# ---- block 1 ----
**Block 1: placement by cell class**

The bar under the picture is 20 um long.
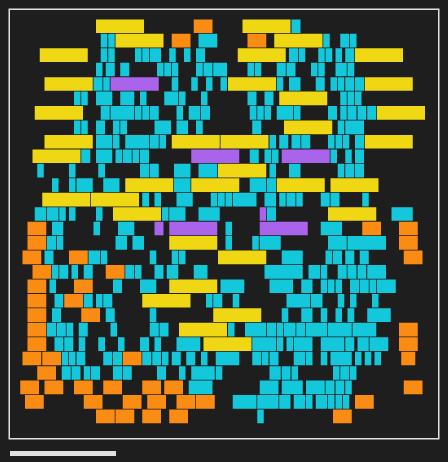
**Block 1: gate families picked out**

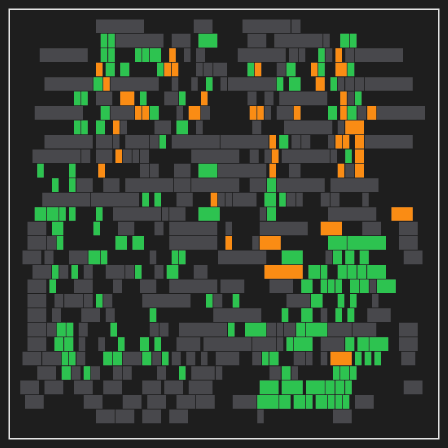
$ cat src/rtl/uart_tx_sched_pkg.sv
// Shared types and constants for the multi-requester UART transmit scheduler.
package uart_tx_sched_pkg;

    localparam int NUM_REQ = 4;
    localparam int GRANT_W = $clog2(NUM_REQ);

    typedef logic [GRANT_W-1:0] grant_idx_t;

    typedef enum logic [2:0] {
        S_IDLE,
        S_START,
        S_DATA,
        S_PARITY,
        S_STOP
    } tx_state_t;

    // Advance a requester index by one, wrapping from the last requester back to 0.
    function automatic grant_idx_t next_idx(input grant_idx_t idx);
        grant_idx_t nxt;
        if (idx == grant_idx_t'(NUM_REQ - 1)) begin
            nxt = '0;
        end else begin
            nxt = idx + grant_idx_t'(1);
        end
        return nxt;
    endfunction

endpackage

$ cat src/rtl/uart_rr_arbiter.sv
// Combinational round-robin arbiter: picks the first active request at or
// after the pointer, wrapping around, and reports it one-hot and encoded.
module uart_rr_arbiter
    import uart_tx_sched_pkg::*;
(
    input  logic [NUM_REQ-1:0] req,
    input  grant_idx_t         ptr,
    input  logic               enable,
    output logic [NUM_REQ-1:0] grant,
    output grant_idx_t         index
);

    logic       found;
    grant_idx_t cand;

    // Walk the requesters starting at the pointer and take the first one that is asking.
    always_comb begin
        grant = '0;
        index = '0;
        found = 1'b0;
        cand  = ptr;
        for (int k = 0; k < NUM_REQ; k++) begin
            if (enable && !found && req[cand]) begin
                found       = 1'b1;
                grant[cand] = 1'b1;
                index       = cand;
            end
            cand = next_idx(cand);
        end
    end

endmodule

$ cat src/rtl/uart_tx_scheduler.sv
// Shares one UART transmit serializer among several byte requesters.
// Arbitration happens only while idle; the granted byte is latched and framed
// as start, data LSB-first, optional even parity, then one or two stop bits.
module uart_tx_scheduler
    import uart_tx_sched_pkg::*;
#(
    parameter int unsigned CLK_DIV    = 16,
    parameter int unsigned DATA_WIDTH = 8,
    parameter int unsigned PARITY_EN  = 1,
    parameter int unsigned STOP_BITS  = 1
) (
    input  logic                          pclk,
    input  logic                          areset,
    input  logic [NUM_REQ-1:0]            req_valid,
    input  logic [NUM_REQ*DATA_WIDTH-1:0] req_data,
    output logic [NUM_REQ-1:0]            req_ready,
    output logic                          tx,
    output logic                          bclk,
    output logic                          busy,
    output grant_idx_t                    grant_id
);

    localparam logic [15:0] BAUD_LAST = 16'(CLK_DIV - 1);
    localparam logic [3:0]  DATA_LAST = 4'(DATA_WIDTH - 1);
    localparam logic [3:0]  STOP_LAST = 4'(STOP_BITS - 1);
    localparam int          DIDX_W    = $clog2(DATA_WIDTH);

    tx_state_t               state;
    tx_state_t               state_next;
    grant_idx_t              ptr;
    grant_idx_t              grant_id_q;
    logic [15:0]             baud_cnt;
    logic [3:0]              bit_cnt;
    logic [DATA_WIDTH-1:0]   data_q;
    logic [DATA_WIDTH-1:0]   req_slice;
    logic [NUM_REQ-1:0]      arb_grant;
    grant_idx_t              arb_idx;
    logic                    arb_en;
    logic                    handshake;
    logic                    bit_end;

    // Only offer grants while idle and out of reset, so req_ready drops with reset immediately.
    assign arb_en    = (state == S_IDLE) && areset;
    assign handshake = |arb_grant;
    assign req_ready = arb_grant;

    uart_rr_arbiter u_arb (
        .req    (req_valid),
        .ptr    (ptr),
        .enable (arb_en),
        .grant  (arb_grant),
        .index  (arb_idx)
    );

    // The last pclk of each bit time is the only moment the frame may advance.
    assign bit_end  = (state != S_IDLE) && (baud_cnt == BAUD_LAST);
    assign bclk     = bit_end;
    assign busy     = (state != S_IDLE);
    assign grant_id = grant_id_q;

    // Select the winning requester's byte slice for latching at the handshake.
    always_comb begin
        req_slice = '0;
        for (int i = 0; i < NUM_REQ; i++) begin
            if (arb_idx == grant_idx_t'(i)) begin
                req_slice = req_data[i*DATA_WIDTH +: DATA_WIDTH];
            end
        end
    end

    // State register; reset abandons any frame in flight and returns the line to idle-high.
    always_ff @(posedge pclk or negedge areset) begin
        if (!areset) begin
            state <= S_IDLE;
        end else begin
            state <= state_next;
        end
    end

    // Next-state selection and the serial line value for the current frame slot.
    always_comb begin
        state_next = state;
        tx         = 1'b1;
        case (state)
            S_IDLE: begin
                if (handshake) begin
                    state_next = S_START;
                end
            end
            S_START: begin
                tx = 1'b0;
                if (bit_end) begin
                    state_next = S_DATA;
                end
            end
            S_DATA: begin
                tx = data_q[bit_cnt[DIDX_W-1:0]];
                if (bit_end && (bit_cnt == DATA_LAST)) begin
                    state_next = (PARITY_EN != 0) ? S_PARITY : S_STOP;
                end
            end
            S_PARITY: begin
                tx = ^data_q;
                if (bit_end) begin
                    state_next = S_STOP;
                end
            end
            S_STOP: begin
                tx = 1'b1;
                if (bit_end && (bit_cnt == STOP_LAST)) begin
                    state_next = S_IDLE;
                end
            end
            default: begin
                state_next = S_IDLE;
            end
        endcase
    end

    // Handshake capture, round-robin pointer, baud divider and per-state bit counter.
    always_ff @(posedge pclk or negedge areset) begin
        if (!areset) begin
            ptr        <= '0;
            grant_id_q <= '0;
            data_q     <= '0;
            baud_cnt   <= '0;
            bit_cnt    <= '0;
        end else if (state == S_IDLE) begin
            baud_cnt <= '0;
            bit_cnt  <= '0;
            if (handshake) begin
                data_q     <= req_slice;
                grant_id_q <= arb_idx;
                ptr        <= next_idx(arb_idx);
            end
        end else begin
            baud_cnt <= bit_end ? 16'd0 : baud_cnt + 16'd1;
            if (bit_end) begin
                bit_cnt <= (state_next != state) ? 4'd0 : bit_cnt + 4'd1;
            end
        end
    end

endmodule
$ cat config.mk
export PLATFORM = sky130hd
export DESIGN_NAME = uart_tx_scheduler
export DESIGN_NICKNAME = d
export VERILOG_FILES = /design/src/rtl/uart_tx_sched_pkg.sv /design/src/rtl/uart_rr_arbiter.sv /design/src/rtl/uart_tx_scheduler.sv
export SDC_FILE = /design/constraint.sdc
export NUM_CORES = 1
export LEC_CHECK = 0
export ABC_AREA = 1
export ABC_CLOCK_PERIOD_IN_PS = 8200
export CAP_MARGIN = 20
export CORE_MARGIN = 1.5
export CORE_UTILIZATION = 45
export CTS_BUF_LIST = sky130_fd_sc_hd__clkbuf_16
export CTS_CLUSTER_SIZE = 12
export DETAILED_ROUTE_END_ITERATION = 16
export HOLD_SLACK_MARGIN = 0.03
export PLACE_DENSITY_LB_ADDON = 0.12
export SLEW_MARGIN = 20
export SYNTH_ARGS = -nofsm -noshare
export SYNTH_HDL_FRONTEND = slang
export SYNTH_SLANG_ARGS = --single-unit
$ cat constraint.sdc
create_clock -name pclk -period 8.2 [get_ports pclk]
set_input_delay 0.82 -clock pclk [delete_from_list [all_inputs] [get_ports pclk]]
set_output_delay 0.82 -clock pclk [all_outputs]
set_load 0.02 [all_outputs]
==> impl_metrics.csv <==
group,metric,value,unit
drt,via_per_inst,5.15,
min_path,hold_path.class,"reg -> reg",
final_timing,worst_slack,4220,ps
die,n_tap_cell,75,
clock_network,cts_buffers,5,
synthesis,synth-simple-area-share,36.8,%
synthesis,xor_share,3.23,%
run_status,status,"completed",
cells_and_area,nNonClkBuffers,47,
placement,dpl.cell_count,480,
power,leakagePower,1.61,nW
synthesis,ff_type,"dfrtp_1",
critical_path,crit_start,"areset",
cells_and_area,seq-cell-share,26.1,%
power,switching_power,79.6,uW
placement,place_ws,4110,ps
critical_path,critPathKind,"in -> out",
power,switching_share,20.9,%
global_routing,busiest_layer,"met2",
synthesis,synthAoiAreaFrac,13.5,%
synthesis,ys.flops,35,
power,comb-power,31.4,uW
synthesis,synth.most_common_cell,"nand2_1",
cells_and_area,nets,464,
power,powerDensity,113,nW/um2
clock_network,htreeDepth,2,
clock_network,holdBufCountCts,0,
About 'placement by cell class' of block 1:
legend:
  clock drivers and dummy loads:
    colour: purple
    cells: 7
  other buffers and delay cells:
    colour: orange
    cells: 47
  combinational and other logic:
    colour: cyan
    cells: 323
  flops:
    colour: yellow
    cells: 35

About 'gate families picked out' of block 1:
legend:
  NOR gates:
    colour: orange
    cells: 41
  NAND gates:
    colour: green
    cells: 149
    where: widely spread


# ---- block 2 ----
===== config.mk =====
export PLATFORM = sky130hd
export DESIGN_NAME = cp0_tlb_regfile_flat
export DESIGN_NICKNAME = d
export VERILOG_FILES = /design/src/rtl/cp0_tlb_regfile_if.sv /design/src/rtl/cp0_tlb_regfile.sv /design/src/flat_wrapper.sv
export SDC_FILE = /design/constraint.sdc
export NUM_CORES = 1
export LEC_CHECK = 0
export ABC_CLOCK_PERIOD_IN_PS = 3900
export CAP_MARGIN = 5
export CORE_AREA = 2 2 241 243
export DETAILED_ROUTE_END_ITERATION = 12
export DIE_AREA = 0 0 243 245
export PLACE_DENSITY = 0.59
export SYNTH_ARGS = -nofsm -noshare
export SYNTH_HDL_FRONTEND = slang
export SYNTH_SLANG_ARGS = --single-unit

===== constraint.sdc =====
create_clock -name clk -period 3.9 [get_ports clk]
set_input_delay 0.78 -clock clk [delete_from_list [all_inputs] [get_ports clk]]
set_output_delay 0.78 -clock clk [all_outputs]
set_load 0.01 [all_outputs]

===== src/rtl/cp0_tlb_regfile_if.sv =====
// CP0 register file bus: mtc0/mfc0 access, commit events, TLB results and
// exported register values. The master drives the pipeline side.
interface cp0_tlb_regfile_if #(
   parameter int unsigned TLBNUM = 16
);
   localparam int unsigned IDX_W = $clog2(TLBNUM);

   logic [5:0]       ext_int;
   logic             wen;
   logic [4:0]       addr;
   logic [2:0]       sel;
   logic [31:0]      wdata;
   logic [31:0]      rdata;
   logic             exc_valid;
   logic [4:0]       exc_code;
   logic             eret;
   logic [31:0]      pc;
   logic             in_delayslot;
   logic [31:0]      badvaddr;
   logic             tlbp;
   logic             tlbp_miss;
   logic [IDX_W-1:0] tlbp_idx;
   logic             tlbr;
   logic [31:0]      tlbr_hi;
   logic [31:0]      tlbr_lo0;
   logic [31:0]      tlbr_lo1;
   logic [31:0]      tlbr_mask;
   logic [31:0]      status;
   logic [31:0]      cause;
   logic [31:0]      epc;
   logic [31:0]      ebase;
   logic [31:0]      entry_hi;
   logic [31:0]      entry_lo0;
   logic [31:0]      entry_lo1;
   logic [31:0]      page_mask;
   logic [31:0]      index;
   logic [31:0]      tlb_context;
   logic [IDX_W-1:0] random;
   logic             int_req;

   modport master (
      output ext_int, wen, addr, sel, wdata, exc_valid, exc_code, eret, pc, in_delayslot,
             badvaddr, tlbp, tlbp_miss, tlbp_idx, tlbr, tlbr_hi, tlbr_lo0, tlbr_lo1, tlbr_mask,
      input  rdata, status, cause, epc, ebase, entry_hi, entry_lo0, entry_lo1, page_mask,
             index, tlb_context, random, int_req
   );

   modport slave (
      input  ext_int, wen, addr, sel, wdata, exc_valid, exc_code, eret, pc, in_delayslot,
             badvaddr, tlbp, tlbp_miss, tlbp_idx, tlbr, tlbr_hi, tlbr_lo0, tlbr_lo1, tlbr_mask,
      output rdata, status, cause, epc, ebase, entry_hi, entry_lo0, entry_lo1, page_mask,
             index, tlb_context, random, int_req
   );
endinterface


===== src/rtl/cp0_tlb_regfile.sv =====
// CP0 register file with exception, timer and TLB-management registers for the
// MEM stage. Register values are exported and readable via mfc0 (rdata).
module cp0_tlb_regfile #(
   parameter int unsigned TLBNUM    = 16,
   parameter int unsigned COUNT_DIV = 2,
   parameter logic [31:0] PRID_VAL  = 32'h004c_0102,
   parameter logic [31:0] EBASE_RST = 32'h8000_0000
) (
   input logic              clk,
   input logic              rst,
   cp0_tlb_regfile_if.slave bus
);
   localparam int unsigned     IDX_W      = $clog2(TLBNUM);
   localparam int unsigned     PS_W       = (COUNT_DIV > 1) ? $clog2(COUNT_DIV) : 1;
   localparam logic [IDX_W-1:0] RAND_TOP  = IDX_W'(TLBNUM - 1);
   localparam logic [31:0]     CONFIG_VAL = 32'h0000_8000 | (32'(TLBNUM - 1) << 25);
   localparam logic [31:0]     ST_MASK    = 32'h0040_ff03;
   localparam logic [31:0]     HI_MASK    = 32'hffff_e0ff;
   localparam logic [31:0]     LO_MASK    = 32'h03ff_ffff;
   localparam logic [31:0]     PM_MASK    = 32'h01ff_e000;

   logic [31:0]      status_q, status_d;
   logic             bd_q, bd_d, ti_q, ti_d;
   logic [5:0]       ip_hw_q, ip_hw_d;
   logic [1:0]       ip_sw_q, ip_sw_d;
   logic [4:0]       exc_code_q, exc_code_d;
   logic [31:0]      epc_q, epc_d, badvaddr_q, badvaddr_d;
   logic [31:0]      count_q, count_d, compare_q, compare_d, ebase_q, ebase_d;
   logic [PS_W-1:0]  presc_q, presc_d;
   logic             index_p_q, index_p_d;
   logic [IDX_W-1:0] index_idx_q, index_idx_d;
   logic [31:0]      entry_hi_q, entry_hi_d, entry_lo0_q, entry_lo0_d;
   logic [31:0]      entry_lo1_q, entry_lo1_d, page_mask_q, page_mask_d;
   logic [8:0]       ptebase_q, ptebase_d;
   logic [18:0]      badvpn2_q, badvpn2_d;
   logic [IDX_W-1:0] wired_q, wired_d, random_q, random_d;

   logic [31:0] cause_w, index_w, context_w;
   logic        do_exc, do_mtc0, tlb_exc;

   assign do_exc  = bus.exc_valid & ~bus.eret;
   assign do_mtc0 = bus.wen & ~bus.exc_valid & ~bus.eret;
   assign tlb_exc = (bus.exc_code == 5'd1) || (bus.exc_code == 5'd2) || (bus.exc_code == 5'd3);

   // IP7 carries the timer interrupt alongside ext_int[5]
   assign cause_w   = {bd_q, ti_q, 14'b0, ip_hw_q[5] | ti_q, ip_hw_q[4:0], ip_sw_q, 1'b0,
                       exc_code_q, 2'b0};
   assign index_w   = {index_p_q, {(31 - IDX_W){1'b0}}, index_idx_q};
   assign context_w = {ptebase_q, badvpn2_q, 4'b0};

   // Next-state: mtc0 first, then exception/eret, then tlbp/tlbr override their fields
   always_comb begin
      status_d    = status_q;
      bd_d        = bd_q;
      ti_d        = ti_q;
      ip_hw_d     = bus.ext_int;
      ip_sw_d     = ip_sw_q;
      exc_code_d  = exc_code_q;
      epc_d       = epc_q;
      badvaddr_d  = badvaddr_q;
      count_d     = count_q;
      compare_d   = compare_q;
      ebase_d     = ebase_q;
      presc_d     = presc_q;
      index_p_d   = index_p_q;
      index_idx_d = index_idx_q;
      entry_hi_d  = entry_hi_q;
      entry_lo0_d = entry_lo0_q;
      entry_lo1_d = entry_lo1_q;
      page_mask_d = page_mask_q;
      ptebase_d   = ptebase_q;
      badvpn2_d   = badvpn2_q;
      wired_d     = wired_q;
      random_d    = (random_q <= wired_q) ? RAND_TOP : random_q - IDX_W'(1);

      if (presc_q == PS_W'(COUNT_DIV - 1)) begin
         presc_d = '0;
         count_d = count_q + 32'd1;
      end else begin
         presc_d = presc_q + PS_W'(1);
      end

      // Zero Compare is treated as timer disabled
      if (count_q == compare_q && compare_q != 32'd0) ti_d = 1'b1;

      if (do_mtc0) begin
         if (bus.sel == 3'd0) begin
            case (bus.addr)
               5'd0:  index_idx_d = bus.wdata[IDX_W-1:0];
               5'd2:  entry_lo0_d = bus.wdata & LO_MASK;
               5'd3:  entry_lo1_d = bus.wdata & LO_MASK;
               5'd4:  ptebase_d   = bus.wdata[31:23];
               5'd5:  page_mask_d = bus.wdata & PM_MASK;
               5'd6:  begin
                  wired_d  = bus.wdata[IDX_W-1:0];
                  random_d = RAND_TOP;
               end
               5'd9:  begin
                  count_d = bus.wdata;
                  presc_d = '0;
               end
               5'd10: entry_hi_d  = bus.wdata & HI_MASK;
               5'd11: begin
                  compare_d = bus.wdata;
                  ti_d      = 1'b0;
               end
               5'd12: status_d    = bus.wdata & ST_MASK;
               5'd13: ip_sw_d     = bus.wdata[9:8];
               5'd14: epc_d       = bus.wdata;
               default: ;
            endcase
         end else if (bus.sel == 3'd1 && bus.addr == 5'd15) begin
            ebase_d[29:12] = bus.wdata[29:12];
         end
      end

      if (bus.eret) begin
         status_d[1] = 1'b0;
      end else if (do_exc) begin
         status_d[1] = 1'b1;
         exc_code_d  = bus.exc_code;
         // Nested exceptions keep the outer EPC/BD
         if (!status_q[1]) begin
            epc_d = bus.in_delayslot ? bus.pc - 32'd4 : bus.pc;
            bd_d  = bus.in_delayslot;
         end
         if (bus.exc_code >= 5'd1 && bus.exc_code <= 5'd5) badvaddr_d = bus.badvaddr;
         if (tlb_exc) begin
            entry_hi_d[31:13] = bus.badvaddr[31:13];
            badvpn2_d         = bus.badvaddr[31:13];
         end
      end

      if (bus.tlbp) begin
         index_p_d = bus.tlbp_miss;
         if (!bus.tlbp_miss) index_idx_d = bus.tlbp_idx;
      end

      if (bus.tlbr) begin
         entry_hi_d  = bus.tlbr_hi & HI_MASK;
         entry_lo0_d = bus.tlbr_lo0 & LO_MASK;
         entry_lo1_d = bus.tlbr_lo1 & LO_MASK;
         page_mask_d = bus.tlbr_mask & PM_MASK;
      end
   end

   // State registers with synchronous reset
   always_ff @(posedge clk) begin
      if (rst) begin
         status_q    <= 32'h0040_0000;
         bd_q        <= 1'b0;
         ti_q        <= 1'b0;
         ip_hw_q     <= '0;
         ip_sw_q     <= '0;
         exc_code_q  <= '0;
         epc_q       <= '0;
         badvaddr_q  <= '0;
         count_q     <= '0;
         compare_q   <= '0;
         ebase_q     <= EBASE_RST;
         presc_q     <= '0;
         index_p_q   <= 1'b0;
         index_idx_q <= '0;
         entry_hi_q  <= '0;
         entry_lo0_q <= '0;
         entry_lo1_q <= '0;
         page_mask_q <= '0;
         ptebase_q   <= '0;
         badvpn2_q   <= '0;
         wired_q     <= '0;
         random_q    <= RAND_TOP;
      end else begin
         status_q    <= status_d;
         bd_q        <= bd_d;
         ti_q        <= ti_d;
         ip_hw_q     <= ip_hw_d;
         ip_sw_q     <= ip_sw_d;
         exc_code_q  <= exc_code_d;
         epc_q       <= epc_d;
         badvaddr_q  <= badvaddr_d;
         count_q     <= count_d;
         compare_q   <= compare_d;
         ebase_q     <= ebase_d;
         presc_q     <= presc_d;
         index_p_q   <= index_p_d;
         index_idx_q <= index_idx_d;
         entry_hi_q  <= entry_hi_d;
         entry_lo0_q <= entry_lo0_d;
         entry_lo1_q <= entry_lo1_d;
         page_mask_q <= page_mask_d;
         ptebase_q   <= ptebase_d;
         badvpn2_q   <= badvpn2_d;
         wired_q     <= wired_d;
         random_q    <= random_d;
      end
   end

   // mfc0 read decode from registered state only
   always_comb begin
      bus.rdata = 32'd0;
      if (bus.sel == 3'd0) begin
         case (bus.addr)
            5'd0:  bus.rdata = index_w;
            5'd1:  bus.rdata = 32'(random_q);
            5'd2:  bus.rdata = entry_lo0_q;
            5'd3:  bus.rdata = entry_lo1_q;
            5'd4:  bus.rdata = context_w;
            5'd5:  bus.rdata = page_mask_q;
            5'd6:  bus.rdata = 32'(wired_q);
            5'd8:  bus.rdata = badvaddr_q;
            5'd9:  bus.rdata = count_q;
            5'd10: bus.rdata = entry_hi_q;
            5'd11: bus.rdata = compare_q;
            5'd12: bus.rdata = status_q;
            5'd13: bus.rdata = cause_w;
            5'd14: bus.rdata = epc_q;
            5'd15: bus.rdata = PRID_VAL;
            5'd16: bus.rdata = CONFIG_VAL;
            default: ;
         endcase
      end else if (bus.sel == 3'd1 && bus.addr == 5'd15) begin
         bus.rdata = ebase_q;
      end
   end

   assign bus.status      = status_q;
   assign bus.cause       = cause_w;
   assign bus.epc         = epc_q;
   assign bus.ebase       = ebase_q;
   assign bus.entry_hi    = entry_hi_q;
   assign bus.entry_lo0   = entry_lo0_q;
   assign bus.entry_lo1   = entry_lo1_q;
   assign bus.page_mask   = page_mask_q;
   assign bus.index       = index_w;
   assign bus.tlb_context = context_w;
   assign bus.random      = random_q;
   assign bus.int_req     = status_q[0] & ~status_q[1] & |(cause_w[15:8] & status_q[15:8]);
endmodule


===== src/flat_wrapper.sv =====
// flat-port wrapper written by rule: the top's interface ports become plain ports
module cp0_tlb_regfile_flat 
#(
   parameter int unsigned TLBNUM    = 16,
   parameter int unsigned COUNT_DIV = 2,
   parameter logic [31:0] PRID_VAL  = 32'h004c_0102,
   parameter logic [31:0] EBASE_RST = 32'h8000_0000
)
  (clk, rst, bus_ext_int, bus_wen, bus_addr, bus_sel, bus_wdata, bus_exc_valid, bus_exc_code, bus_eret, bus_pc, bus_in_delayslot, bus_badvaddr, bus_tlbp, bus_tlbp_miss, bus_tlbp_idx, bus_tlbr, bus_tlbr_hi, bus_tlbr_lo0, bus_tlbr_lo1, bus_tlbr_mask, bus_rdata, bus_status, bus_cause, bus_epc, bus_ebase, bus_entry_hi, bus_entry_lo0, bus_entry_lo1, bus_page_mask, bus_index, bus_tlb_context, bus_random, bus_int_req);
  cp0_tlb_regfile_if #(.TLBNUM(TLBNUM)) bus_i ();
  input logic clk;
  input logic rst;
  input wire logic [$bits(bus_i.ext_int)-1:0] bus_ext_int;
  input wire logic [$bits(bus_i.wen)-1:0] bus_wen;
  input wire logic [$bits(bus_i.addr)-1:0] bus_addr;
  input wire logic [$bits(bus_i.sel)-1:0] bus_sel;
  input wire logic [$bits(bus_i.wdata)-1:0] bus_wdata;
  input wire logic [$bits(bus_i.exc_valid)-1:0] bus_exc_valid;
  input wire logic [$bits(bus_i.exc_code)-1:0] bus_exc_code;
  input wire logic [$bits(bus_i.eret)-1:0] bus_eret;
  input wire logic [$bits(bus_i.pc)-1:0] bus_pc;
  input wire logic [$bits(bus_i.in_delayslot)-1:0] bus_in_delayslot;
  input wire logic [$bits(bus_i.badvaddr)-1:0] bus_badvaddr;
  input wire logic [$bits(bus_i.tlbp)-1:0] bus_tlbp;
  input wire logic [$bits(bus_i.tlbp_miss)-1:0] bus_tlbp_miss;
  input wire logic [$bits(bus_i.tlbp_idx)-1:0] bus_tlbp_idx;
  input wire logic [$bits(bus_i.tlbr)-1:0] bus_tlbr;
  input wire logic [$bits(bus_i.tlbr_hi)-1:0] bus_tlbr_hi;
  input wire logic [$bits(bus_i.tlbr_lo0)-1:0] bus_tlbr_lo0;
  input wire logic [$bits(bus_i.tlbr_lo1)-1:0] bus_tlbr_lo1;
  input wire logic [$bits(bus_i.tlbr_mask)-1:0] bus_tlbr_mask;
  output wire logic [$bits(bus_i.rdata)-1:0] bus_rdata;
  output wire logic [$bits(bus_i.status)-1:0] bus_status;
  output wire logic [$bits(bus_i.cause)-1:0] bus_cause;
  output wire logic [$bits(bus_i.epc)-1:0] bus_epc;
  output wire logic [$bits(bus_i.ebase)-1:0] bus_ebase;
  output wire logic [$bits(bus_i.entry_hi)-1:0] bus_entry_hi;
  output wire logic [$bits(bus_i.entry_lo0)-1:0] bus_entry_lo0;
  output wire logic [$bits(bus_i.entry_lo1)-1:0] bus_entry_lo1;
  output wire logic [$bits(bus_i.page_mask)-1:0] bus_page_mask;
  output wire logic [$bits(bus_i.index)-1:0] bus_index;
  output wire logic [$bits(bus_i.tlb_context)-1:0] bus_tlb_context;
  output wire logic [$bits(bus_i.random)-1:0] bus_random;
  output wire logic [$bits(bus_i.int_req)-1:0] bus_int_req;
  assign bus_i.ext_int = bus_ext_int;
  assign bus_i.wen = bus_wen;
  assign bus_i.addr = bus_addr;
  assign bus_i.sel = bus_sel;
  assign bus_i.wdata = bus_wdata;
  assign bus_i.exc_valid = bus_exc_valid;
  assign bus_i.exc_code = bus_exc_code;
  assign bus_i.eret = bus_eret;
  assign bus_i.pc = bus_pc;
  assign bus_i.in_delayslot = bus_in_delayslot;
  assign bus_i.badvaddr = bus_badvaddr;
  assign bus_i.tlbp = bus_tlbp;
  assign bus_i.tlbp_miss = bus_tlbp_miss;
  assign bus_i.tlbp_idx = bus_tlbp_idx;
  assign bus_i.tlbr = bus_tlbr;
  assign bus_i.tlbr_hi = bus_tlbr_hi;
  assign bus_i.tlbr_lo0 = bus_tlbr_lo0;
  assign bus_i.tlbr_lo1 = bus_tlbr_lo1;
  assign bus_i.tlbr_mask = bus_tlbr_mask;
  assign bus_rdata = bus_i.rdata;
  assign bus_status = bus_i.status;
  assign bus_cause = bus_i.cause;
  assign bus_epc = bus_i.epc;
  assign bus_ebase = bus_i.ebase;
  assign bus_entry_hi = bus_i.entry_hi;
  assign bus_entry_lo0 = bus_i.entry_lo0;
  assign bus_entry_lo1 = bus_i.entry_lo1;
  assign bus_page_mask = bus_i.page_mask;
  assign bus_index = bus_i.index;
  assign bus_tlb_context = bus_i.tlb_context;
  assign bus_random = bus_i.random;
  assign bus_int_req = bus_i.int_req;
  cp0_tlb_regfile #(.TLBNUM(TLBNUM), .COUNT_DIV(COUNT_DIV), .PRID_VAL(PRID_VAL), .EBASE_RST(EBASE_RST)) u_core (.clk(clk), .rst(rst), .bus(bus_i));
endmodule

==> impl_metrics.csv <==
group,metric,value,unit
synthesis,ys_sh_adder,0.510,%
die,io_pins,613,
placement,dp_hpwl,71100,um
die,die_area,59500,um2
cells_and_area,drive_above_1_share,12.9,%
global_routing,busiest_layer,"met2",
clock_network,cts_buffers,39,
critical_path,critPathKind,"in -> out",
synthesis,yosys_area,17200,um2
power,p_seq,3.42,mW
power,switching_share,28.1,%
power,p_clk_share,44.6,%
run_status,violations,"negative setup slack",
die,coreArea,57000,um2
run_status,status,"finished, violations left",
final_timing,worst_slack,-19.7,ps
critical_path,worst-path-max-fanout,18,
final_timing,finalSetupViolCount,2,
cells_and_area,layout_top_cell,"clkdlybuf4s50_1",
cells_and_area,register_area,6110,um2
placement,routabilityCongestion,0.996,
synthesis,synth.most_common_cell,"dfxtp_1",
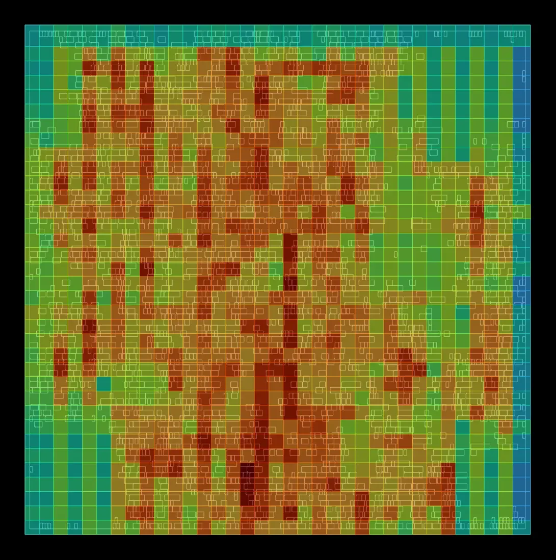
**Above:** block 2 (track usage over the die).
fin util: 42.7%
met3 usage in global routing: 6.79%


# ---- block 3 ----
File: config.mk
export PLATFORM = sky130hd
export DESIGN_NAME = sync_up_down_counter
export DESIGN_NICKNAME = d
export VERILOG_FILES = /design/src/rtl/sync_up_down_counter_pkg.sv /design/src/rtl/sync_up_down_counter_jk_ff.sv /design/src/rtl/sync_up_down_counter.sv
export SDC_FILE = /design/constraint.sdc
export NUM_CORES = 1
export LEC_CHECK = 0
export CAP_MARGIN = 40
export CORE_AREA = 2 2 39 41
export DETAILED_ROUTE_END_ITERATION = 12
export DIE_AREA = 0 0 41 43
export PLACE_DENSITY_LB_ADDON = 0.3
export SYNTH_ARGS = -nofsm -noshare
export SYNTH_HDL_FRONTEND = slang
export SYNTH_SLANG_ARGS = --single-unit
File: constraint.sdc
create_clock -name clk -period 0.9 [get_ports clk]
set_input_delay 0.135 -clock clk [delete_from_list [all_inputs] [get_ports clk]]
set_output_delay 0.135 -clock clk [all_outputs]
set_load 0.1 [all_outputs]
File: src/rtl/sync_up_down_counter_pkg.sv
// Shared constants for the synchronous up/down counter: mode encoding and
// the default counter width used by the surrounding design.
package sync_up_down_counter_pkg;

    localparam logic MODE_UP   = 1'b1;
    localparam logic MODE_DOWN = 1'b0;

    localparam int DEFAULT_WIDTH = 3;

endpackage : sync_up_down_counter_pkg

File: src/rtl/sync_up_down_counter_jk_ff.sv
// Single JK flip-flop with synchronous active-high reset to 0.
// {j,k}: 00 hold, 01 reset, 10 set, 11 toggle.
module jk_ff (
    input  logic clk,
    input  logic rst,
    input  logic j,
    input  logic k,
    output logic q,
    output logic qn
);

    always_ff @(posedge clk) begin
        if (rst) begin
            q <= 1'b0;
        end else begin
            case ({j, k})
                2'b00:   q <= q;
                2'b01:   q <= 1'b0;
                2'b10:   q <= 1'b1;
                2'b11:   q <= ~q;
                default: q <= q;
            endcase
        end
    end

    assign qn = ~q;

endmodule : jk_ff

File: src/rtl/sync_up_down_counter.sv
// Modulo-2^WIDTH synchronous up/down counter built from toggle-mode JK flops.
// m = MODE_UP counts up, m = MODE_DOWN counts down; rst has priority over m.
module sync_up_down_counter
    import sync_up_down_counter_pkg::*;
#(
    parameter int WIDTH = DEFAULT_WIDTH
) (
    input  logic             clk,
    input  logic             rst,
    input  logic             m,
    output logic [WIDTH-1:0] q
);

    logic [WIDTH-1:0] t;
    logic [WIDTH-1:0] qn;

    // Bit 0 always toggles; bit i toggles once all lower bits are about to
    // carry (all ones, up) or borrow (all zeros, i.e. all qn ones, down).
    assign t[0] = 1'b1;

    genvar i;
    generate
        for (i = 1; i < WIDTH; i++) begin : g_toggle
            assign t[i] = (m == MODE_UP) ? (&q[i-1:0]) : (&qn[i-1:0]);
        end

        for (i = 0; i < WIDTH; i++) begin : g_bit
            jk_ff u_ff (
                .clk (clk),
                .rst (rst),
                .j   (t[i]),
                .k   (t[i]),
                .q   (q[i]),
                .qn  (qn[i])
            );
        end
    endgenerate

endmodule : sync_up_down_counter

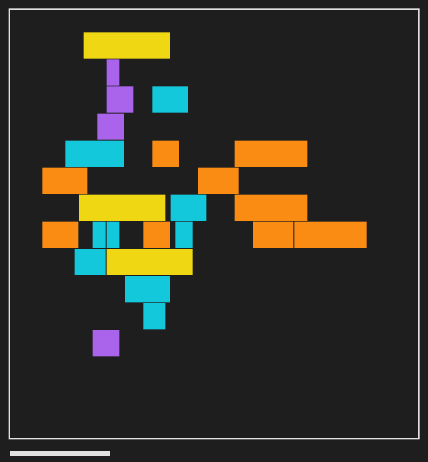
**Above:** block 3 (placement by cell class).
The bar under the picture is 10 um long.
legend:
  flops:
    colour: yellow
    cells: 3
  other buffers and delay cells:
    colour: orange
    cells: 9
  combinational and other logic:
    colour: cyan
    cells: 9
  clock drivers and dummy loads:
    colour: purple
    cells: 4

==> impl_metrics.csv <==
group,metric,value,unit
critical_path,crit_cells,2,
critical_path,crit_start,"g_bit[0].u_ff.q",
final_timing,finalSetupViolCount,5,
cells_and_area,instances_no_fill,41,
final_timing,worst_slack,-96.3,ps
global_routing,grt_pass1_vias,157,
placement,place_ws,-334,ps
placement,io_buffers,5,
run_status,status,"finished, violations left",
clock_network,cts_buffers,3,
power,switching_power,263,uW
min_path,hold-path-cell-count,4,
min_path,whs_endpoint,"g_bit[1].u_ff.q",
critical_path,path_buffers,2,
synthesis,ys.flops,3,
run_status,violations,"negative setup slack",
clock_network,clockBufferDepth,2,
drt,routedLengthMet1,116,um
power,powerDensity,2280,nW/um2

# ---- block 4 ----
**Block 4: track usage over the die**

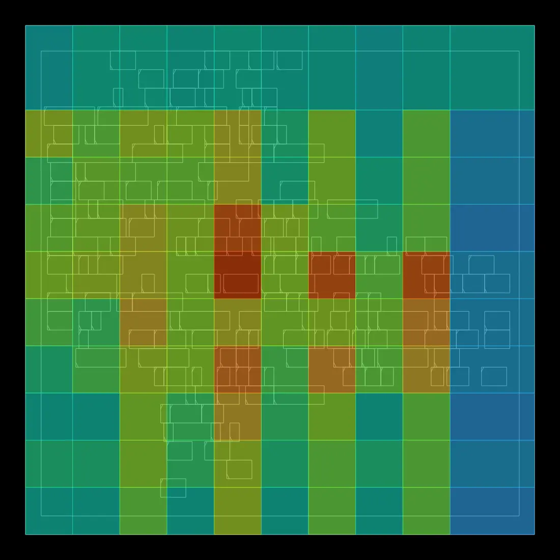
**Block 4: gate families picked out**

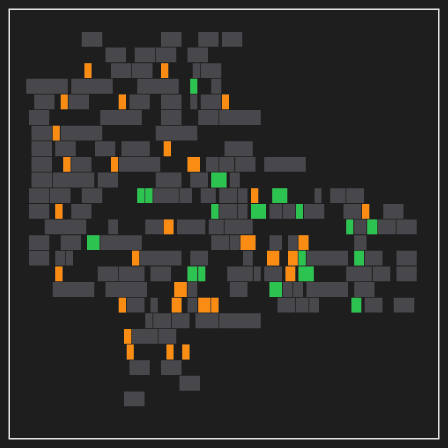
**Block 4: register map, names as in the netlist**

The bar under the picture is 20 um long. Other sequential cells in the stronger grey, the rest of the logic in the fainter grey.
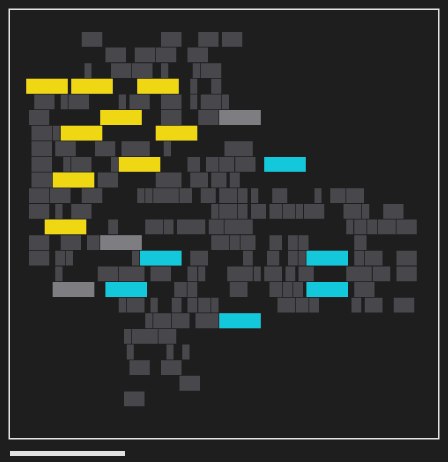
`src/rtl/srl_fifo_ctl.sv`:
```
`default_nettype none
// +--------------------------------------------------------------------------+
// | Module  : srl_fifo_ctl                                                   |
// | Desc    : Turns an external 32x9 SRL into a 33-word FWFT FIFO with a     |
// |           registered head word. Define SRLFIFO_BYPASS_EN for the         |
// |           empty-FIFO write bypass into the head register.                |
// | Rev     : 1.0  initial release                                           |
// +--------------------------------------------------------------------------+
module srl_fifo_ctl #(
  parameter int AF_LEVEL = 28
) (
  input  logic       clk,
  input  logic       rst,
  input  logic [8:0] wr_d,
  input  logic       wr_en,
  output logic       full,
  output logic       afull,
  output logic [8:0] rd_d,
  output logic       rd_valid,
  input  logic       rd_en,
  output logic [5:0] level,
  output logic       ovf,
  output logic       udf,
  output logic [8:0] srl_d,
  output logic       srl_ce,
  output logic [4:0] srl_a,
  input  logic [8:0] srl_y
);

  localparam logic [5:0] c_depth    = 6'd32;
  localparam logic [5:0] c_af_level = 6'(AF_LEVEL);

  logic [5:0] r_count;
  logic [8:0] r_rd_d;
  logic       r_rd_valid;
  logic       r_ovf;
  logic       r_udf;

  logic       w_wr_acc;
  logic       w_ld;
  logic       w_pref;
  logic       w_byp;
  logic       w_shift;

  assign full     = (r_count == c_depth);
  assign w_wr_acc = wr_en & ~full;
  assign w_ld     = ~r_rd_valid | rd_en;
  assign w_pref   = w_ld & (r_count != 6'd0);

`ifdef SRLFIFO_BYPASS_EN
  // An empty SRL with a free head register lets the write skip the SRL.
  assign w_byp = w_ld & (r_count == 6'd0) & w_wr_acc;
`else
  assign w_byp = 1'b0;
`endif

  assign w_shift = w_wr_acc & ~w_byp;

  assign srl_d  = wr_d;
  assign srl_ce = w_shift;
  // count==32 wraps to 0 in five bits, so the subtraction still yields 31.
  assign srl_a  = (r_count == 6'd0) ? 5'd0 : (r_count[4:0] - 5'd1);

  assign level    = r_count + {5'd0, r_rd_valid};
  assign afull    = (level >= c_af_level);
  assign rd_d     = r_rd_d;
  assign rd_valid = r_rd_valid;
  assign ovf      = r_ovf;
  assign udf      = r_udf;

  always_ff @(posedge clk) begin
    if (rst) begin
      r_count <= 6'd0;
    end else begin
      case ({w_shift, w_pref})
        2'b10:   r_count <= r_count + 6'd1;
        2'b01:   r_count <= r_count - 6'd1;
        default: r_count <= r_count;
      endcase
    end
  end

  // Head register: the SRL read at count-1 happens before this edge's shift.
  always_ff @(posedge clk) begin
    if (rst) begin
      r_rd_d     <= 9'd0;
      r_rd_valid <= 1'b0;
    end else if (w_pref) begin
      r_rd_d     <= srl_y;
      r_rd_valid <= 1'b1;
    end else if (w_byp) begin
      r_rd_d     <= wr_d;
      r_rd_valid <= 1'b1;
    end else if (rd_en) begin
      r_rd_valid <= 1'b0;
    end
  end

  always_ff @(posedge clk) begin
    if (rst) begin
      r_ovf <= 1'b0;
      r_udf <= 1'b0;
    end else begin
      r_ovf <= r_ovf | (wr_en & full);
      r_udf <= r_udf | (rd_en & ~r_rd_valid);
    end
  end

endmodule
`default_nettype wire

```
`config.mk`:
```
export PLATFORM = sky130hd
export DESIGN_NAME = srl_fifo_ctl
export DESIGN_NICKNAME = d
export VERILOG_FILES = /design/src/rtl/srl_fifo_ctl.sv
export SDC_FILE = /design/constraint.sdc
export NUM_CORES = 1
export LEC_CHECK = 0
export CAP_MARGIN = 20
export CORE_MARGIN = 2
export CORE_UTILIZATION = 25
export DETAILED_ROUTE_END_ITERATION = 8
export PLACE_DENSITY = 0.61
export SLEW_MARGIN = 20
export SYNTH_ARGS = -nofsm -noshare
export SYNTH_HDL_FRONTEND = slang
export SYNTH_SLANG_ARGS = --single-unit
```
`constraint.sdc`:
```
create_clock -name clk -period 5.6 [get_ports clk]
set_clock_uncertainty 0.15 [all_clocks]
set_input_delay 0.84 -clock clk [delete_from_list [all_inputs] [get_ports clk]]
set_output_delay 0.84 -clock clk [all_outputs]
set_load 0.005 [all_outputs]
```
==> impl_metrics.csv <==
group,metric,value,unit
run_status,status,"completed",
drt,wl_met2,1150,um
synthesis,synthAoiAreaFrac,12.8,%
synthesis,netlist_area,1240,um2
clock_network,cts_sinks,18,
synthesis,synthDistinctLibCells,37,
die,die_area,5540,um2
power,p_int,591,uW
synthesis,ff_type,"dfxtp_1",
power,comb-power,627,uW
global_routing,grt_pass1_wl,4530,um
clock_network,cts_buffers,3,
global_routing,antenna_found_initial,0,
final_timing,max_slew_margin,47.7,%
synthesis,mux_area_share,9.78,%
synthesis,fp_nets,184,
clock_network,clkSlewWorstSetupHoldPaths,70,ps
critical_path,worst-path-max-fanout,13,
placement,dpl_cell_area,1590,um2
placement,routabilityCongestion,0.782,
cells_and_area,register_area,360,um2
Notes on 'track usage over the die' of block 4 above:
GR met1 Demand/Resource: 14.3%
met2 usage: 15.1%

Notes on 'gate families picked out' of block 4 above:
legend:
  NOR gates:
    colour: orange
    cells: 30
  NAND gates:
    colour: green
    cells: 18

Notes on 'register map, names as in the netlist' of block 4 above:
legend:
  rd_d:
    colour: yellow
    placed_flops: 9
  r_count:
    colour: cyan
    placed_flops: 6
not coloured: 3


# ---- block 5 ----
**Block 5: signal wires by layer**

The bar under the picture is 50 um long. Only two layers are drawn.
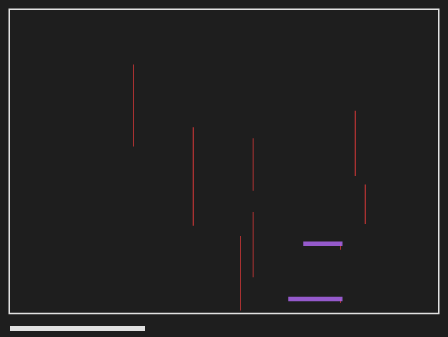
**Block 5: gate families picked out**

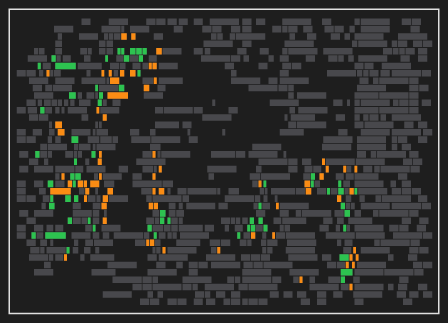
### config.mk
export PLATFORM = sky130hd
export DESIGN_NAME = if_id_reg
export DESIGN_NICKNAME = d
export VERILOG_FILES = /design/src/rtl/cpu_pkg.sv /design/src/rtl/sat_counter.sv /design/src/rtl/if_id_reg.sv
export SDC_FILE = /design/constraint.sdc
export NUM_CORES = 1
export LEC_CHECK = 0
export CORE_ASPECT_RATIO = 0.7
export CORE_MARGIN = 2
export CORE_UTILIZATION = 35
export CTS_CLUSTER_DIAMETER = 60
export DETAILED_ROUTE_END_ITERATION = 6
export GPL_TIMING_DRIVEN = 0
export HOLD_SLACK_MARGIN = 0.03
export SLEW_MARGIN = 20
export SYNTH_ARGS = -nofsm -noshare
export SYNTH_HDL_FRONTEND = slang
export SYNTH_HIERARCHICAL = 1
export SYNTH_SLANG_ARGS = --single-unit
export TNS_END_PERCENT = 30
### constraint.sdc
create_clock -name clk_i -period 6.2 [get_ports clk_i]
set_clock_uncertainty 0.15 [all_clocks]
set_input_delay 1.55 -clock clk_i [delete_from_list [all_inputs] [get_ports clk_i]]
set_output_delay 1.55 -clock clk_i [all_outputs]
set_load 0.05 [all_outputs]
### src/rtl/cpu_pkg.sv
// Shared CPU constants and the IF/ID update-kind encoding.
// Every pipeline stage imports this package.
package cpu_pkg;

   localparam int                DATA_W    = 32;
   localparam logic [DATA_W-1:0] NOP_INSTR = '0;   // sll $0,$0,0
   localparam int                PC_INCR   = 4;

   typedef enum logic [1:0] {
      UPD_RESET  = 2'd0,
      UPD_BUBBLE = 2'd1,
      UPD_HOLD   = 2'd2,
      UPD_LOAD   = 2'd3
   } upd_e;

endpackage

### src/rtl/sat_counter.sv
// Event counter that sticks at all-ones instead of wrapping.
// A synchronous clear takes priority over increment.
module sat_counter #(
   parameter int WIDTH = 16
) (
   input  logic             clk_i,
   input  logic             clr_i,
   input  logic             inc_i,
   output logic [WIDTH-1:0] cnt_o
);

   logic [WIDTH-1:0] cnt_q;
   logic [WIDTH-1:0] cnt_d;

   always_comb begin
      cnt_d = cnt_q;
      if (clr_i) begin
         cnt_d = '0;
      end else if (inc_i && (cnt_q != '1)) begin
         cnt_d = cnt_q + WIDTH'(1);
      end
   end

   always_ff @(posedge clk_i) begin
      cnt_q <= cnt_d;
   end

   assign cnt_o = cnt_q;

endmodule

### src/rtl/if_id_reg.sv
// IF/ID pipeline register: captures PC, PC+4 and the fetched instruction,
// holds on load-use stall, loads a NOP bubble on flush or while idle.
module if_id_reg
   import cpu_pkg::*;
#(
   parameter int                DATA_W = cpu_pkg::DATA_W,
   parameter int                CNT_W  = 16,
   parameter logic [DATA_W-1:0] NOP    = NOP_INSTR
) (
   input  logic              clk_i,
   input  logic              rst_i,
   input  logic              start_i,
   input  logic              stall_i,
   input  logic              flush_i,
   input  logic [DATA_W-1:0] pc_i,
   input  logic [DATA_W-1:0] instr_i,
   output logic [DATA_W-1:0] pc_o,
   output logic [DATA_W-1:0] pc_plus4_o,
   output logic [DATA_W-1:0] instr_o,
   output logic              valid_o,
   output logic [CNT_W-1:0]  stall_cnt_o,
   output logic [CNT_W-1:0]  flush_cnt_o
);

   // valid_o=1 means instr_o/pc_o/pc_plus4_o describe a real fetched
   // instruction; there is no back-pressure, the next stage accepts every cycle.
   upd_e              upd;
   logic [DATA_W-1:0] pc_q, pc_d;
   logic [DATA_W-1:0] pc4_q, pc4_d;
   logic [DATA_W-1:0] instr_q, instr_d;
   logic              valid_q, valid_d;
   logic              stall_inc;
   logic              flush_inc;

   always_comb begin
      if (rst_i) begin
         upd = UPD_RESET;
      end else if (!start_i || flush_i) begin
         upd = UPD_BUBBLE;
      end else if (stall_i) begin
         upd = UPD_HOLD;
      end else begin
         upd = UPD_LOAD;
      end
   end

   assign stall_inc = (upd == UPD_HOLD);
   assign flush_inc = !rst_i && start_i && flush_i;

   always_comb begin
      pc_d    = pc_q;
      pc4_d   = pc4_q;
      instr_d = instr_q;
      valid_d = valid_q;
      unique case (upd)
         UPD_RESET: begin
            pc_d    = '0;
            pc4_d   = '0;
            instr_d = NOP;
            valid_d = 1'b0;
         end
         // A bubble keeps the PC fields so branch logic never sees garbage.
         UPD_BUBBLE: begin
            instr_d = NOP;
            valid_d = 1'b0;
         end
         UPD_HOLD: ;
         UPD_LOAD: begin
            pc_d    = pc_i;
            pc4_d   = pc_i + DATA_W'(PC_INCR);
            instr_d = instr_i;
            valid_d = 1'b1;
         end
         default: ;
      endcase
   end

   always_ff @(posedge clk_i) begin
      pc_q    <= pc_d;
      pc4_q   <= pc4_d;
      instr_q <= instr_d;
      valid_q <= valid_d;
   end

   sat_counter #(.WIDTH(CNT_W)) u_stall_cnt (
      .clk_i (clk_i),
      .clr_i (rst_i),
      .inc_i (stall_inc),
      .cnt_o (stall_cnt_o)
   );

   sat_counter #(.WIDTH(CNT_W)) u_flush_cnt (
      .clk_i (clk_i),
      .clr_i (rst_i),
      .inc_i (flush_inc),
      .cnt_o (flush_cnt_o)
   );

   assign pc_o       = pc_q;
   assign pc_plus4_o = pc4_q;
   assign instr_o    = instr_q;
   assign valid_o    = valid_q;

endmodule
==> impl_metrics.csv <==
group,metric,value,unit
power,p_int,1.76,mW
cells_and_area,drive_above_1_share,8.92,%
critical_path,cp_slowest_stage_delay,510,ps
placement,dp_hpwl,11500,um
final_timing,worst_slack,2250,ps
power,comb-power,441,uW
critical_path,worstRegToRegCells,5,
run_status,status,"completed",
power,switching_share,28.5,%
clock_network,cts_resized,0,
synthesis,edf_count,95,
die,die_x,158,um
critical_path,end_kind,"flop",
drt,ant_nets,0,
synthesis,avgSynthCellArea,11.6,um2
drt,vias,4781,
cells_and_area,nFillCells,1403,
synthesis,ys.flops,127,
synthesis,synth-simple-area-share,24.2,%
cells_and_area,signal_buffer_area_fraction,24.3,%
## Picture notes: 'signal wires by layer' of block 5
legend:
  metal 5:
    colour: purple
    wire_length: 31.3 um
  metal 4:
    colour: red
    wire_length: 178 um

## Picture notes: 'gate families picked out' of block 5
legend:
  NOR gates:
    colour: orange
    cells: 65
  NAND gates:
    colour: green
    cells: 61


# ---- block 6 ----
**Block 6: signal wires by layer**

The bar under the picture is 20 um long. Only two layers are drawn.
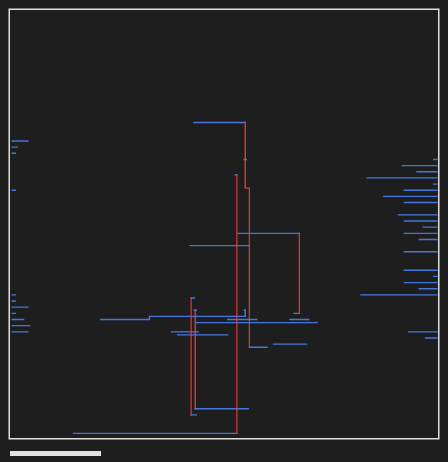
**Block 6: signal metal coverage by tile**

The bar under the picture is 20 um long. 19 x 19 tiles, from black (low) to pale yellow (high), scaled to the fullest tile. Values are wire area over tile area, all layers added.
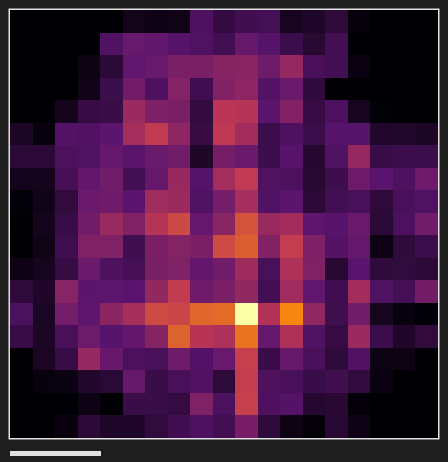
--- config.mk ---
export PLATFORM = sky130hd
export DESIGN_NAME = xor_descrambler
export DESIGN_NICKNAME = d
export VERILOG_FILES = /design/src/rtl/xor_descrambler.sv
export SDC_FILE = /design/constraint.sdc
export NUM_CORES = 1
export LEC_CHECK = 0
export CELL_PAD_IN_SITES_DETAIL_PLACEMENT = 2
export CELL_PAD_IN_SITES_GLOBAL_PLACEMENT = 2
export CORE_MARGIN = 1.5
export CORE_UTILIZATION = 32
export CTS_BUF_LIST = sky130_fd_sc_hd__clkbuf_4
export DETAILED_ROUTE_END_ITERATION = 10
export PLACE_DENSITY = 0.92
export SLEW_MARGIN = 20
export SYNTH_ARGS = -nofsm -noshare
export SYNTH_HDL_FRONTEND = slang
export SYNTH_SLANG_ARGS = --single-unit
export TNS_END_PERCENT = 1
--- constraint.sdc ---
create_clock -name clk -period 2.7 [get_ports clk]
set_input_delay 0.405 -clock clk [delete_from_list [all_inputs] [get_ports clk]]
set_output_delay 0.405 -clock clk [all_outputs]
set_load 0.01 [all_outputs]
--- src/rtl/xor_descrambler.sv ---
// xor_descrambler: additive stream descrambler, 16-bit words XORed with a
// Galois-LFSR keystream that advances 16 steps per accepted word.
//
// Ports:
//   clk, rst             rising-edge clock, synchronous active-high reset
//   seed_load, seed      resync pulse and value (seed 0 maps to 16'h0001)
//   in_valid, in_data    scrambled word from upstream
//   in_ready             word accepted this cycle when in_valid is high
//   out_valid, out_data  plain word to downstream, held until out_ready
//   out_ready            downstream takes out_data this cycle
//   synced               high once a seed has been loaded
//   word_count           words accepted since the last seed_load or reset
//
// Build option: define XNOR_KEY_EN for the XNOR-scrambled link variant,
// where out_data is the inverted XOR of word and keystream.

module xor_descrambler #(
    parameter logic [15:0] POLY     = 16'hB400,
    parameter logic [15:0] SEED_RST = 16'hACE1,
    parameter int          CNT_W    = 16
) (
    input  logic             clk,
    input  logic             rst,
    input  logic             seed_load,
    input  logic [15:0]      seed,
    input  logic             in_valid,
    input  logic [15:0]      in_data,
    output logic             in_ready,
    output logic             out_valid,
    output logic [15:0]      out_data,
    input  logic             out_ready,
    output logic             synced,
    output logic [CNT_W-1:0] word_count
);

    typedef enum logic {
        UNSEEDED = 1'b0,
        RUN      = 1'b1
    } state_t;

    state_t          state_q;
    state_t          state_d;
    logic [15:0]     lfsr_q;
    logic [15:0]     lfsr_adv;
    logic [15:0]     seed_eff;
    logic [15:0]     plain;
    logic            accept;

    // One Galois step in right-shift form.
    function automatic logic [15:0] lfsr_step(input logic [15:0] s);
        logic [15:0] r;
        r = s >> 1;
        if (s[0]) begin
            r = r ^ POLY;
        end
        return r;
    endfunction

    // Sixteen steps unrolled, one per keystream bit consumed by a word.
    function automatic logic [15:0] lfsr_step16(input logic [15:0] s);
        logic [15:0] r;
        r = s;
        for (int i = 0; i < 16; i++) begin
            r = lfsr_step(r);
        end
        return r;
    endfunction

    // FSM next-state: seed_load is the only way into, and within, RUN.
    always_comb begin
        state_d = state_q;
        if (seed_load) begin
            state_d = RUN;
        end
    end

    always_ff @(posedge clk) begin
        if (rst) begin
            state_q <= UNSEEDED;
        end else begin
            state_q <= state_d;
        end
    end

    // A pending output may be replaced in the same cycle it is taken.
    always_comb begin
        in_ready = (state_q == RUN) && !seed_load &&
                   (!out_valid || out_ready);
    end

    assign accept   = in_valid && in_ready;
    assign synced   = (state_q == RUN);
    assign lfsr_adv = lfsr_step16(lfsr_q);

    // An all-zero LFSR would never leave zero, so remap it.
    assign seed_eff = (seed == 16'h0000) ? 16'h0001 : seed;

`ifdef XNOR_KEY_EN
    assign plain = ~(in_data ^ lfsr_q);
`else
    assign plain = in_data ^ lfsr_q;
`endif

    // Keystream state and word counter.
    always_ff @(posedge clk) begin
        if (rst) begin
            lfsr_q     <= SEED_RST;
            word_count <= '0;
        end else if (seed_load) begin
            lfsr_q     <= seed_eff;
            word_count <= '0;
        end else if (accept) begin
            lfsr_q     <= lfsr_adv;
            word_count <= word_count + 1'b1;
        end
    end

    // Output register: a pending word survives seed_load untouched.
    always_ff @(posedge clk) begin
        if (rst) begin
            out_valid <= 1'b0;
            out_data  <= 16'h0000;
        end else if (accept) begin
            out_valid <= 1'b1;
            out_data  <= plain;
        end else if (out_ready) begin
            out_valid <= 1'b0;
        end
    end

endmodule
==> impl_metrics.csv <==
group,metric,value,unit
synthesis,edf_count,0,
power,ir_worst_vdd,0.272,mV
synthesis,ys_cells,299,
cells_and_area,nNonClkBuffers,79,
placement,place_ws,430,ps
clock_network,postCtsSetupRepairBufs,0,
run_status,status,"completed",
final_timing,max_slew_margin,68.4,%
drt,drt-pass1-iter-count,4,
die,n_tap_cell,105,
drt,met3_length,346,um
final_timing,tightest_slew,462,ps
synthesis,ys.flops,50,
global_routing,grt_max_degree,37,
min_path,whs_endpoint,"out_data[10]",
synthesis,topCellsByArea,"dfxtp_1, xnor2_1, xor2_1",
power,powerClk,470,uW
clock_network,htreeDepth,2,
critical_path,cp.required,2300,ps
final_timing,finalClockSkew,2.85,ps
synthesis,synthAoiAreaFrac,10.7,%
global_routing,grt_use_met3,3.14,%
synthesis,syn_inst,299,
cells_and_area,largest_cell_class,"multi-input combinational cells",
die,rows,33,
final_timing,finalCritPeriodShare,87.2,%
die,initCoreUtil,32.8,%
cells_and_area,nFillCells,895,
cells_and_area,largestRegisters,"lfsr_q (16), out_data (16), word_count (16)",
clock_network,clockBufferDepth,2,
critical_path,worstPathArrival,1950,ps
critical_path,slowest_stage,"clkdlybuf4s50_1",
clock_network,clock_latency,380,ps
global_routing,grt_pass1_wl,13600,um
power,p_clk_share,27.5,%
final_timing,finalSetupViolCount,0,
final_timing,fmax,425,MHz
cells_and_area,register_area,1000,um2
Notes on 'signal wires by layer' of block 6 above:
legend:
  metal 3:
    colour: blue
    wire_length: 347 um
  metal 4:
    colour: red
    wire_length: 173 um

Notes on 'signal metal coverage by tile' of block 6 above:
fullest tile: 0.72
nearly empty tiles: 16%
tiles over half the peak: 5.5%
mean over tiles: 0.15
emptiest ninth of the die: north-east


# ---- block 7 ----
**Block 7: track usage over the die**

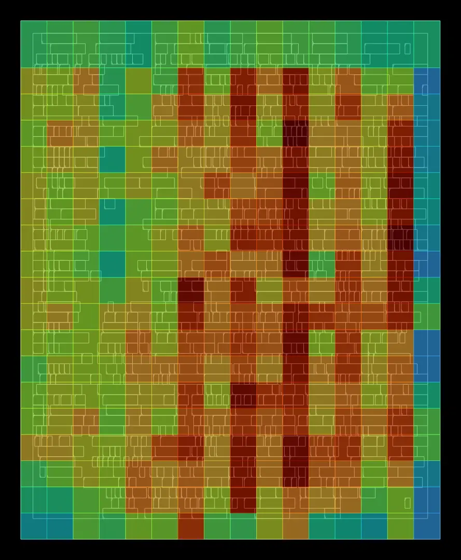
**Block 7: placement by cell class**

The bar under the picture is 20 um long.
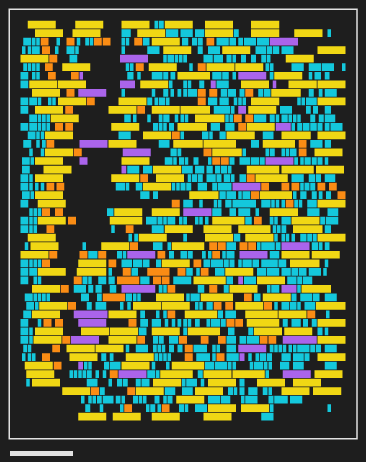
**Block 7: register map, names as in the netlist**

The bar under the picture is 20 um long. Other sequential cells in the stronger grey, the rest of the logic in the fainter grey.
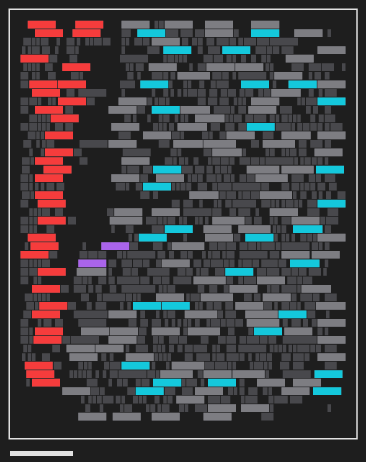
===== src/rtl/fetch_pc_unit.sv =====
// rtl/fetch_pc_unit.sv - PC owner and single-outstanding instruction fetch front end
// Define FETCH_ADDR_CHECK_EN to enable fetch address checking (S_ERR path, if_adel).
module fetch_pc_unit #(
   parameter logic [31:0] RESET_PC  = 32'h0000_3000,
   parameter logic [31:0] EXC_ENTRY = 32'h0000_4180,
   parameter logic [31:0] IM_LO     = 32'h0000_3000,
   parameter logic [31:0] IM_HI     = 32'h0000_6FFF
) (
   input  logic        clk,
   input  logic        reset,
   output logic        imem_req,
   output logic [31:0] imem_addr,
   input  logic        imem_ack,
   input  logic [31:0] imem_rdata,
   output logic        if_valid,
   input  logic        if_ready,
   output logic [31:0] if_pc,
   output logic [31:0] if_instr,
   output logic        if_adel,
   input  logic        npc_valid,
   input  logic [31:0] npc_target,
   input  logic        exc_valid,
   input  logic        eret_valid,
   input  logic [31:0] epc
);

`ifdef FETCH_ADDR_CHECK_EN
   localparam logic CHECK_EN = 1'b1;
`else
   localparam logic CHECK_EN = 1'b0;
`endif

   typedef enum logic [1:0] {S_REQ, S_OUT, S_ERR, S_DROP} state_t;

   state_t      state_q, state_d;
   logic [31:0] fetch_pc_q, fetch_pc_d;
   logic [31:0] imem_addr_q, imem_addr_d;
   logic        imem_req_q, imem_req_d;
   logic        if_valid_q, if_valid_d;
   logic [31:0] if_pc_q, if_pc_d;
   logic [31:0] if_instr_q, if_instr_d;
   logic        if_adel_q, if_adel_d;
   logic        pend_q, pend_d;
   logic [31:0] pend_target_q, pend_target_d;

   logic handshake, outstanding, new_fetch, new_bad;

   always_comb begin
      state_d       = state_q;
      fetch_pc_d    = fetch_pc_q;
      imem_addr_d   = imem_addr_q;
      if_valid_d    = if_valid_q;
      if_pc_d       = if_pc_q;
      if_instr_d    = if_instr_q;
      if_adel_d     = if_adel_q;
      pend_d        = pend_q;
      pend_target_d = pend_target_q;
      handshake     = if_valid_q && if_ready;
      outstanding   = imem_req_q && !imem_ack;
      new_fetch     = 1'b0;

      if (npc_valid) begin
         pend_d        = 1'b1;
         pend_target_d = npc_target;
      end

      case (state_q)
         S_REQ: begin
            if (imem_req_q && imem_ack) begin
               if_pc_d    = fetch_pc_q;
               if_instr_d = imem_rdata;
               if_adel_d  = 1'b0;
               if_valid_d = 1'b1;
               state_d    = S_OUT;
            end
         end
         S_OUT: begin
            if (handshake) begin
               // The accepted instruction may itself be the delay slot of a same-cycle branch.
               if (npc_valid)   fetch_pc_d = npc_target;
               else if (pend_q) fetch_pc_d = pend_target_q;
               else             fetch_pc_d = if_pc_q + 32'd4;
               pend_d     = 1'b0;
               if_valid_d = 1'b0;
               new_fetch  = 1'b1;
            end
         end
         S_ERR: begin
            if_pc_d    = fetch_pc_q;
            if_instr_d = 32'd0;
            if_adel_d  = 1'b1;
            if_valid_d = 1'b1;
            state_d    = S_OUT;
         end
         S_DROP: begin
            if (imem_ack) new_fetch = 1'b1;
         end
         default: state_d = S_REQ;
      endcase

      if (exc_valid || eret_valid) begin
         fetch_pc_d = exc_valid ? EXC_ENTRY : epc;
         pend_d     = 1'b0;
         if_valid_d = 1'b0;
         if (outstanding) state_d = S_DROP;
         else             new_fetch = 1'b1;
      end

      new_bad = CHECK_EN && ((fetch_pc_d[1:0] != 2'b00) ||
                             (fetch_pc_d < IM_LO) || (fetch_pc_d > IM_HI));
      if (new_fetch) state_d = new_bad ? S_ERR : S_REQ;

      // The bus address must not move while a request waits for its ack.
      imem_req_d = (state_d == S_REQ) || (state_d == S_DROP);
      if (!outstanding) imem_addr_d = fetch_pc_d;
   end

   always_ff @(posedge clk or negedge reset) begin
      if (!reset) begin
         state_q       <= S_REQ;
         fetch_pc_q    <= RESET_PC;
         imem_addr_q   <= RESET_PC;
         imem_req_q    <= 1'b0;
         if_valid_q    <= 1'b0;
         if_pc_q       <= 32'd0;
         if_instr_q    <= 32'd0;
         if_adel_q     <= 1'b0;
         pend_q        <= 1'b0;
         pend_target_q <= 32'd0;
      end else begin
         state_q       <= state_d;
         fetch_pc_q    <= fetch_pc_d;
         imem_addr_q   <= imem_addr_d;
         imem_req_q    <= imem_req_d;
         if_valid_q    <= if_valid_d;
         if_pc_q       <= if_pc_d;
         if_instr_q    <= if_instr_d;
         if_adel_q     <= if_adel_d;
         pend_q        <= pend_d;
         pend_target_q <= pend_target_d;
      end
   end

   assign imem_req  = imem_req_q;
   assign imem_addr = CHECK_EN ? imem_addr_q : {imem_addr_q[31:2], 2'b00};
   assign if_valid  = if_valid_q;
   assign if_pc     = if_pc_q;
   assign if_instr  = if_instr_q;
   assign if_adel   = CHECK_EN && if_adel_q;

endmodule


===== config.mk =====
export PLATFORM = sky130hd
export DESIGN_NAME = fetch_pc_unit
export DESIGN_NICKNAME = d
export VERILOG_FILES = /design/src/rtl/fetch_pc_unit.sv
export SDC_FILE = /design/constraint.sdc
export NUM_CORES = 1
export LEC_CHECK = 0
export ABC_CLOCK_PERIOD_IN_PS = 2100
export CAP_MARGIN = 25
export CORE_ASPECT_RATIO = 1.25
export CORE_MARGIN = 3
export CORE_UTILIZATION = 57
export DETAILED_ROUTE_END_ITERATION = 7
export DONT_BUFFER_PORTS = 1
export PLACE_DENSITY = 0.75
export SYNTH_ARGS = -nofsm -noshare
export SYNTH_HDL_FRONTEND = slang
export SYNTH_SLANG_ARGS = --single-unit

===== constraint.sdc =====
create_clock -name clk -period 2.1 [get_ports clk]
set_input_delay 0.42 -clock clk [delete_from_list [all_inputs] [get_ports clk]]
set_output_delay 0.42 -clock clk [all_outputs]
set_load 0.1 [all_outputs]

==> impl_metrics.csv <==
group,metric,value,unit
run_status,violations,"negative hold slack",
power,p_int,6.18,mW
clock_network,clockBufferDepth,2,
placement,routabilityCongestion,0.914,
power,ir_worst_vdd,0.683,mV
drt,wl,22500,um
global_routing,antenna_found_initial,1,
critical_path,critPathKind,"reg -> reg",
die,coreArea,13300,um2
critical_path,timing.rr.start,"if_pc[19]",
final_timing,rsz0062_at_grt,"no",
cells_and_area,nFillCells,1003,
final_timing,fin_hold_ws,-308,ps
cells_and_area,instances_no_fill,1074,
clock_network,clock_latency,430,ps
synthesis,synth.most_common_cell,"nand2_1",
drt,routedLengthMet1,8240,um
clock_network,cts_buffers,17,
run_status,status,"finished, violations left",
cells_and_area,inv_count,15,
drt,vias,6598,
clock_network,htreeDepth,4,
final_timing,finalHoldViolCount,163,
synthesis,synth_top_area_share,51.2,%
cells_and_area,largest_cell_class,"sequential cells",
critical_path,crit_cells,7,
synthesis,synthAoiAreaFrac,12.9,%
synthesis,synth-simple-area-share,21.5,%
synthesis,synthArstFlopShare,100,%
final_timing,finalCritPeriodShare,95.4,%
drt,wl_met2,11300,um
final_timing,fmax,499,MHz
synthesis,top_cells_by_count,"nand2_1, dfrtp_1, o21ai_0, clkbuf_1, a21oi_1",
global_routing,track_usage,29.8,%
## Picture notes: 'track usage over the die' of block 7
Avg WL per Cell: 21.0 um
GR met1 Demand/Resource: 33.1%
met3 usage in global routing: 10.3%
met2 usage: 50.8%
fin util: 70.4%

## Picture notes: 'placement by cell class' of block 7
legend:
  clock drivers and dummy loads:
    colour: purple
    cells: 32
  flops:
    colour: yellow
    cells: 163
  combinational and other logic:
    colour: cyan
    cells: 600
  other buffers and delay cells:
    colour: orange
    cells: 108

## Picture notes: 'register map, names as in the netlist' of block 7
legend:
  if_instr:
    colour: red
    placed_flops: 32
    where: a vertical strip on the left
  fetch_pc_q:
    colour: cyan
    placed_flops: 30
  state_q:
    colour: purple
    placed_flops: 2
not coloured: 99


# ---- block 8 ----
**Block 8: register map, names as in the netlist**

The bar under the picture is 50 um long. Other sequential cells in the stronger grey, the rest of the logic in the fainter grey.
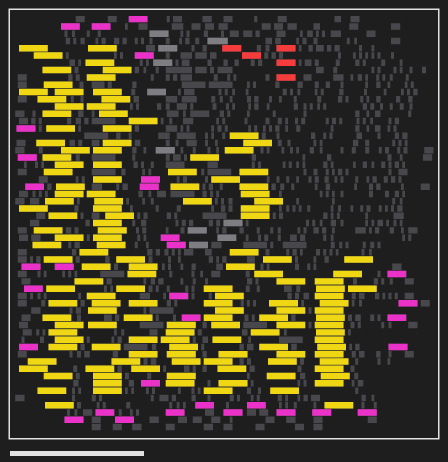
## config.mk

```make
export PLATFORM = sky130hd
export DESIGN_NAME = wb_queue
export DESIGN_NICKNAME = d
export VERILOG_FILES = /design/src/rtl/wb_pkg.sv /design/src/rtl/wb_fifo.sv /design/src/rtl/wb_queue.sv
export SDC_FILE = /design/constraint.sdc
export NUM_CORES = 1
export LEC_CHECK = 0
export ABC_AREA = 1
export CAP_MARGIN = 20
export CELL_PAD_IN_SITES_DETAIL_PLACEMENT = 1
export CELL_PAD_IN_SITES_GLOBAL_PLACEMENT = 2
export CORE_UTILIZATION = 35
export CTS_CLUSTER_DIAMETER = 80
export DETAILED_ROUTE_END_ITERATION = 16
export GPL_TIMING_DRIVEN = 0
export PLACE_DENSITY = 0.76
export SYNTH_ARGS = -nofsm -noshare
export SYNTH_HDL_FRONTEND = slang
export SYNTH_SLANG_ARGS = --single-unit
```

## constraint.sdc

```tcl
create_clock -name clk -period 3.2 [get_ports clk]
set_input_delay 0.48 -clock clk [delete_from_list [all_inputs] [get_ports clk]]
set_output_delay 0.48 -clock clk [all_outputs]
set_load 0.1 [all_outputs]
```

## src/rtl/wb_pkg.sv

```systemverilog
// Shared write-back definitions: register address width, default data width
// and the queued entry layout.
package wb_pkg;

  localparam int unsigned REG_ADDR_W = 5;
  localparam int unsigned DATA_W     = 32;

  typedef struct packed {
    logic [REG_ADDR_W-1:0] rd;
    logic [DATA_W-1:0]     data;
  } wb_entry_t;

endpackage

```

## src/rtl/wb_fifo.sv

```systemverilog
// Write-back entry storage with wrapping pointers; exposes entries in age order
// (index 0 = head). WB_QUEUE_BYPASS_EN adds the per-entry data view.
module wb_fifo
  import wb_pkg::*;
#(
  parameter  int unsigned DEPTH  = 4,
  parameter  int unsigned DATA_W = wb_pkg::DATA_W,
  localparam int unsigned PTR_W  = $clog2(DEPTH),
  localparam int unsigned CNT_W  = PTR_W + 1
) (
  input  logic                                 clk,
  input  logic                                 rst,
  input  logic                                 i_push,
  input  logic                                 i_pop,
  input  logic [REG_ADDR_W-1:0]                i_rd,
  input  logic [DATA_W-1:0]                    i_data,
  output logic [CNT_W-1:0]                     o_count,
  output logic [DEPTH-1:0]                     o_valid,
  output logic [DEPTH-1:0][REG_ADDR_W-1:0]     o_rd,
  output logic [DATA_W-1:0]                    o_head_data
`ifdef WB_QUEUE_BYPASS_EN
  ,
  output logic [DEPTH-1:0][DATA_W-1:0]         o_data
`endif
);

  typedef struct packed {
    logic [REG_ADDR_W-1:0] rd;
    logic [DATA_W-1:0]     data;
  } entry_t;

  entry_t             r_mem [DEPTH];
  logic [PTR_W-1:0]   r_wr_ptr;
  logic [PTR_W-1:0]   r_rd_ptr;
  logic [CNT_W-1:0]   r_count;
  logic [PTR_W-1:0]   w_idx;

  // Pointers are exactly log2(DEPTH) bits, so increments wrap modulo DEPTH.
  always_ff @(posedge clk) begin
    if (rst) begin
      r_wr_ptr <= '0;
      r_rd_ptr <= '0;
      r_count  <= '0;
    end else begin
      if (i_push) begin
        r_mem[r_wr_ptr] <= '{rd: i_rd, data: i_data};
        r_wr_ptr        <= r_wr_ptr + 1'b1;
      end
      if (i_pop) begin
        r_rd_ptr <= r_rd_ptr + 1'b1;
      end
      case ({i_push, i_pop})
        2'b10:   r_count <= r_count + 1'b1;
        2'b01:   r_count <= r_count - 1'b1;
        default: r_count <= r_count;
      endcase
    end
  end

  always_comb begin
    o_valid = '0;
    o_rd    = '0;
    w_idx   = '0;
`ifdef WB_QUEUE_BYPASS_EN
    o_data  = '0;
`endif
    for (int unsigned k = 0; k < DEPTH; k++) begin
      w_idx      = r_rd_ptr + PTR_W'(k);
      o_valid[k] = (CNT_W'(k) < r_count);
      o_rd[k]    = r_mem[w_idx].rd;
`ifdef WB_QUEUE_BYPASS_EN
      o_data[k]  = r_mem[w_idx].data;
`endif
    end
  end

  assign o_head_data = r_mem[r_rd_ptr].data;
  assign o_count     = r_count;

endmodule

```

## src/rtl/wb_queue.sv

```systemverilog
// Write-back queue in front of the register-file write port, with pending-write
// hazard lookup. WB_QUEUE_BYPASS_EN adds fwdDataA/fwdDataB forwarding outputs.
module wb_queue
  import wb_pkg::*;
#(
  parameter  int unsigned DEPTH  = 4,
  parameter  int unsigned DATA_W = wb_pkg::DATA_W,
  localparam int unsigned CNT_W  = $clog2(DEPTH) + 1
) (
  input  logic                  clk,
  input  logic                  rst,
  input  logic                  inValid,
  output logic                  inReady,
  input  logic [REG_ADDR_W-1:0] inReg,
  input  logic [DATA_W-1:0]     inData,
  input  logic                  wbStall,
  output logic [REG_ADDR_W-1:0] writeReg,
  output logic [DATA_W-1:0]     writeData,
  output logic                  RegWrite,
  input  logic [REG_ADDR_W-1:0] lookRegA,
  input  logic [REG_ADDR_W-1:0] lookRegB,
  output logic                  hazardA,
  output logic                  hazardB,
  output logic [CNT_W-1:0]      count
`ifdef WB_QUEUE_BYPASS_EN
  ,
  output logic [DATA_W-1:0]     fwdDataA,
  output logic [DATA_W-1:0]     fwdDataB
`endif
);

  logic [CNT_W-1:0]                 w_count;
  logic [DEPTH-1:0]                 w_valid;
  logic [DEPTH-1:0][REG_ADDR_W-1:0] w_rd;
  logic [DATA_W-1:0]                w_head_data;
  logic                             w_push;
  logic                             w_pop;
  logic [1:0][REG_ADDR_W-1:0]       w_look;
  logic [1:0]                       w_hit;
`ifdef WB_QUEUE_BYPASS_EN
  logic [DEPTH-1:0][DATA_W-1:0]     w_data;
  logic [1:0][DATA_W-1:0]           w_fwd;
`endif

  logic                  r_reg_write;
  logic [REG_ADDR_W-1:0] r_write_reg;
  logic [DATA_W-1:0]     r_write_data;

  // Register 0 writes are accepted (handshake completes) but never stored.
  assign inReady = (w_count < CNT_W'(DEPTH));
  assign w_push  = inValid && inReady && (inReg != '0);
  assign w_pop   = (w_count != '0) && !wbStall;

  wb_fifo #(
    .DEPTH  (DEPTH),
    .DATA_W (DATA_W)
  ) u_fifo (
    .clk         (clk),
    .rst         (rst),
    .i_push      (w_push),
    .i_pop       (w_pop),
    .i_rd        (inReg),
    .i_data      (inData),
    .o_count     (w_count),
    .o_valid     (w_valid),
    .o_rd        (w_rd),
    .o_head_data (w_head_data)
`ifdef WB_QUEUE_BYPASS_EN
    ,
    .o_data      (w_data)
`endif
  );

  always_ff @(posedge clk) begin
    if (rst) begin
      r_reg_write  <= 1'b0;
      r_write_reg  <= '0;
      r_write_data <= '0;
    end else begin
      r_reg_write <= w_pop;
      if (w_pop) begin
        r_write_reg  <= w_rd[0];
        r_write_data <= w_head_data;
      end
    end
  end

  assign w_look = {lookRegB, lookRegA};

  // Scan oldest (write port) to youngest so the last match wins the forward.
  always_comb begin
    w_hit = '0;
`ifdef WB_QUEUE_BYPASS_EN
    w_fwd = '0;
`endif
    for (int unsigned p = 0; p < 2; p++) begin
      if (w_look[p] != '0) begin
        if (r_reg_write && (r_write_reg == w_look[p])) begin
          w_hit[p] = 1'b1;
`ifdef WB_QUEUE_BYPASS_EN
          w_fwd[p] = r_write_data;
`endif
        end
        for (int unsigned k = 0; k < DEPTH; k++) begin
          if (w_valid[k] && (w_rd[k] == w_look[p])) begin
            w_hit[p] = 1'b1;
`ifdef WB_QUEUE_BYPASS_EN
            w_fwd[p] = w_data[k];
`endif
          end
        end
      end
    end
  end

  assign hazardA   = w_hit[0];
  assign hazardB   = w_hit[1];
  assign RegWrite  = r_reg_write;
  assign writeReg  = r_write_reg;
  assign writeData = r_write_data;
  assign count     = w_count;
`ifdef WB_QUEUE_BYPASS_EN
  assign fwdDataA  = w_fwd[0];
  assign fwdDataB  = w_fwd[1];
`endif

endmodule

```

==> impl_metrics.csv <==
group,metric,value,unit
run_status,status,"completed",
final_timing,layout_min_cycle_time,2950,ps
cells_and_area,signal_buffer_area_fraction,11.2,%
synthesis,syn_inst,939,
placement,io_buffers,91,
power,switching_share,46.1,%
synthesis,yosysTopAreaCell,"edfxtp_1",
power,total_power,9.67,mW
run,warnings,33,
critical_path,crit_cells,11,
min_path,whs_endpoint,"u_fifo.r_wr_ptr[0]",
final_timing,tightest_slew,1060,ps
cells_and_area,final_area,10700,um2
final_timing,rsz0062_at_grt,"no",
cells_and_area,nets,1113,
cells_and_area,layout_top_cell,"nand2_1",
placement,dpl.cell_count,1358,
die,die_x,160,um
critical_path,slowest_stage,"dfxtp_1",
placement,dp_hpwl,18100,um
cells_and_area,comb_area,2910,um2
clock_network,cts_sinks,195,
drt,drt-pass1-iter-count,4,
final_timing,fin_hold_ws,515,ps
cells_and_area,comb_area_share,27.1,%
synthesis,netlist_area,8720,um2
power,powerDensity,900,nW/um2
final_timing,worst_slack,251,ps
clock_network,clockBufferDepth,2,
synthesis,ys_warn_count,0,
cells_and_area,utilization,44.1,%
critical_path,worstRegToRegCells,10,
drt,routedLengthMet1,11700,um
min_path,hold-path-cell-count,1,
power,leakagePower,4.25,nW
critical_path,worst-path-max-fanout,10,
drt,post_drt_wl_per_cell,18.5,um
die,rows,57,
## Picture notes: 'register map, names as in the netlist' of block 8
legend:
  writeReg:
    colour: red
    placed_flops: 5
  u_fifo.r_mem:
    colour: yellow
    placed_flops: 148
    where: widely spread
  writeData:
    colour: magenta
    placed_flops: 32
    where: widely spread
not coloured: 10


# ---- block 9 ----
**Block 9: gate families picked out**

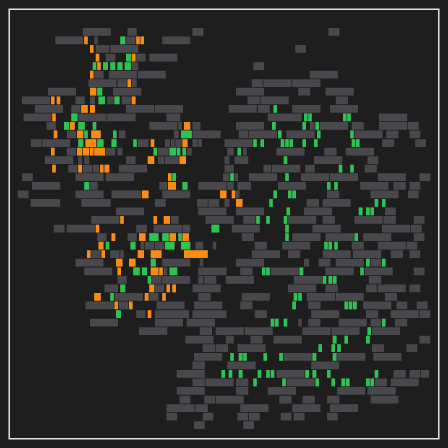
**Block 9: placement by cell class**

The bar under the picture is 50 um long.
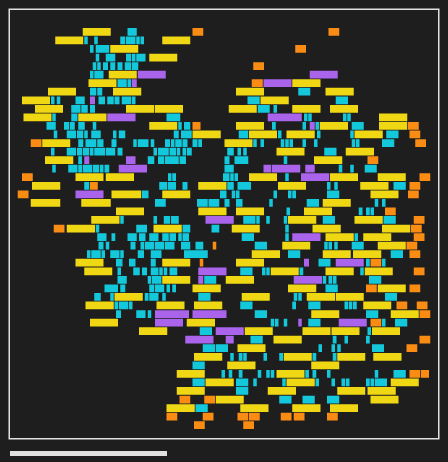
## src/rtl/uart_frame_rx.sv

```systemverilog
// 8N1 UART receiver that reassembles NBYTES consecutive bytes (first byte = LSB)
// into one parallel word, with framing-error and inter-byte timeout detection.
module uart_frame_rx #(
  parameter int unsigned BAUD_DIV     = 5208,
  parameter int unsigned NBYTES       = 5,
  parameter int unsigned TIMEOUT_BITS = 20
) (
  input  logic                  sys_clk,
  input  logic                  rst_n,
  input  logic                  uart_rx,
  output logic [8*NBYTES-1:0]   rx_data,
  output logic                  rx_valid,
  output logic                  frame_err,
  output logic                  busy
);

  localparam int unsigned FW     = 8 * NBYTES;
  localparam int unsigned BW     = (BAUD_DIV > 1) ? $clog2(BAUD_DIV) : 1;
  localparam int unsigned TO_CYC = TIMEOUT_BITS * BAUD_DIV;
  localparam int unsigned TW     = (TO_CYC > 1) ? $clog2(TO_CYC) : 1;
  localparam int unsigned CW     = (NBYTES > 1) ? $clog2(NBYTES) : 1;

  localparam logic [BW-1:0] BAUD_LAST = BW'(BAUD_DIV - 1);
  localparam logic [BW-1:0] BAUD_HALF = BW'(BAUD_DIV / 2 - 1);
  localparam logic [TW-1:0] TO_LAST   = TW'(TO_CYC - 1);
  localparam logic [CW-1:0] CNT_LAST  = CW'(NBYTES - 1);

  typedef enum logic [1:0] {IDLE, START, DATA, STOP} state_t;

  logic          r_rx_meta, r_rx_s, r_rx_prev;
  state_t        r_state, w_state_nxt;
  logic [BW-1:0] r_baud_cnt;
  logic [2:0]    r_bit_cnt;
  logic [7:0]    r_byte;
  // Only the NBYTES-1 most recent bytes are kept; the in-flight byte completes the word.
  logic [FW-9:0] r_sr;
  logic [CW-1:0] r_byte_cnt;
  logic [TW-1:0] r_idle_cnt;
  logic [FW-1:0] r_rx_data;
  logic          r_rx_valid, r_frame_err;

  logic          w_fall, w_baud_clr, w_data_smp, w_byte_done, w_stop_err, w_timeout;
  logic [FW-1:0] w_frame;

  assign w_fall    = r_rx_prev & ~r_rx_s;
  assign w_frame   = {r_byte, r_sr};
  assign w_timeout = (r_state == IDLE) && (r_byte_cnt != '0) && (r_idle_cnt == TO_LAST);

  assign rx_data   = r_rx_data;
  assign rx_valid  = r_rx_valid;
  assign frame_err = r_frame_err;
  assign busy      = (r_state != IDLE) || (r_byte_cnt != '0);

  always_ff @(posedge sys_clk or negedge rst_n) begin
    if (!rst_n) begin
      r_rx_meta <= 1'b1;
      r_rx_s    <= 1'b1;
      r_rx_prev <= 1'b1;
    end else begin
      r_rx_meta <= uart_rx;
      r_rx_s    <= r_rx_meta;
      r_rx_prev <= r_rx_s;
    end
  end

  always_ff @(posedge sys_clk or negedge rst_n) begin
    if (!rst_n) r_state <= IDLE;
    else        r_state <= w_state_nxt;
  end

  always_comb begin
    w_state_nxt = r_state;
    w_baud_clr  = 1'b0;
    w_data_smp  = 1'b0;
    w_byte_done = 1'b0;
    w_stop_err  = 1'b0;
    unique case (r_state)
      IDLE: begin
        if (w_fall) begin
          w_state_nxt = START;
          w_baud_clr  = 1'b1;
        end
      end
      START: begin
        if (r_baud_cnt == BAUD_HALF) begin
          w_baud_clr  = 1'b1;
          w_state_nxt = r_rx_s ? IDLE : DATA;
        end
      end
      DATA: begin
        if (r_baud_cnt == BAUD_LAST) begin
          w_baud_clr = 1'b1;
          w_data_smp = 1'b1;
          if (r_bit_cnt == 3'd7) w_state_nxt = STOP;
        end
      end
      STOP: begin
        if (r_baud_cnt == BAUD_LAST) begin
          w_baud_clr  = 1'b1;
          w_state_nxt = IDLE;
          if (r_rx_s) w_byte_done = 1'b1;
          else        w_stop_err  = 1'b1;
        end
      end
      default: w_state_nxt = IDLE;
    endcase
  end

  always_ff @(posedge sys_clk or negedge rst_n) begin
    if (!rst_n) begin
      r_baud_cnt <= '0;
      r_bit_cnt  <= '0;
      r_byte     <= '0;
    end else begin
      if (w_baud_clr || r_state == IDLE) r_baud_cnt <= '0;
      else                               r_baud_cnt <= r_baud_cnt + BW'(1);
      if (r_state == START)  r_bit_cnt <= '0;
      else if (w_data_smp)   r_bit_cnt <= r_bit_cnt + 3'd1;
      if (w_data_smp) r_byte <= {r_rx_s, r_byte[7:1]};
    end
  end

  // Timeout takes priority; it is only possible in IDLE so it never meets a stop sample.
  always_ff @(posedge sys_clk or negedge rst_n) begin
    if (!rst_n) begin
      r_sr        <= '0;
      r_byte_cnt  <= '0;
      r_idle_cnt  <= '0;
      r_rx_data   <= '0;
      r_rx_valid  <= 1'b0;
      r_frame_err <= 1'b0;
    end else begin
      r_rx_valid  <= 1'b0;
      r_frame_err <= 1'b0;
      if (w_timeout || w_stop_err) begin
        r_byte_cnt  <= '0;
        r_frame_err <= 1'b1;
      end else if (w_byte_done) begin
        r_sr <= w_frame[FW-1:8];
        if (r_byte_cnt == CNT_LAST) begin
          r_rx_data  <= w_frame;
          r_rx_valid <= 1'b1;
          r_byte_cnt <= '0;
        end else begin
          r_byte_cnt <= r_byte_cnt + CW'(1);
        end
      end
      if (r_state != IDLE || r_byte_cnt == '0 || w_fall || w_timeout) r_idle_cnt <= '0;
      else                                                           r_idle_cnt <= r_idle_cnt + TW'(1);
    end
  end

endmodule

```

## config.mk

```make
export PLATFORM = sky130hd
export DESIGN_NAME = uart_frame_rx
export DESIGN_NICKNAME = d
export VERILOG_FILES = /design/src/rtl/uart_frame_rx.sv
export SDC_FILE = /design/constraint.sdc
export NUM_CORES = 1
export LEC_CHECK = 0
export CORE_MARGIN = 2
export CORE_UTILIZATION = 30
export CTS_CLUSTER_DIAMETER = 150
export DETAILED_ROUTE_END_ITERATION = 16
export HOLD_SLACK_MARGIN = 0.1
export PLACE_DENSITY_LB_ADDON = 0.2
export RECOVER_POWER = 100
export SLEW_MARGIN = 10
export SYNTH_ARGS = -nofsm -noshare
export SYNTH_HDL_FRONTEND = slang
export SYNTH_SLANG_ARGS = --single-unit
```

## constraint.sdc

```tcl
create_clock -name sys_clk -period 5.6 [get_ports sys_clk]
set_input_delay 1.12 -clock sys_clk [delete_from_list [all_inputs] [get_ports sys_clk]]
set_output_delay 1.12 -clock sys_clk [all_outputs]
set_load 0.02 [all_outputs]
```

==> impl_metrics.csv <==
group,metric,value,unit
run_status,status,"finished, violations left",
run_status,violations,"max-capacitance violations, max-slew violations",
synthesis,synthTopLogicFamily,"simple AND/OR/NAND/NOR gates",
min_path,whs_endpoint,"r_rx_s",
synthesis,syn_inst,476,
cells_and_area,comb_cells,320,
drt,routedLengthMet1,4810,um
critical_path,worst-path-max-fanout,40,
critical_path,r2r-end,"rx_data[27]",
synthesis,synthDistinctLibCells,40,
power,ir_worst_vdd,0.213,mV
die,rows,48,
run,warnings,27,
clock_network,cts_sinks,123,
synthesis,ff_type,"dfrtp_1",
cells_and_area,final_area,6470,um2
synthesis,yosysTopAreaCell,"dfrtp_1",
cells_and_area,seq_cells,123,
final_timing,report.final.slew_viol_count,52,
run,maxCapViolCount,2,
power,switching_power,479,uW
synthesis,ys_cells,476,
critical_path,rrSetupSlack,1960,ps
cells_and_area,layout_top_cells,"dfrtp_1, nand2_1, dlygate4sd3_1",
drt,vias,3502,
Notes on 'gate families picked out' of block 9 above:
legend:
  NAND gates:
    colour: green
    cells: 142
  NOR gates:
    colour: orange
    cells: 69

Notes on 'placement by cell class' of block 9 above:
legend:
  flops:
    colour: yellow
    cells: 123
  clock drivers and dummy loads:
    colour: purple
    cells: 31
  other buffers and delay cells:
    colour: orange
    cells: 49
  combinational and other logic:
    colour: cyan
    cells: 331


# ---- block 10 ----
## config.mk

```make
export PLATFORM = sky130hd
export DESIGN_NAME = ram32m_burst_reader
export DESIGN_NICKNAME = d
export VERILOG_FILES = /design/src/rtl/ram32m_burst_reader.sv
export SDC_FILE = /design/constraint.sdc
export NUM_CORES = 1
export LEC_CHECK = 0
export ABC_AREA = 1
export ABC_CLOCK_PERIOD_IN_PS = 2600
export CORE_MARGIN = 2
export CORE_UTILIZATION = 40
export CTS_CLUSTER_DIAMETER = 60
export DETAILED_ROUTE_END_ITERATION = 10
export PLACE_DENSITY = 0.68
export SLEW_MARGIN = 20
export SYNTH_ARGS = -nofsm -noshare
export SYNTH_HDL_FRONTEND = slang
export SYNTH_SLANG_ARGS = --single-unit
```

## constraint.sdc

```tcl
create_clock -name CLK -period 2.6 [get_ports CLK]
set_clock_uncertainty 0.15 [all_clocks]
set_input_delay 0.39 -clock CLK [delete_from_list [all_inputs] [get_ports CLK]]
set_output_delay 0.39 -clock CLK [all_outputs]
set_load 0.03 [all_outputs]
```

## src/rtl/ram32m_burst_reader.sv

```systemverilog
// Streams LEN+1 RAM32M words from BASE; first word valid one edge after START, then one word per edge.
// Valid/ready output: a stalled word holds data and LAST until accepted; ABORT drops the burst immediately.
module ram32m_burst_reader #(
   parameter logic IS_CLK_INVERTED = 1'b0
) (
   input  logic       CLK,
   input  logic       RST_N,
   input  logic       START,
   input  logic       ABORT,
   input  logic [4:0] BASE,
   input  logic [4:0] LEN,
   output logic [4:0] ADDR,
   input  logic [1:0] DOA,
   input  logic [1:0] DOB,
   input  logic [1:0] DOC,
   output logic [5:0] M_DATA,
   output logic       M_VALID,
   input  logic       M_READY,
   output logic       M_LAST,
   output logic       BUSY,
   output logic       DONE
);

   typedef enum logic [1:0] {IDLE, RUN, FLUSH} state_t;

   state_t     state, state_nxt;
   logic [4:0] cnt, cnt_nxt, addr_nxt;
   logic [5:0] data_nxt;
   logic       valid_nxt, last_nxt, done_nxt;
   logic       load;
   logic       clk_eff;

   // Same edge selection as the RAM32M primitive's own clock inversion.
   assign clk_eff = CLK ^ IS_CLK_INVERTED;
   assign load    = !M_VALID || M_READY;
   assign BUSY    = (state != IDLE);

   always_ff @(posedge clk_eff or negedge RST_N) begin
      if (!RST_N) begin
         state   <= IDLE;
         ADDR    <= 5'd0;
         cnt     <= 5'd0;
         M_DATA  <= 6'd0;
         M_VALID <= 1'b0;
         M_LAST  <= 1'b0;
         DONE    <= 1'b0;
      end else begin
         state   <= state_nxt;
         ADDR    <= addr_nxt;
         cnt     <= cnt_nxt;
         M_DATA  <= data_nxt;
         M_VALID <= valid_nxt;
         M_LAST  <= last_nxt;
         DONE    <= done_nxt;
      end
   end

   always_comb begin
      state_nxt = state;
      addr_nxt  = ADDR;
      cnt_nxt   = cnt;
      data_nxt  = M_DATA;
      valid_nxt = M_VALID;
      last_nxt  = M_LAST;
      done_nxt  = 1'b0;
      case (state)
         IDLE: begin
            if (START) begin
               addr_nxt  = BASE;
               cnt_nxt   = LEN;
               state_nxt = RUN;
            end
         end
         RUN: begin
            if (ABORT) begin
               valid_nxt = 1'b0;
               last_nxt  = 1'b0;
               cnt_nxt   = 5'd0;
               state_nxt = IDLE;
            end else if (load) begin
               // DO is the asynchronous read of the current ADDR, captured before any same-edge write.
               data_nxt  = {DOC, DOB, DOA};
               valid_nxt = 1'b1;
               last_nxt  = (cnt == 5'd0);
               addr_nxt  = ADDR + 5'd1;
               cnt_nxt   = cnt - 5'd1;
               if (cnt == 5'd0) state_nxt = FLUSH;
            end
         end
         FLUSH: begin
            if (ABORT) begin
               valid_nxt = 1'b0;
               last_nxt  = 1'b0;
               cnt_nxt   = 5'd0;
               state_nxt = IDLE;
            end else if (M_VALID && M_READY) begin
               valid_nxt = 1'b0;
               last_nxt  = 1'b0;
               done_nxt  = 1'b1;
               state_nxt = IDLE;
            end
         end
         default: state_nxt = IDLE;
      endcase
   end

endmodule

```

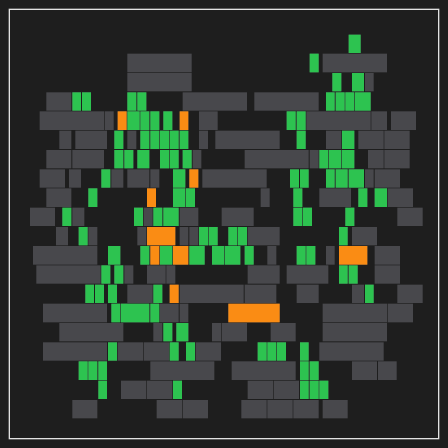
**Above:** block 10 (gate families picked out).
legend:
  NOR gates:
    colour: orange
    cells: 10
  NAND gates:
    colour: green
    cells: 101

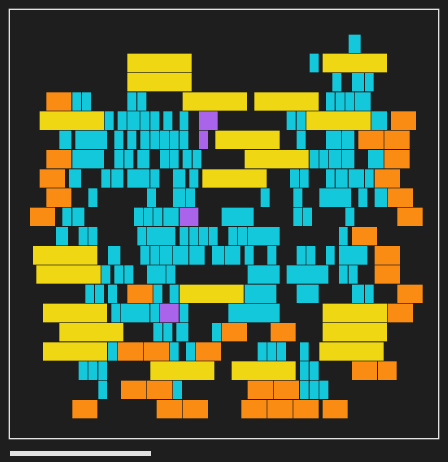
**Above:** block 10 (placement by cell class).
The bar under the picture is 20 um long.
legend:
  flops:
    colour: yellow
    cells: 21
  other buffers and delay cells:
    colour: orange
    cells: 36
  clock drivers and dummy loads:
    colour: purple
    cells: 4
  combinational and other logic:
    colour: cyan
    cells: 151

==> impl_metrics.csv <==
group,metric,value,unit
run_status,status,"completed",
cells_and_area,signal_buffer_area_fraction,21.0,%
power,powerClk,153,uW
critical_path,crit_chain,"inv_1 -> ha_1 -> inv_1 -> clkdlybuf4s50_1",
drt,drt_iter0_drc,68,
critical_path,worstRegToRegCells,9,
critical_path,r2r-end,"ADDR[4]",
final_timing,rsz0062_at_grt,"no",
cells_and_area,final_area,1710,um2
synthesis,ys_warn_count,0,
synthesis,synth.most_common_cell,"nand2_1",
min_path,hold_path.class,"in -> async",
critical_path,end_kind,"primary output",
placement,io_buffers,35,
run,maxCapViolCount,0,
drt,top_layer,"met4",
clock_network,cts_buffers,3,
die,io_pins,36,
power,p_clk_share,7.5,%
drt,drcViolationCount,0,
critical_path,cpMostUsedCell,"inv_1",
final_timing,setup_tns,0,ps
power,top_power_group,"combinational cells",
power,seq_power_share,29.6,%
synthesis,edf_count,0,
critical_path,cp.required,2060,ps
critical_path,worst-path-max-fanout,4,
synthesis,netlist_area,1280,um2
synthesis,synth-simple-area-share,39.7,%
cells_and_area,seq_cells,21,
global_routing,use_met1,21.1,%
synthesis,yosys_area,1280,um2
drt,via_per_inst,4.70,
power,ir_worst_vdd,0.502,mV

# ---- block 11 ----
**Block 11: gate families picked out**

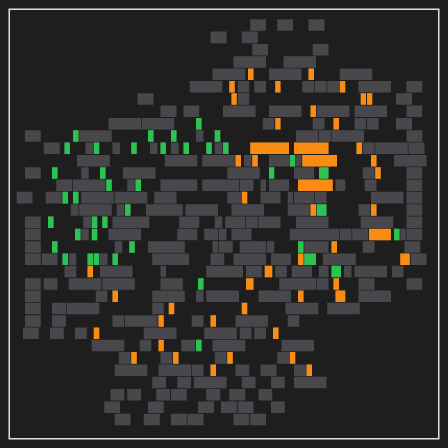
**Block 11: register map, names as in the netlist**

The bar under the picture is 20 um long. Other sequential cells in the stronger grey, the rest of the logic in the fainter grey.
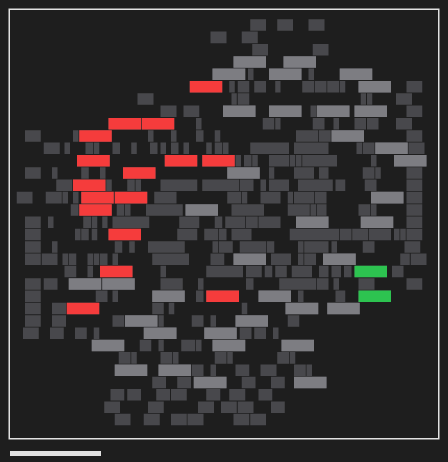
**Block 11: track usage over the die**

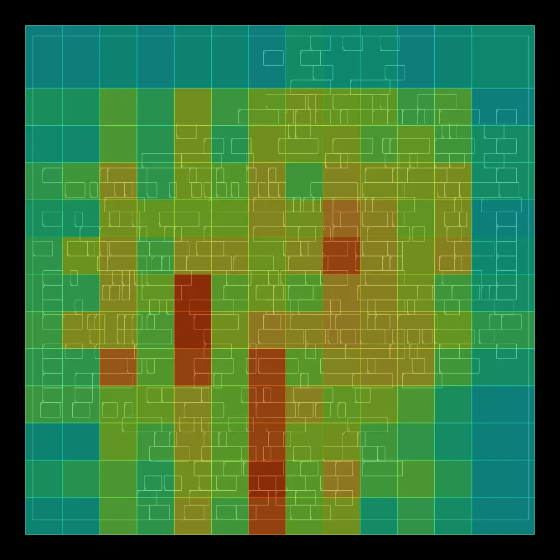
`config.mk`:
```
export PLATFORM = sky130hd
export DESIGN_NAME = cla_multiword_add_ctrl_flat
export DESIGN_NICKNAME = d
export VERILOG_FILES = /design/src/rtl/cla_pkg.sv /design/src/rtl/cla_multiword_add_ctrl_if.sv /design/src/rtl/carry_look_ahead_adder.sv /design/src/rtl/cla_multiword_add_ctrl.sv /design/src/flat_wrapper.sv
export SDC_FILE = /design/constraint.sdc
export NUM_CORES = 1
export LEC_CHECK = 0
export CAP_MARGIN = 10
export CORE_UTILIZATION = 30
export CTS_BUF_LIST = sky130_fd_sc_hd__clkbuf_8 sky130_fd_sc_hd__clkbuf_16
export CTS_CLUSTER_DIAMETER = 40
export DETAILED_ROUTE_END_ITERATION = 10
export PLACE_DENSITY = 0.57
export SLEW_MARGIN = 20
export SYNTH_ARGS = -nofsm -noshare
export SYNTH_HDL_FRONTEND = slang
export SYNTH_SLANG_ARGS = --single-unit
```
`constraint.sdc`:
```
create_clock -name clk -period 4.03 [get_ports clk]
set_clock_uncertainty 0.15 [all_clocks]
set_input_delay 0.403 -clock clk [delete_from_list [all_inputs] [get_ports clk]]
set_output_delay 0.403 -clock clk [all_outputs]
set_load 0.02 [all_outputs]
```
`src/rtl/cla_pkg.sv`:
```
// Shared definitions for the multi-word CLA sequencer.
//   SLICE_W  - width of one carry_look_ahead_adder pass
//   state_t  - controller states (S_IDLE, S_RUN, S_DONE)
//   nslice() - number of nibble passes needed for a given operand width
package cla_pkg;

    localparam int unsigned SLICE_W = 4;

    typedef enum logic [1:0] {
        S_IDLE = 2'd0,
        S_RUN  = 2'd1,
        S_DONE = 2'd2
    } state_t;

    function automatic int unsigned nslice(input int unsigned width);
        return width / SLICE_W;
    endfunction

endpackage

```
`src/rtl/cla_multiword_add_ctrl_if.sv`:
```
// Request/result bundle for cla_multiword_add_ctrl.
//   master: start, sub, a, b, cin out; ready, busy, done, sum, cout, ovf in
//   slave : the mirror image, used by the sequencer
interface cla_multiword_add_ctrl_if #(
    parameter int unsigned WIDTH = 16
);
    logic             start;
    logic             sub;
    logic [WIDTH-1:0] a;
    logic [WIDTH-1:0] b;
    logic             cin;
    logic             ready;
    logic             busy;
    logic             done;
    logic [WIDTH-1:0] sum;
    logic             cout;
    logic             ovf;

    modport master (
        output start, sub, a, b, cin,
        input  ready, busy, done, sum, cout, ovf
    );

    modport slave (
        input  start, sub, a, b, cin,
        output ready, busy, done, sum, cout, ovf
    );
endinterface

```
`src/rtl/carry_look_ahead_adder.sv`:
```
// 4-bit carry-look-ahead adder slice.
//   A, B : 4-bit operands
//   Cin  : carry in
//   Sum  : 4-bit sum
//   Cout : carry out of bit 3
module carry_look_ahead_adder (
    input  logic [3:0] A,
    input  logic [3:0] B,
    input  logic       Cin,
    output logic [3:0] Sum,
    output logic       Cout
);
    logic [3:0] g;
    logic [3:0] p;
    logic [4:0] c;

    assign g = A & B;
    assign p = A ^ B;

    // Every carry is expanded from Cin directly; no ripple between bits.
    assign c[0] = Cin;
    assign c[1] = g[0] | (p[0] & Cin);
    assign c[2] = g[1] | (p[1] & g[0]) | (p[1] & p[0] & Cin);
    assign c[3] = g[2] | (p[2] & g[1]) | (p[2] & p[1] & g[0]) | (p[2] & p[1] & p[0] & Cin);
    assign c[4] = g[3] | (p[3] & g[2]) | (p[3] & p[2] & g[1]) | (p[3] & p[2] & p[1] & g[0])
                | (p[3] & p[2] & p[1] & p[0] & Cin);

    assign Sum  = p ^ c[3:0];
    assign Cout = c[4];
endmodule

```
`src/rtl/cla_multiword_add_ctrl.sv`:
```
// WIDTH-bit add/subtract built by time-multiplexing one 4-bit CLA slice,
// least-significant nibble first.
//   clk  - rising-edge clock
//   rst  - synchronous active-high reset
//   bus  - slave side of cla_multiword_add_ctrl_if:
//          start/sub/a/b/cin request, ready/busy/done status,
//          sum/cout/ovf result registers
// WIDTH must be a multiple of 4 and at least 8.
module cla_multiword_add_ctrl
    import cla_pkg::*;
#(
    parameter int unsigned WIDTH = 16
) (
    input  logic                      clk,
    input  logic                      rst,
    cla_multiword_add_ctrl_if.slave   bus
);
    localparam int unsigned NSLICE = nslice(WIDTH);
    localparam int unsigned IDX_W  = $clog2(NSLICE);
    localparam int unsigned MSB    = WIDTH - 1;
    localparam logic [IDX_W-1:0] LAST_IDX = IDX_W'(NSLICE - 1);

    state_t             state_q, state_d;
    logic               accept;
    logic [WIDTH-1:0]   a_r, b_r, sum_q;
    logic [IDX_W-1:0]   idx_q;
    logic               carry_q, cout_q, ovf_q;

    logic [SLICE_W-1:0] s_a, s_b, s_sum;
    logic               s_cout;

    assign s_a = a_r[SLICE_W*idx_q +: SLICE_W];
    assign s_b = b_r[SLICE_W*idx_q +: SLICE_W];

    carry_look_ahead_adder u_slice (
        .A    (s_a),
        .B    (s_b),
        .Cin  (carry_q),
        .Sum  (s_sum),
        .Cout (s_cout)
    );

    always_ff @(posedge clk) begin
        if (rst) state_q <= S_IDLE;
        else     state_q <= state_d;
    end

    always_comb begin
        state_d = state_q;
        accept  = 1'b0;
        unique case (state_q)
            S_IDLE: begin
                if (bus.start) begin
                    state_d = S_RUN;
                    accept  = 1'b1;
                end
            end
            S_RUN: begin
                if (idx_q == LAST_IDX) state_d = S_DONE;
            end
            S_DONE: begin
                // A start here chains straight into the next operation.
                if (bus.start) begin
                    state_d = S_RUN;
                    accept  = 1'b1;
                end else begin
                    state_d = S_IDLE;
                end
            end
            default: state_d = S_IDLE;
        endcase
    end

    always_ff @(posedge clk) begin
        if (rst) begin
            a_r     <= '0;
            b_r     <= '0;
            sum_q   <= '0;
            idx_q   <= '0;
            carry_q <= 1'b0;
            cout_q  <= 1'b0;
            ovf_q   <= 1'b0;
        end else if (accept) begin
            a_r     <= bus.a;
            // Subtract as A + ~B + 1; the +1 enters through the first carry.
            b_r     <= bus.sub ? ~bus.b : bus.b;
            carry_q <= bus.sub ? 1'b1 : bus.cin;
            idx_q   <= '0;
            sum_q   <= '0;
        end else if (state_q == S_RUN) begin
            sum_q[SLICE_W*idx_q +: SLICE_W] <= s_sum;
            carry_q <= s_cout;
            idx_q   <= idx_q + IDX_W'(1);
            if (idx_q == LAST_IDX) begin
                cout_q <= s_cout;
                ovf_q  <= (a_r[MSB] == b_r[MSB]) && (s_sum[SLICE_W-1] != a_r[MSB]);
            end
        end
    end

    // Status is decoded from registered state only, so start never reaches these.
    assign bus.ready = (state_q == S_IDLE) || (state_q == S_DONE);
    assign bus.busy  = (state_q == S_RUN);
    assign bus.done  = (state_q == S_DONE);
    assign bus.sum   = sum_q;
    assign bus.cout  = cout_q;
    assign bus.ovf   = ovf_q;
endmodule

```
`src/flat_wrapper.sv`:
```
// flat-port wrapper written by rule: the top's interface ports become plain ports
module cla_multiword_add_ctrl_flat import cla_pkg::*;
#(
    parameter int unsigned WIDTH = 16
)
  (clk, rst, bus_start, bus_sub, bus_a, bus_b, bus_cin, bus_ready, bus_busy, bus_done, bus_sum, bus_cout, bus_ovf);
  cla_multiword_add_ctrl_if #(.WIDTH(WIDTH)) bus_i ();
  input  logic clk;
  input  logic rst;
  input wire logic [$bits(bus_i.start)-1:0] bus_start;
  input wire logic [$bits(bus_i.sub)-1:0] bus_sub;
  input wire logic [$bits(bus_i.a)-1:0] bus_a;
  input wire logic [$bits(bus_i.b)-1:0] bus_b;
  input wire logic [$bits(bus_i.cin)-1:0] bus_cin;
  output wire logic [$bits(bus_i.ready)-1:0] bus_ready;
  output wire logic [$bits(bus_i.busy)-1:0] bus_busy;
  output wire logic [$bits(bus_i.done)-1:0] bus_done;
  output wire logic [$bits(bus_i.sum)-1:0] bus_sum;
  output wire logic [$bits(bus_i.cout)-1:0] bus_cout;
  output wire logic [$bits(bus_i.ovf)-1:0] bus_ovf;
  assign bus_i.start = bus_start;
  assign bus_i.sub = bus_sub;
  assign bus_i.a = bus_a;
  assign bus_i.b = bus_b;
  assign bus_i.cin = bus_cin;
  assign bus_ready = bus_i.ready;
  assign bus_busy = bus_i.busy;
  assign bus_done = bus_i.done;
  assign bus_sum = bus_i.sum;
  assign bus_cout = bus_i.cout;
  assign bus_ovf = bus_i.ovf;
  cla_multiword_add_ctrl #(.WIDTH(WIDTH)) u_core (.clk(clk), .rst(rst), .bus(bus_i));
endmodule
```
==> impl_metrics.csv <==
group,metric,value,unit
synthesis,synthAoiAreaFrac,15.7,%
critical_path,slowest_stage,"dfxtp_1",
drt,met3_length,205,um
run_status,status,"completed",
power,switching_share,26.3,%
critical_path,cp_slowest_stage_delay,660,ps
drt,wl,5400,um
cells_and_area,signal_buffer_area_fraction,17.9,%
synthesis,ys.flops,55,
synthesis,synth_top_area_share,42.9,%
global_routing,grt.met2_usage,21.1,%
clock_network,cts_root_buffer,"clkbuf_8",
clock_network,cts_tree,"yes",
synthesis,netlist_area,2560,um2
cells_and_area,instances_no_fill,421,
synthesis,synthArstFlopShare,0,%
Notes on 'gate families picked out' of block 11 above:
legend:
  NOR gates:
    colour: orange
    cells: 47
  NAND gates:
    colour: green
    cells: 40

Notes on 'register map, names as in the netlist' of block 11 above:
legend:
  u_core.state_q:
    colour: green
    placed_flops: 2
  u_core.a_r:
    colour: red
    placed_flops: 16
not coloured: 37

Notes on 'track usage over the die' of block 11 above:
Avg WL per Cell: 12.8 um
grt peak-use layer: met2
GR met1 Demand/Resource: 17.1%


# ---- block 12 ----
### config.mk
export PLATFORM = sky130hd
export DESIGN_NAME = sprite_draw_scheduler_flat
export DESIGN_NICKNAME = d
export VERILOG_FILES = /design/src/rtl/sprite_draw_scheduler_if.sv /design/src/rtl/sprite_draw_scheduler.sv /design/src/flat_wrapper.sv
export SDC_FILE = /design/constraint.sdc
export NUM_CORES = 1
export LEC_CHECK = 0
export ABC_AREA = 1
export CORE_MARGIN = 10
export CORE_UTILIZATION = 50
export DETAILED_ROUTE_END_ITERATION = 12
export PLACE_DENSITY = 0.78
export SYNTH_ARGS = -nofsm -noshare
export SYNTH_HDL_FRONTEND = slang
export SYNTH_SLANG_ARGS = --single-unit
### constraint.sdc
create_clock -name clk -period 6.15 [get_ports clk]
set_clock_uncertainty 0.1 [all_clocks]
set_input_delay 0.9225 -clock clk [delete_from_list [all_inputs] [get_ports clk]]
set_output_delay 0.9225 -clock clk [all_outputs]
set_load 0.005 [all_outputs]
### src/rtl/sprite_draw_scheduler_if.sv
`default_nettype none
// ============================================================================
// Module   : sprite_draw_scheduler_if
// Brief    : Command-push, frame-control and renderer signals for the
//            sprite draw scheduler.
// Revision : 1.0 - initial release
// ============================================================================
interface sprite_draw_scheduler_if #(
    parameter int CORDW  = 10,
    parameter int IDW    = 5,
    parameter int SCALEW = 8,
    parameter int DEPTH  = 8
);
    localparam int CNTW = $clog2(DEPTH) + 1;

    logic              cmd_valid;
    logic              cmd_ready;
    logic [CORDW-1:0]  cmd_sx;
    logic [CORDW-1:0]  cmd_sy;
    logic [IDW-1:0]    cmd_id;
    logic [SCALEW-1:0] cmd_scale;
    logic              frame_start;
    logic              frame_done;
    logic              busy;
    logic [CNTW-1:0]   queue_count;
    logic              timeout_err;
    logic              r_rst;
    logic              r_enable;
    logic [CORDW-1:0]  r_sx;
    logic [CORDW-1:0]  r_sy;
    logic [SCALEW-1:0] r_scale;
    logic [IDW-1:0]    r_id;
    logic              r_finished;

    modport master (
        output cmd_valid, cmd_sx, cmd_sy, cmd_id, cmd_scale, frame_start, r_finished,
        input  cmd_ready, frame_done, busy, queue_count, timeout_err,
               r_rst, r_enable, r_sx, r_sy, r_scale, r_id
    );

    modport slave (
        input  cmd_valid, cmd_sx, cmd_sy, cmd_id, cmd_scale, frame_start, r_finished,
        output cmd_ready, frame_done, busy, queue_count, timeout_err,
               r_rst, r_enable, r_sx, r_sy, r_scale, r_id
    );
endinterface
`default_nettype wire

### src/rtl/sprite_draw_scheduler.sv
`default_nettype none
// ============================================================================
// Module   : sprite_draw_scheduler
// Brief    : Sprite command FIFO plus sequencer feeding one sprite at a time
//            to the renderer, with a per-sprite draw timeout.
// Revision : 1.0 - initial release
// ============================================================================
module sprite_draw_scheduler #(
    parameter int CORDW   = 10,
    parameter int IDW     = 5,
    parameter int SCALEW  = 8,
    parameter int DEPTH   = 8,
    parameter int TIMEOUT = 65536
) (
    input  logic                   clk,
    input  logic                   rst_n,
    sprite_draw_scheduler_if.slave bus
);
    localparam int AW   = $clog2(DEPTH);
    localparam int CNTW = AW + 1;
    localparam int DCW  = $clog2(TIMEOUT) + 1;
    localparam int EW   = 2*CORDW + IDW + SCALEW;

    localparam logic [CNTW-1:0] c_FULL     = CNTW'(DEPTH);
    localparam logic [DCW-1:0]  c_TMO_LAST = DCW'(TIMEOUT - 1);

    localparam logic [2:0] c_IDLE  = 3'd0;
    localparam logic [2:0] c_FETCH = 3'd1;
    localparam logic [2:0] c_DRAW  = 3'd2;
    localparam logic [2:0] c_NEXT  = 3'd3;
    localparam logic [2:0] c_DONE  = 3'd4;

    logic [2:0]        r_state;
    logic [2:0]        w_next;
    logic [EW-1:0]     r_mem [DEPTH];
    logic [AW-1:0]     r_wr_ptr;
    logic [AW-1:0]     r_rd_ptr;
    logic [CNTW-1:0]   r_count;
    logic [DCW-1:0]    r_dcnt;
    logic              r_timeout_err;
    logic [CORDW-1:0]  r_lat_sx;
    logic [CORDW-1:0]  r_lat_sy;
    logic [IDW-1:0]    r_lat_id;
    logic [SCALEW-1:0] r_lat_scale;

    logic              w_ready;
    logic              w_push;
    logic              w_pop;
    logic              w_empty;
    logic              w_timeout;
    logic [EW-1:0]     w_head;
    logic [CORDW-1:0]  w_head_sx;
    logic [CORDW-1:0]  w_head_sy;
    logic [IDW-1:0]    w_head_id;
    logic [SCALEW-1:0] w_head_scale;
    logic              w_busy;
    logic              w_done;
    logic              w_enable;

    assign w_ready   = (r_count != c_FULL);
    assign w_push    = bus.cmd_valid && w_ready;
    assign w_pop     = (r_state == c_FETCH);
    assign w_empty   = (r_count == '0);
    assign w_timeout = (r_state == c_DRAW) && !bus.r_finished && (r_dcnt == c_TMO_LAST);

    assign w_head       = r_mem[r_rd_ptr];
    assign w_head_scale = w_head[SCALEW-1:0];
    assign w_head_id    = w_head[SCALEW +: IDW];
    assign w_head_sy    = w_head[SCALEW+IDW +: CORDW];
    assign w_head_sx    = w_head[SCALEW+IDW+CORDW +: CORDW];

    // Storage is not reset; only the pointers and count define validity.
    always_ff @(posedge clk) begin
        if (w_push) begin
            r_mem[r_wr_ptr] <= {bus.cmd_sx, bus.cmd_sy, bus.cmd_id, bus.cmd_scale};
        end
    end

    always_ff @(posedge clk or negedge rst_n) begin
        if (!rst_n) begin
            r_wr_ptr <= '0;
            r_rd_ptr <= '0;
            r_count  <= '0;
        end else begin
            if (w_push) r_wr_ptr <= r_wr_ptr + AW'(1);
            if (w_pop)  r_rd_ptr <= r_rd_ptr + AW'(1);
            case ({w_push, w_pop})
                2'b10:   r_count <= r_count + CNTW'(1);
                2'b01:   r_count <= r_count - CNTW'(1);
                default: r_count <= r_count;
            endcase
        end
    end

    always_ff @(posedge clk or negedge rst_n) begin
        if (!rst_n) r_state <= c_IDLE;
        else        r_state <= w_next;
    end

    always_comb begin
        w_next = r_state;
        case (r_state)
            c_IDLE:  if (bus.frame_start) w_next = w_empty ? c_DONE : c_FETCH;
            c_FETCH: w_next = (w_head_scale == '0) ? c_NEXT : c_DRAW;
            c_DRAW:  if (bus.r_finished || w_timeout) w_next = c_NEXT;
            c_NEXT:  w_next = w_empty ? c_DONE : c_FETCH;
            c_DONE:  w_next = c_IDLE;
            default: w_next = c_IDLE;
        endcase
    end

    always_comb begin
        w_busy   = 1'b1;
        w_done   = 1'b0;
        w_enable = 1'b0;
        case (r_state)
            c_IDLE:  w_busy   = 1'b0;
            c_DRAW:  w_enable = 1'b1;
            c_DONE:  w_done   = 1'b1;
            default: ;
        endcase
    end

    // Draw counter saturates so a stuck renderer can never wrap it back.
    always_ff @(posedge clk or negedge rst_n) begin
        if (!rst_n) begin
            r_dcnt        <= '0;
            r_timeout_err <= 1'b0;
        end else begin
            if (r_state == c_FETCH) begin
                r_dcnt <= '0;
            end else if ((r_state == c_DRAW) && (r_dcnt != {DCW{1'b1}})) begin
                r_dcnt <= r_dcnt + DCW'(1);
            end
            if (w_timeout) r_timeout_err <= 1'b1;
        end
    end

    always_ff @(posedge clk or negedge rst_n) begin
        if (!rst_n) begin
            r_lat_sx    <= '0;
            r_lat_sy    <= '0;
            r_lat_id    <= '0;
            r_lat_scale <= '0;
        end else if (r_state == c_FETCH) begin
            r_lat_sx    <= w_head_sx;
            r_lat_sy    <= w_head_sy;
            r_lat_id    <= w_head_id;
            r_lat_scale <= w_head_scale;
        end
    end

    assign bus.cmd_ready   = w_ready;
    assign bus.queue_count = r_count;
    assign bus.busy        = w_busy;
    assign bus.frame_done  = w_done;
    assign bus.timeout_err = r_timeout_err;
    assign bus.r_enable    = w_enable;
    assign bus.r_rst       = !w_enable;
    assign bus.r_sx        = r_lat_sx;
    assign bus.r_sy        = r_lat_sy;
    assign bus.r_id        = r_lat_id;
    assign bus.r_scale     = r_lat_scale;
endmodule
`default_nettype wire

### src/flat_wrapper.sv
// flat-port wrapper written by rule: the top's interface ports become plain ports
module sprite_draw_scheduler_flat 
#(
    parameter int CORDW   = 10,
    parameter int IDW     = 5,
    parameter int SCALEW  = 8,
    parameter int DEPTH   = 8,
    parameter int TIMEOUT = 65536
)
  (clk, rst_n, bus_cmd_valid, bus_cmd_sx, bus_cmd_sy, bus_cmd_id, bus_cmd_scale, bus_frame_start, bus_r_finished, bus_cmd_ready, bus_frame_done, bus_busy, bus_queue_count, bus_timeout_err, bus_r_rst, bus_r_enable, bus_r_sx, bus_r_sy, bus_r_scale, bus_r_id);
  sprite_draw_scheduler_if #(.CORDW(CORDW), .IDW(IDW), .SCALEW(SCALEW), .DEPTH(DEPTH)) bus_i ();
  input  logic clk;
  input  logic rst_n;
  input wire logic [$bits(bus_i.cmd_valid)-1:0] bus_cmd_valid;
  input wire logic [$bits(bus_i.cmd_sx)-1:0] bus_cmd_sx;
  input wire logic [$bits(bus_i.cmd_sy)-1:0] bus_cmd_sy;
  input wire logic [$bits(bus_i.cmd_id)-1:0] bus_cmd_id;
  input wire logic [$bits(bus_i.cmd_scale)-1:0] bus_cmd_scale;
  input wire logic [$bits(bus_i.frame_start)-1:0] bus_frame_start;
  input wire logic [$bits(bus_i.r_finished)-1:0] bus_r_finished;
  output wire logic [$bits(bus_i.cmd_ready)-1:0] bus_cmd_ready;
  output wire logic [$bits(bus_i.frame_done)-1:0] bus_frame_done;
  output wire logic [$bits(bus_i.busy)-1:0] bus_busy;
  output wire logic [$bits(bus_i.queue_count)-1:0] bus_queue_count;
  output wire logic [$bits(bus_i.timeout_err)-1:0] bus_timeout_err;
  output wire logic [$bits(bus_i.r_rst)-1:0] bus_r_rst;
  output wire logic [$bits(bus_i.r_enable)-1:0] bus_r_enable;
  output wire logic [$bits(bus_i.r_sx)-1:0] bus_r_sx;
  output wire logic [$bits(bus_i.r_sy)-1:0] bus_r_sy;
  output wire logic [$bits(bus_i.r_scale)-1:0] bus_r_scale;
  output wire logic [$bits(bus_i.r_id)-1:0] bus_r_id;
  assign bus_i.cmd_valid = bus_cmd_valid;
  assign bus_i.cmd_sx = bus_cmd_sx;
  assign bus_i.cmd_sy = bus_cmd_sy;
  assign bus_i.cmd_id = bus_cmd_id;
  assign bus_i.cmd_scale = bus_cmd_scale;
  assign bus_i.frame_start = bus_frame_start;
  assign bus_i.r_finished = bus_r_finished;
  assign bus_cmd_ready = bus_i.cmd_ready;
  assign bus_frame_done = bus_i.frame_done;
  assign bus_busy = bus_i.busy;
  assign bus_queue_count = bus_i.queue_count;
  assign bus_timeout_err = bus_i.timeout_err;
  assign bus_r_rst = bus_i.r_rst;
  assign bus_r_enable = bus_i.r_enable;
  assign bus_r_sx = bus_i.r_sx;
  assign bus_r_sy = bus_i.r_sy;
  assign bus_r_scale = bus_i.r_scale;
  assign bus_r_id = bus_i.r_id;
  sprite_draw_scheduler #(.CORDW(CORDW), .IDW(IDW), .SCALEW(SCALEW), .DEPTH(DEPTH), .TIMEOUT(TIMEOUT)) u_core (.clk(clk), .rst_n(rst_n), .bus(bus_i));
endmodule
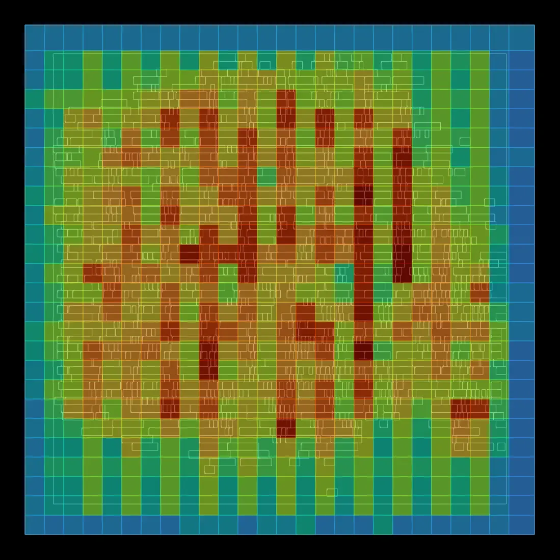
**Above:** block 12 (track usage over the die).
met3 usage in global routing: 4.12%
GRT Overall Usage: 17.1%

==> impl_metrics.csv <==
group,metric,value,unit
synthesis,edf_count,264,
synthesis,fp_nets,1102,
drt,top_layer,"met4",
cells_and_area,syn_to_final_growth,17.3,%
clock_network,cts_root_buffer,"clkbuf_16",
cells_and_area,register_area,9530,um2
critical_path,cp-endpoint,"u_core.r_state[0]",
synthesis,yosysTopAreaCell,"edfxtp_1",
cells_and_area,comb_cells,625,
power,seq_power_share,42.4,%
synthesis,synth.most_common_cell,"edfxtp_1",
run,warnings,28,
die,die_h,182,um
final_timing,finalHoldViolCount,0,
cells_and_area,clk_share,7.33,%
synthesis,ff_type,"edfxtp_1",
power,switching_share,34.4,%
global_routing,grt_pass1_wl,45400,um
die,n_tap_cell,335,
cells_and_area,signal_buffer_area_fraction,5.88,%
clock_network,clkSlewWorstSetupHoldPaths,60,ps
final_timing,report.final.slew_viol_count,0,
synthesis,synthArstFlopShare,19.5,%
run_status,status,"completed",
synthesis,xor_share,0.738,%


## Gallery

Gate families picked out.
image #1
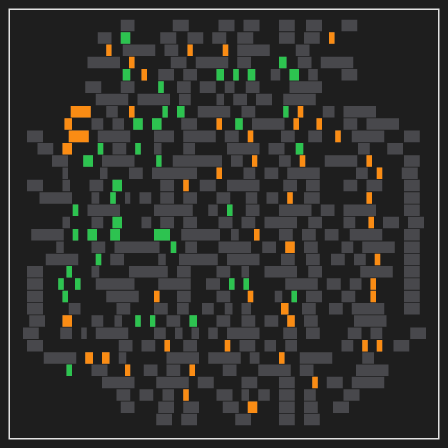
image #2
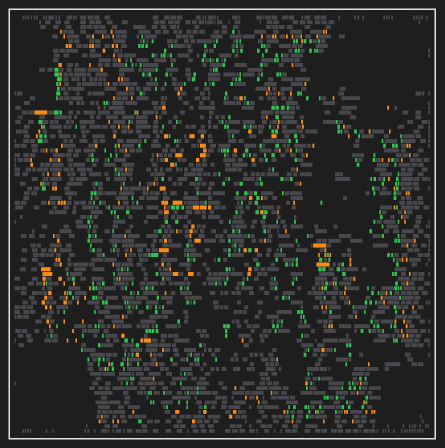
image #3
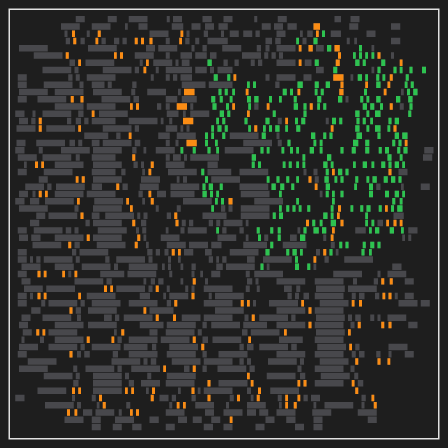
image #4
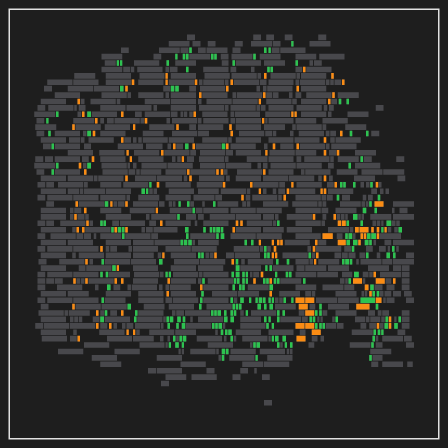
image #5
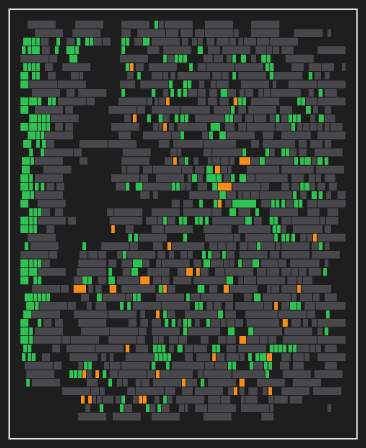
The one with the fewest cells is image #1.
Image #3 comes from block 8.
Image #2 comes from block 2.
Image #4 comes from block 12.
Image #5 comes from block 7.
Image #1 comes from block 6.

Key to image #4:
legend:
  NAND gates:
    colour: green
    cells: 239
  NOR gates:
    colour: orange
    cells: 155


==> gallery <==
Signal wires by layer.
(a)
The bar under the picture is 50 um long. Only two layers are drawn.
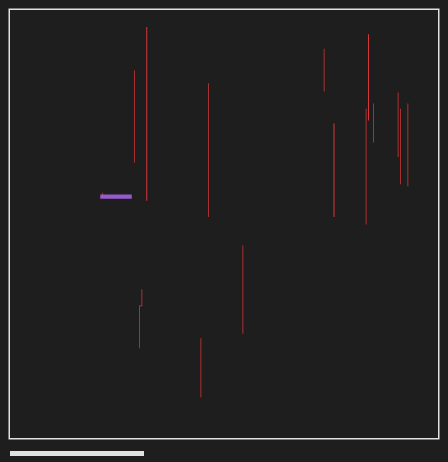
(b)
The bar under the picture is 20 um long. Only two layers are drawn.
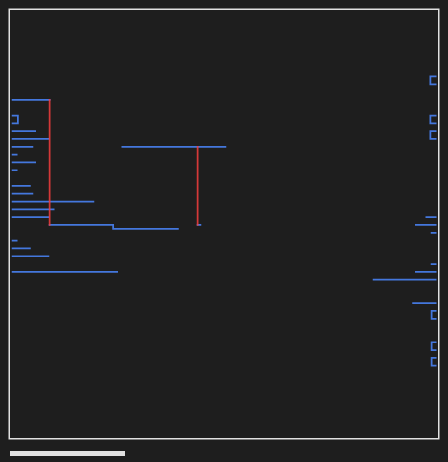
(c)
The bar under the picture is 50 um long. Only two layers are drawn.
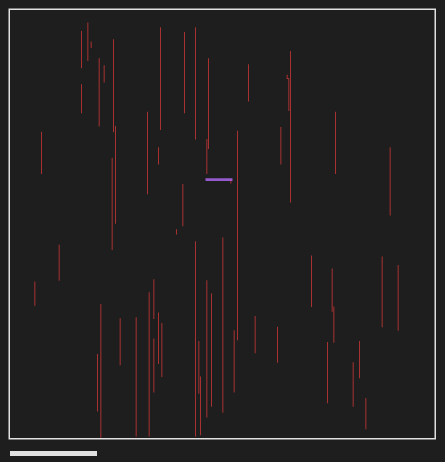
(d)
The bar under the picture is 10 um long. Only two layers are drawn.
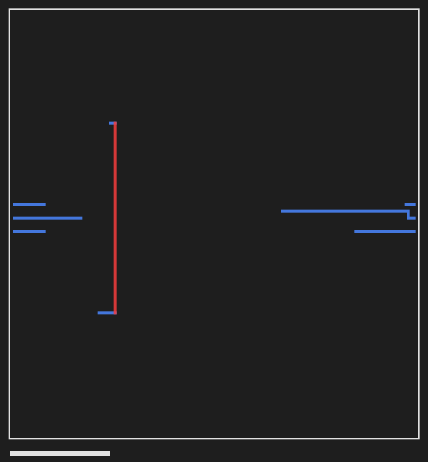
(e)
The bar under the picture is 50 um long. Only two layers are drawn.
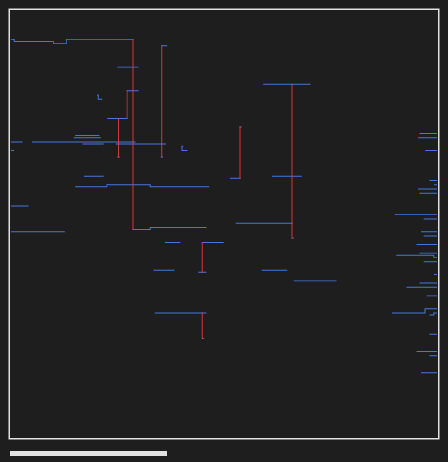
(f)
The bar under the picture is 50 um long. Only two layers are drawn.
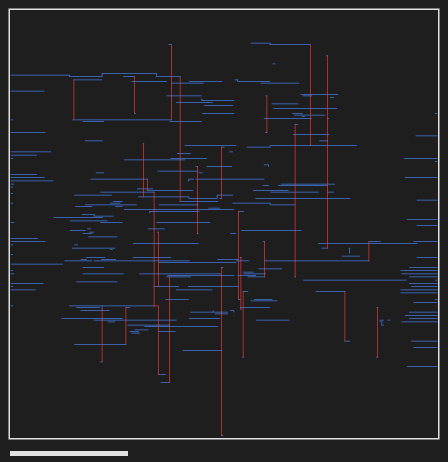
(e): block 9
(b): block 4
(d): block 3
(c): block 2
(f): block 12
(a): block 8
Of these, least wire: (d)
Of these, smallest die: (d)

Power figures rest on the tool's default switching activity, not on a simulated workload.
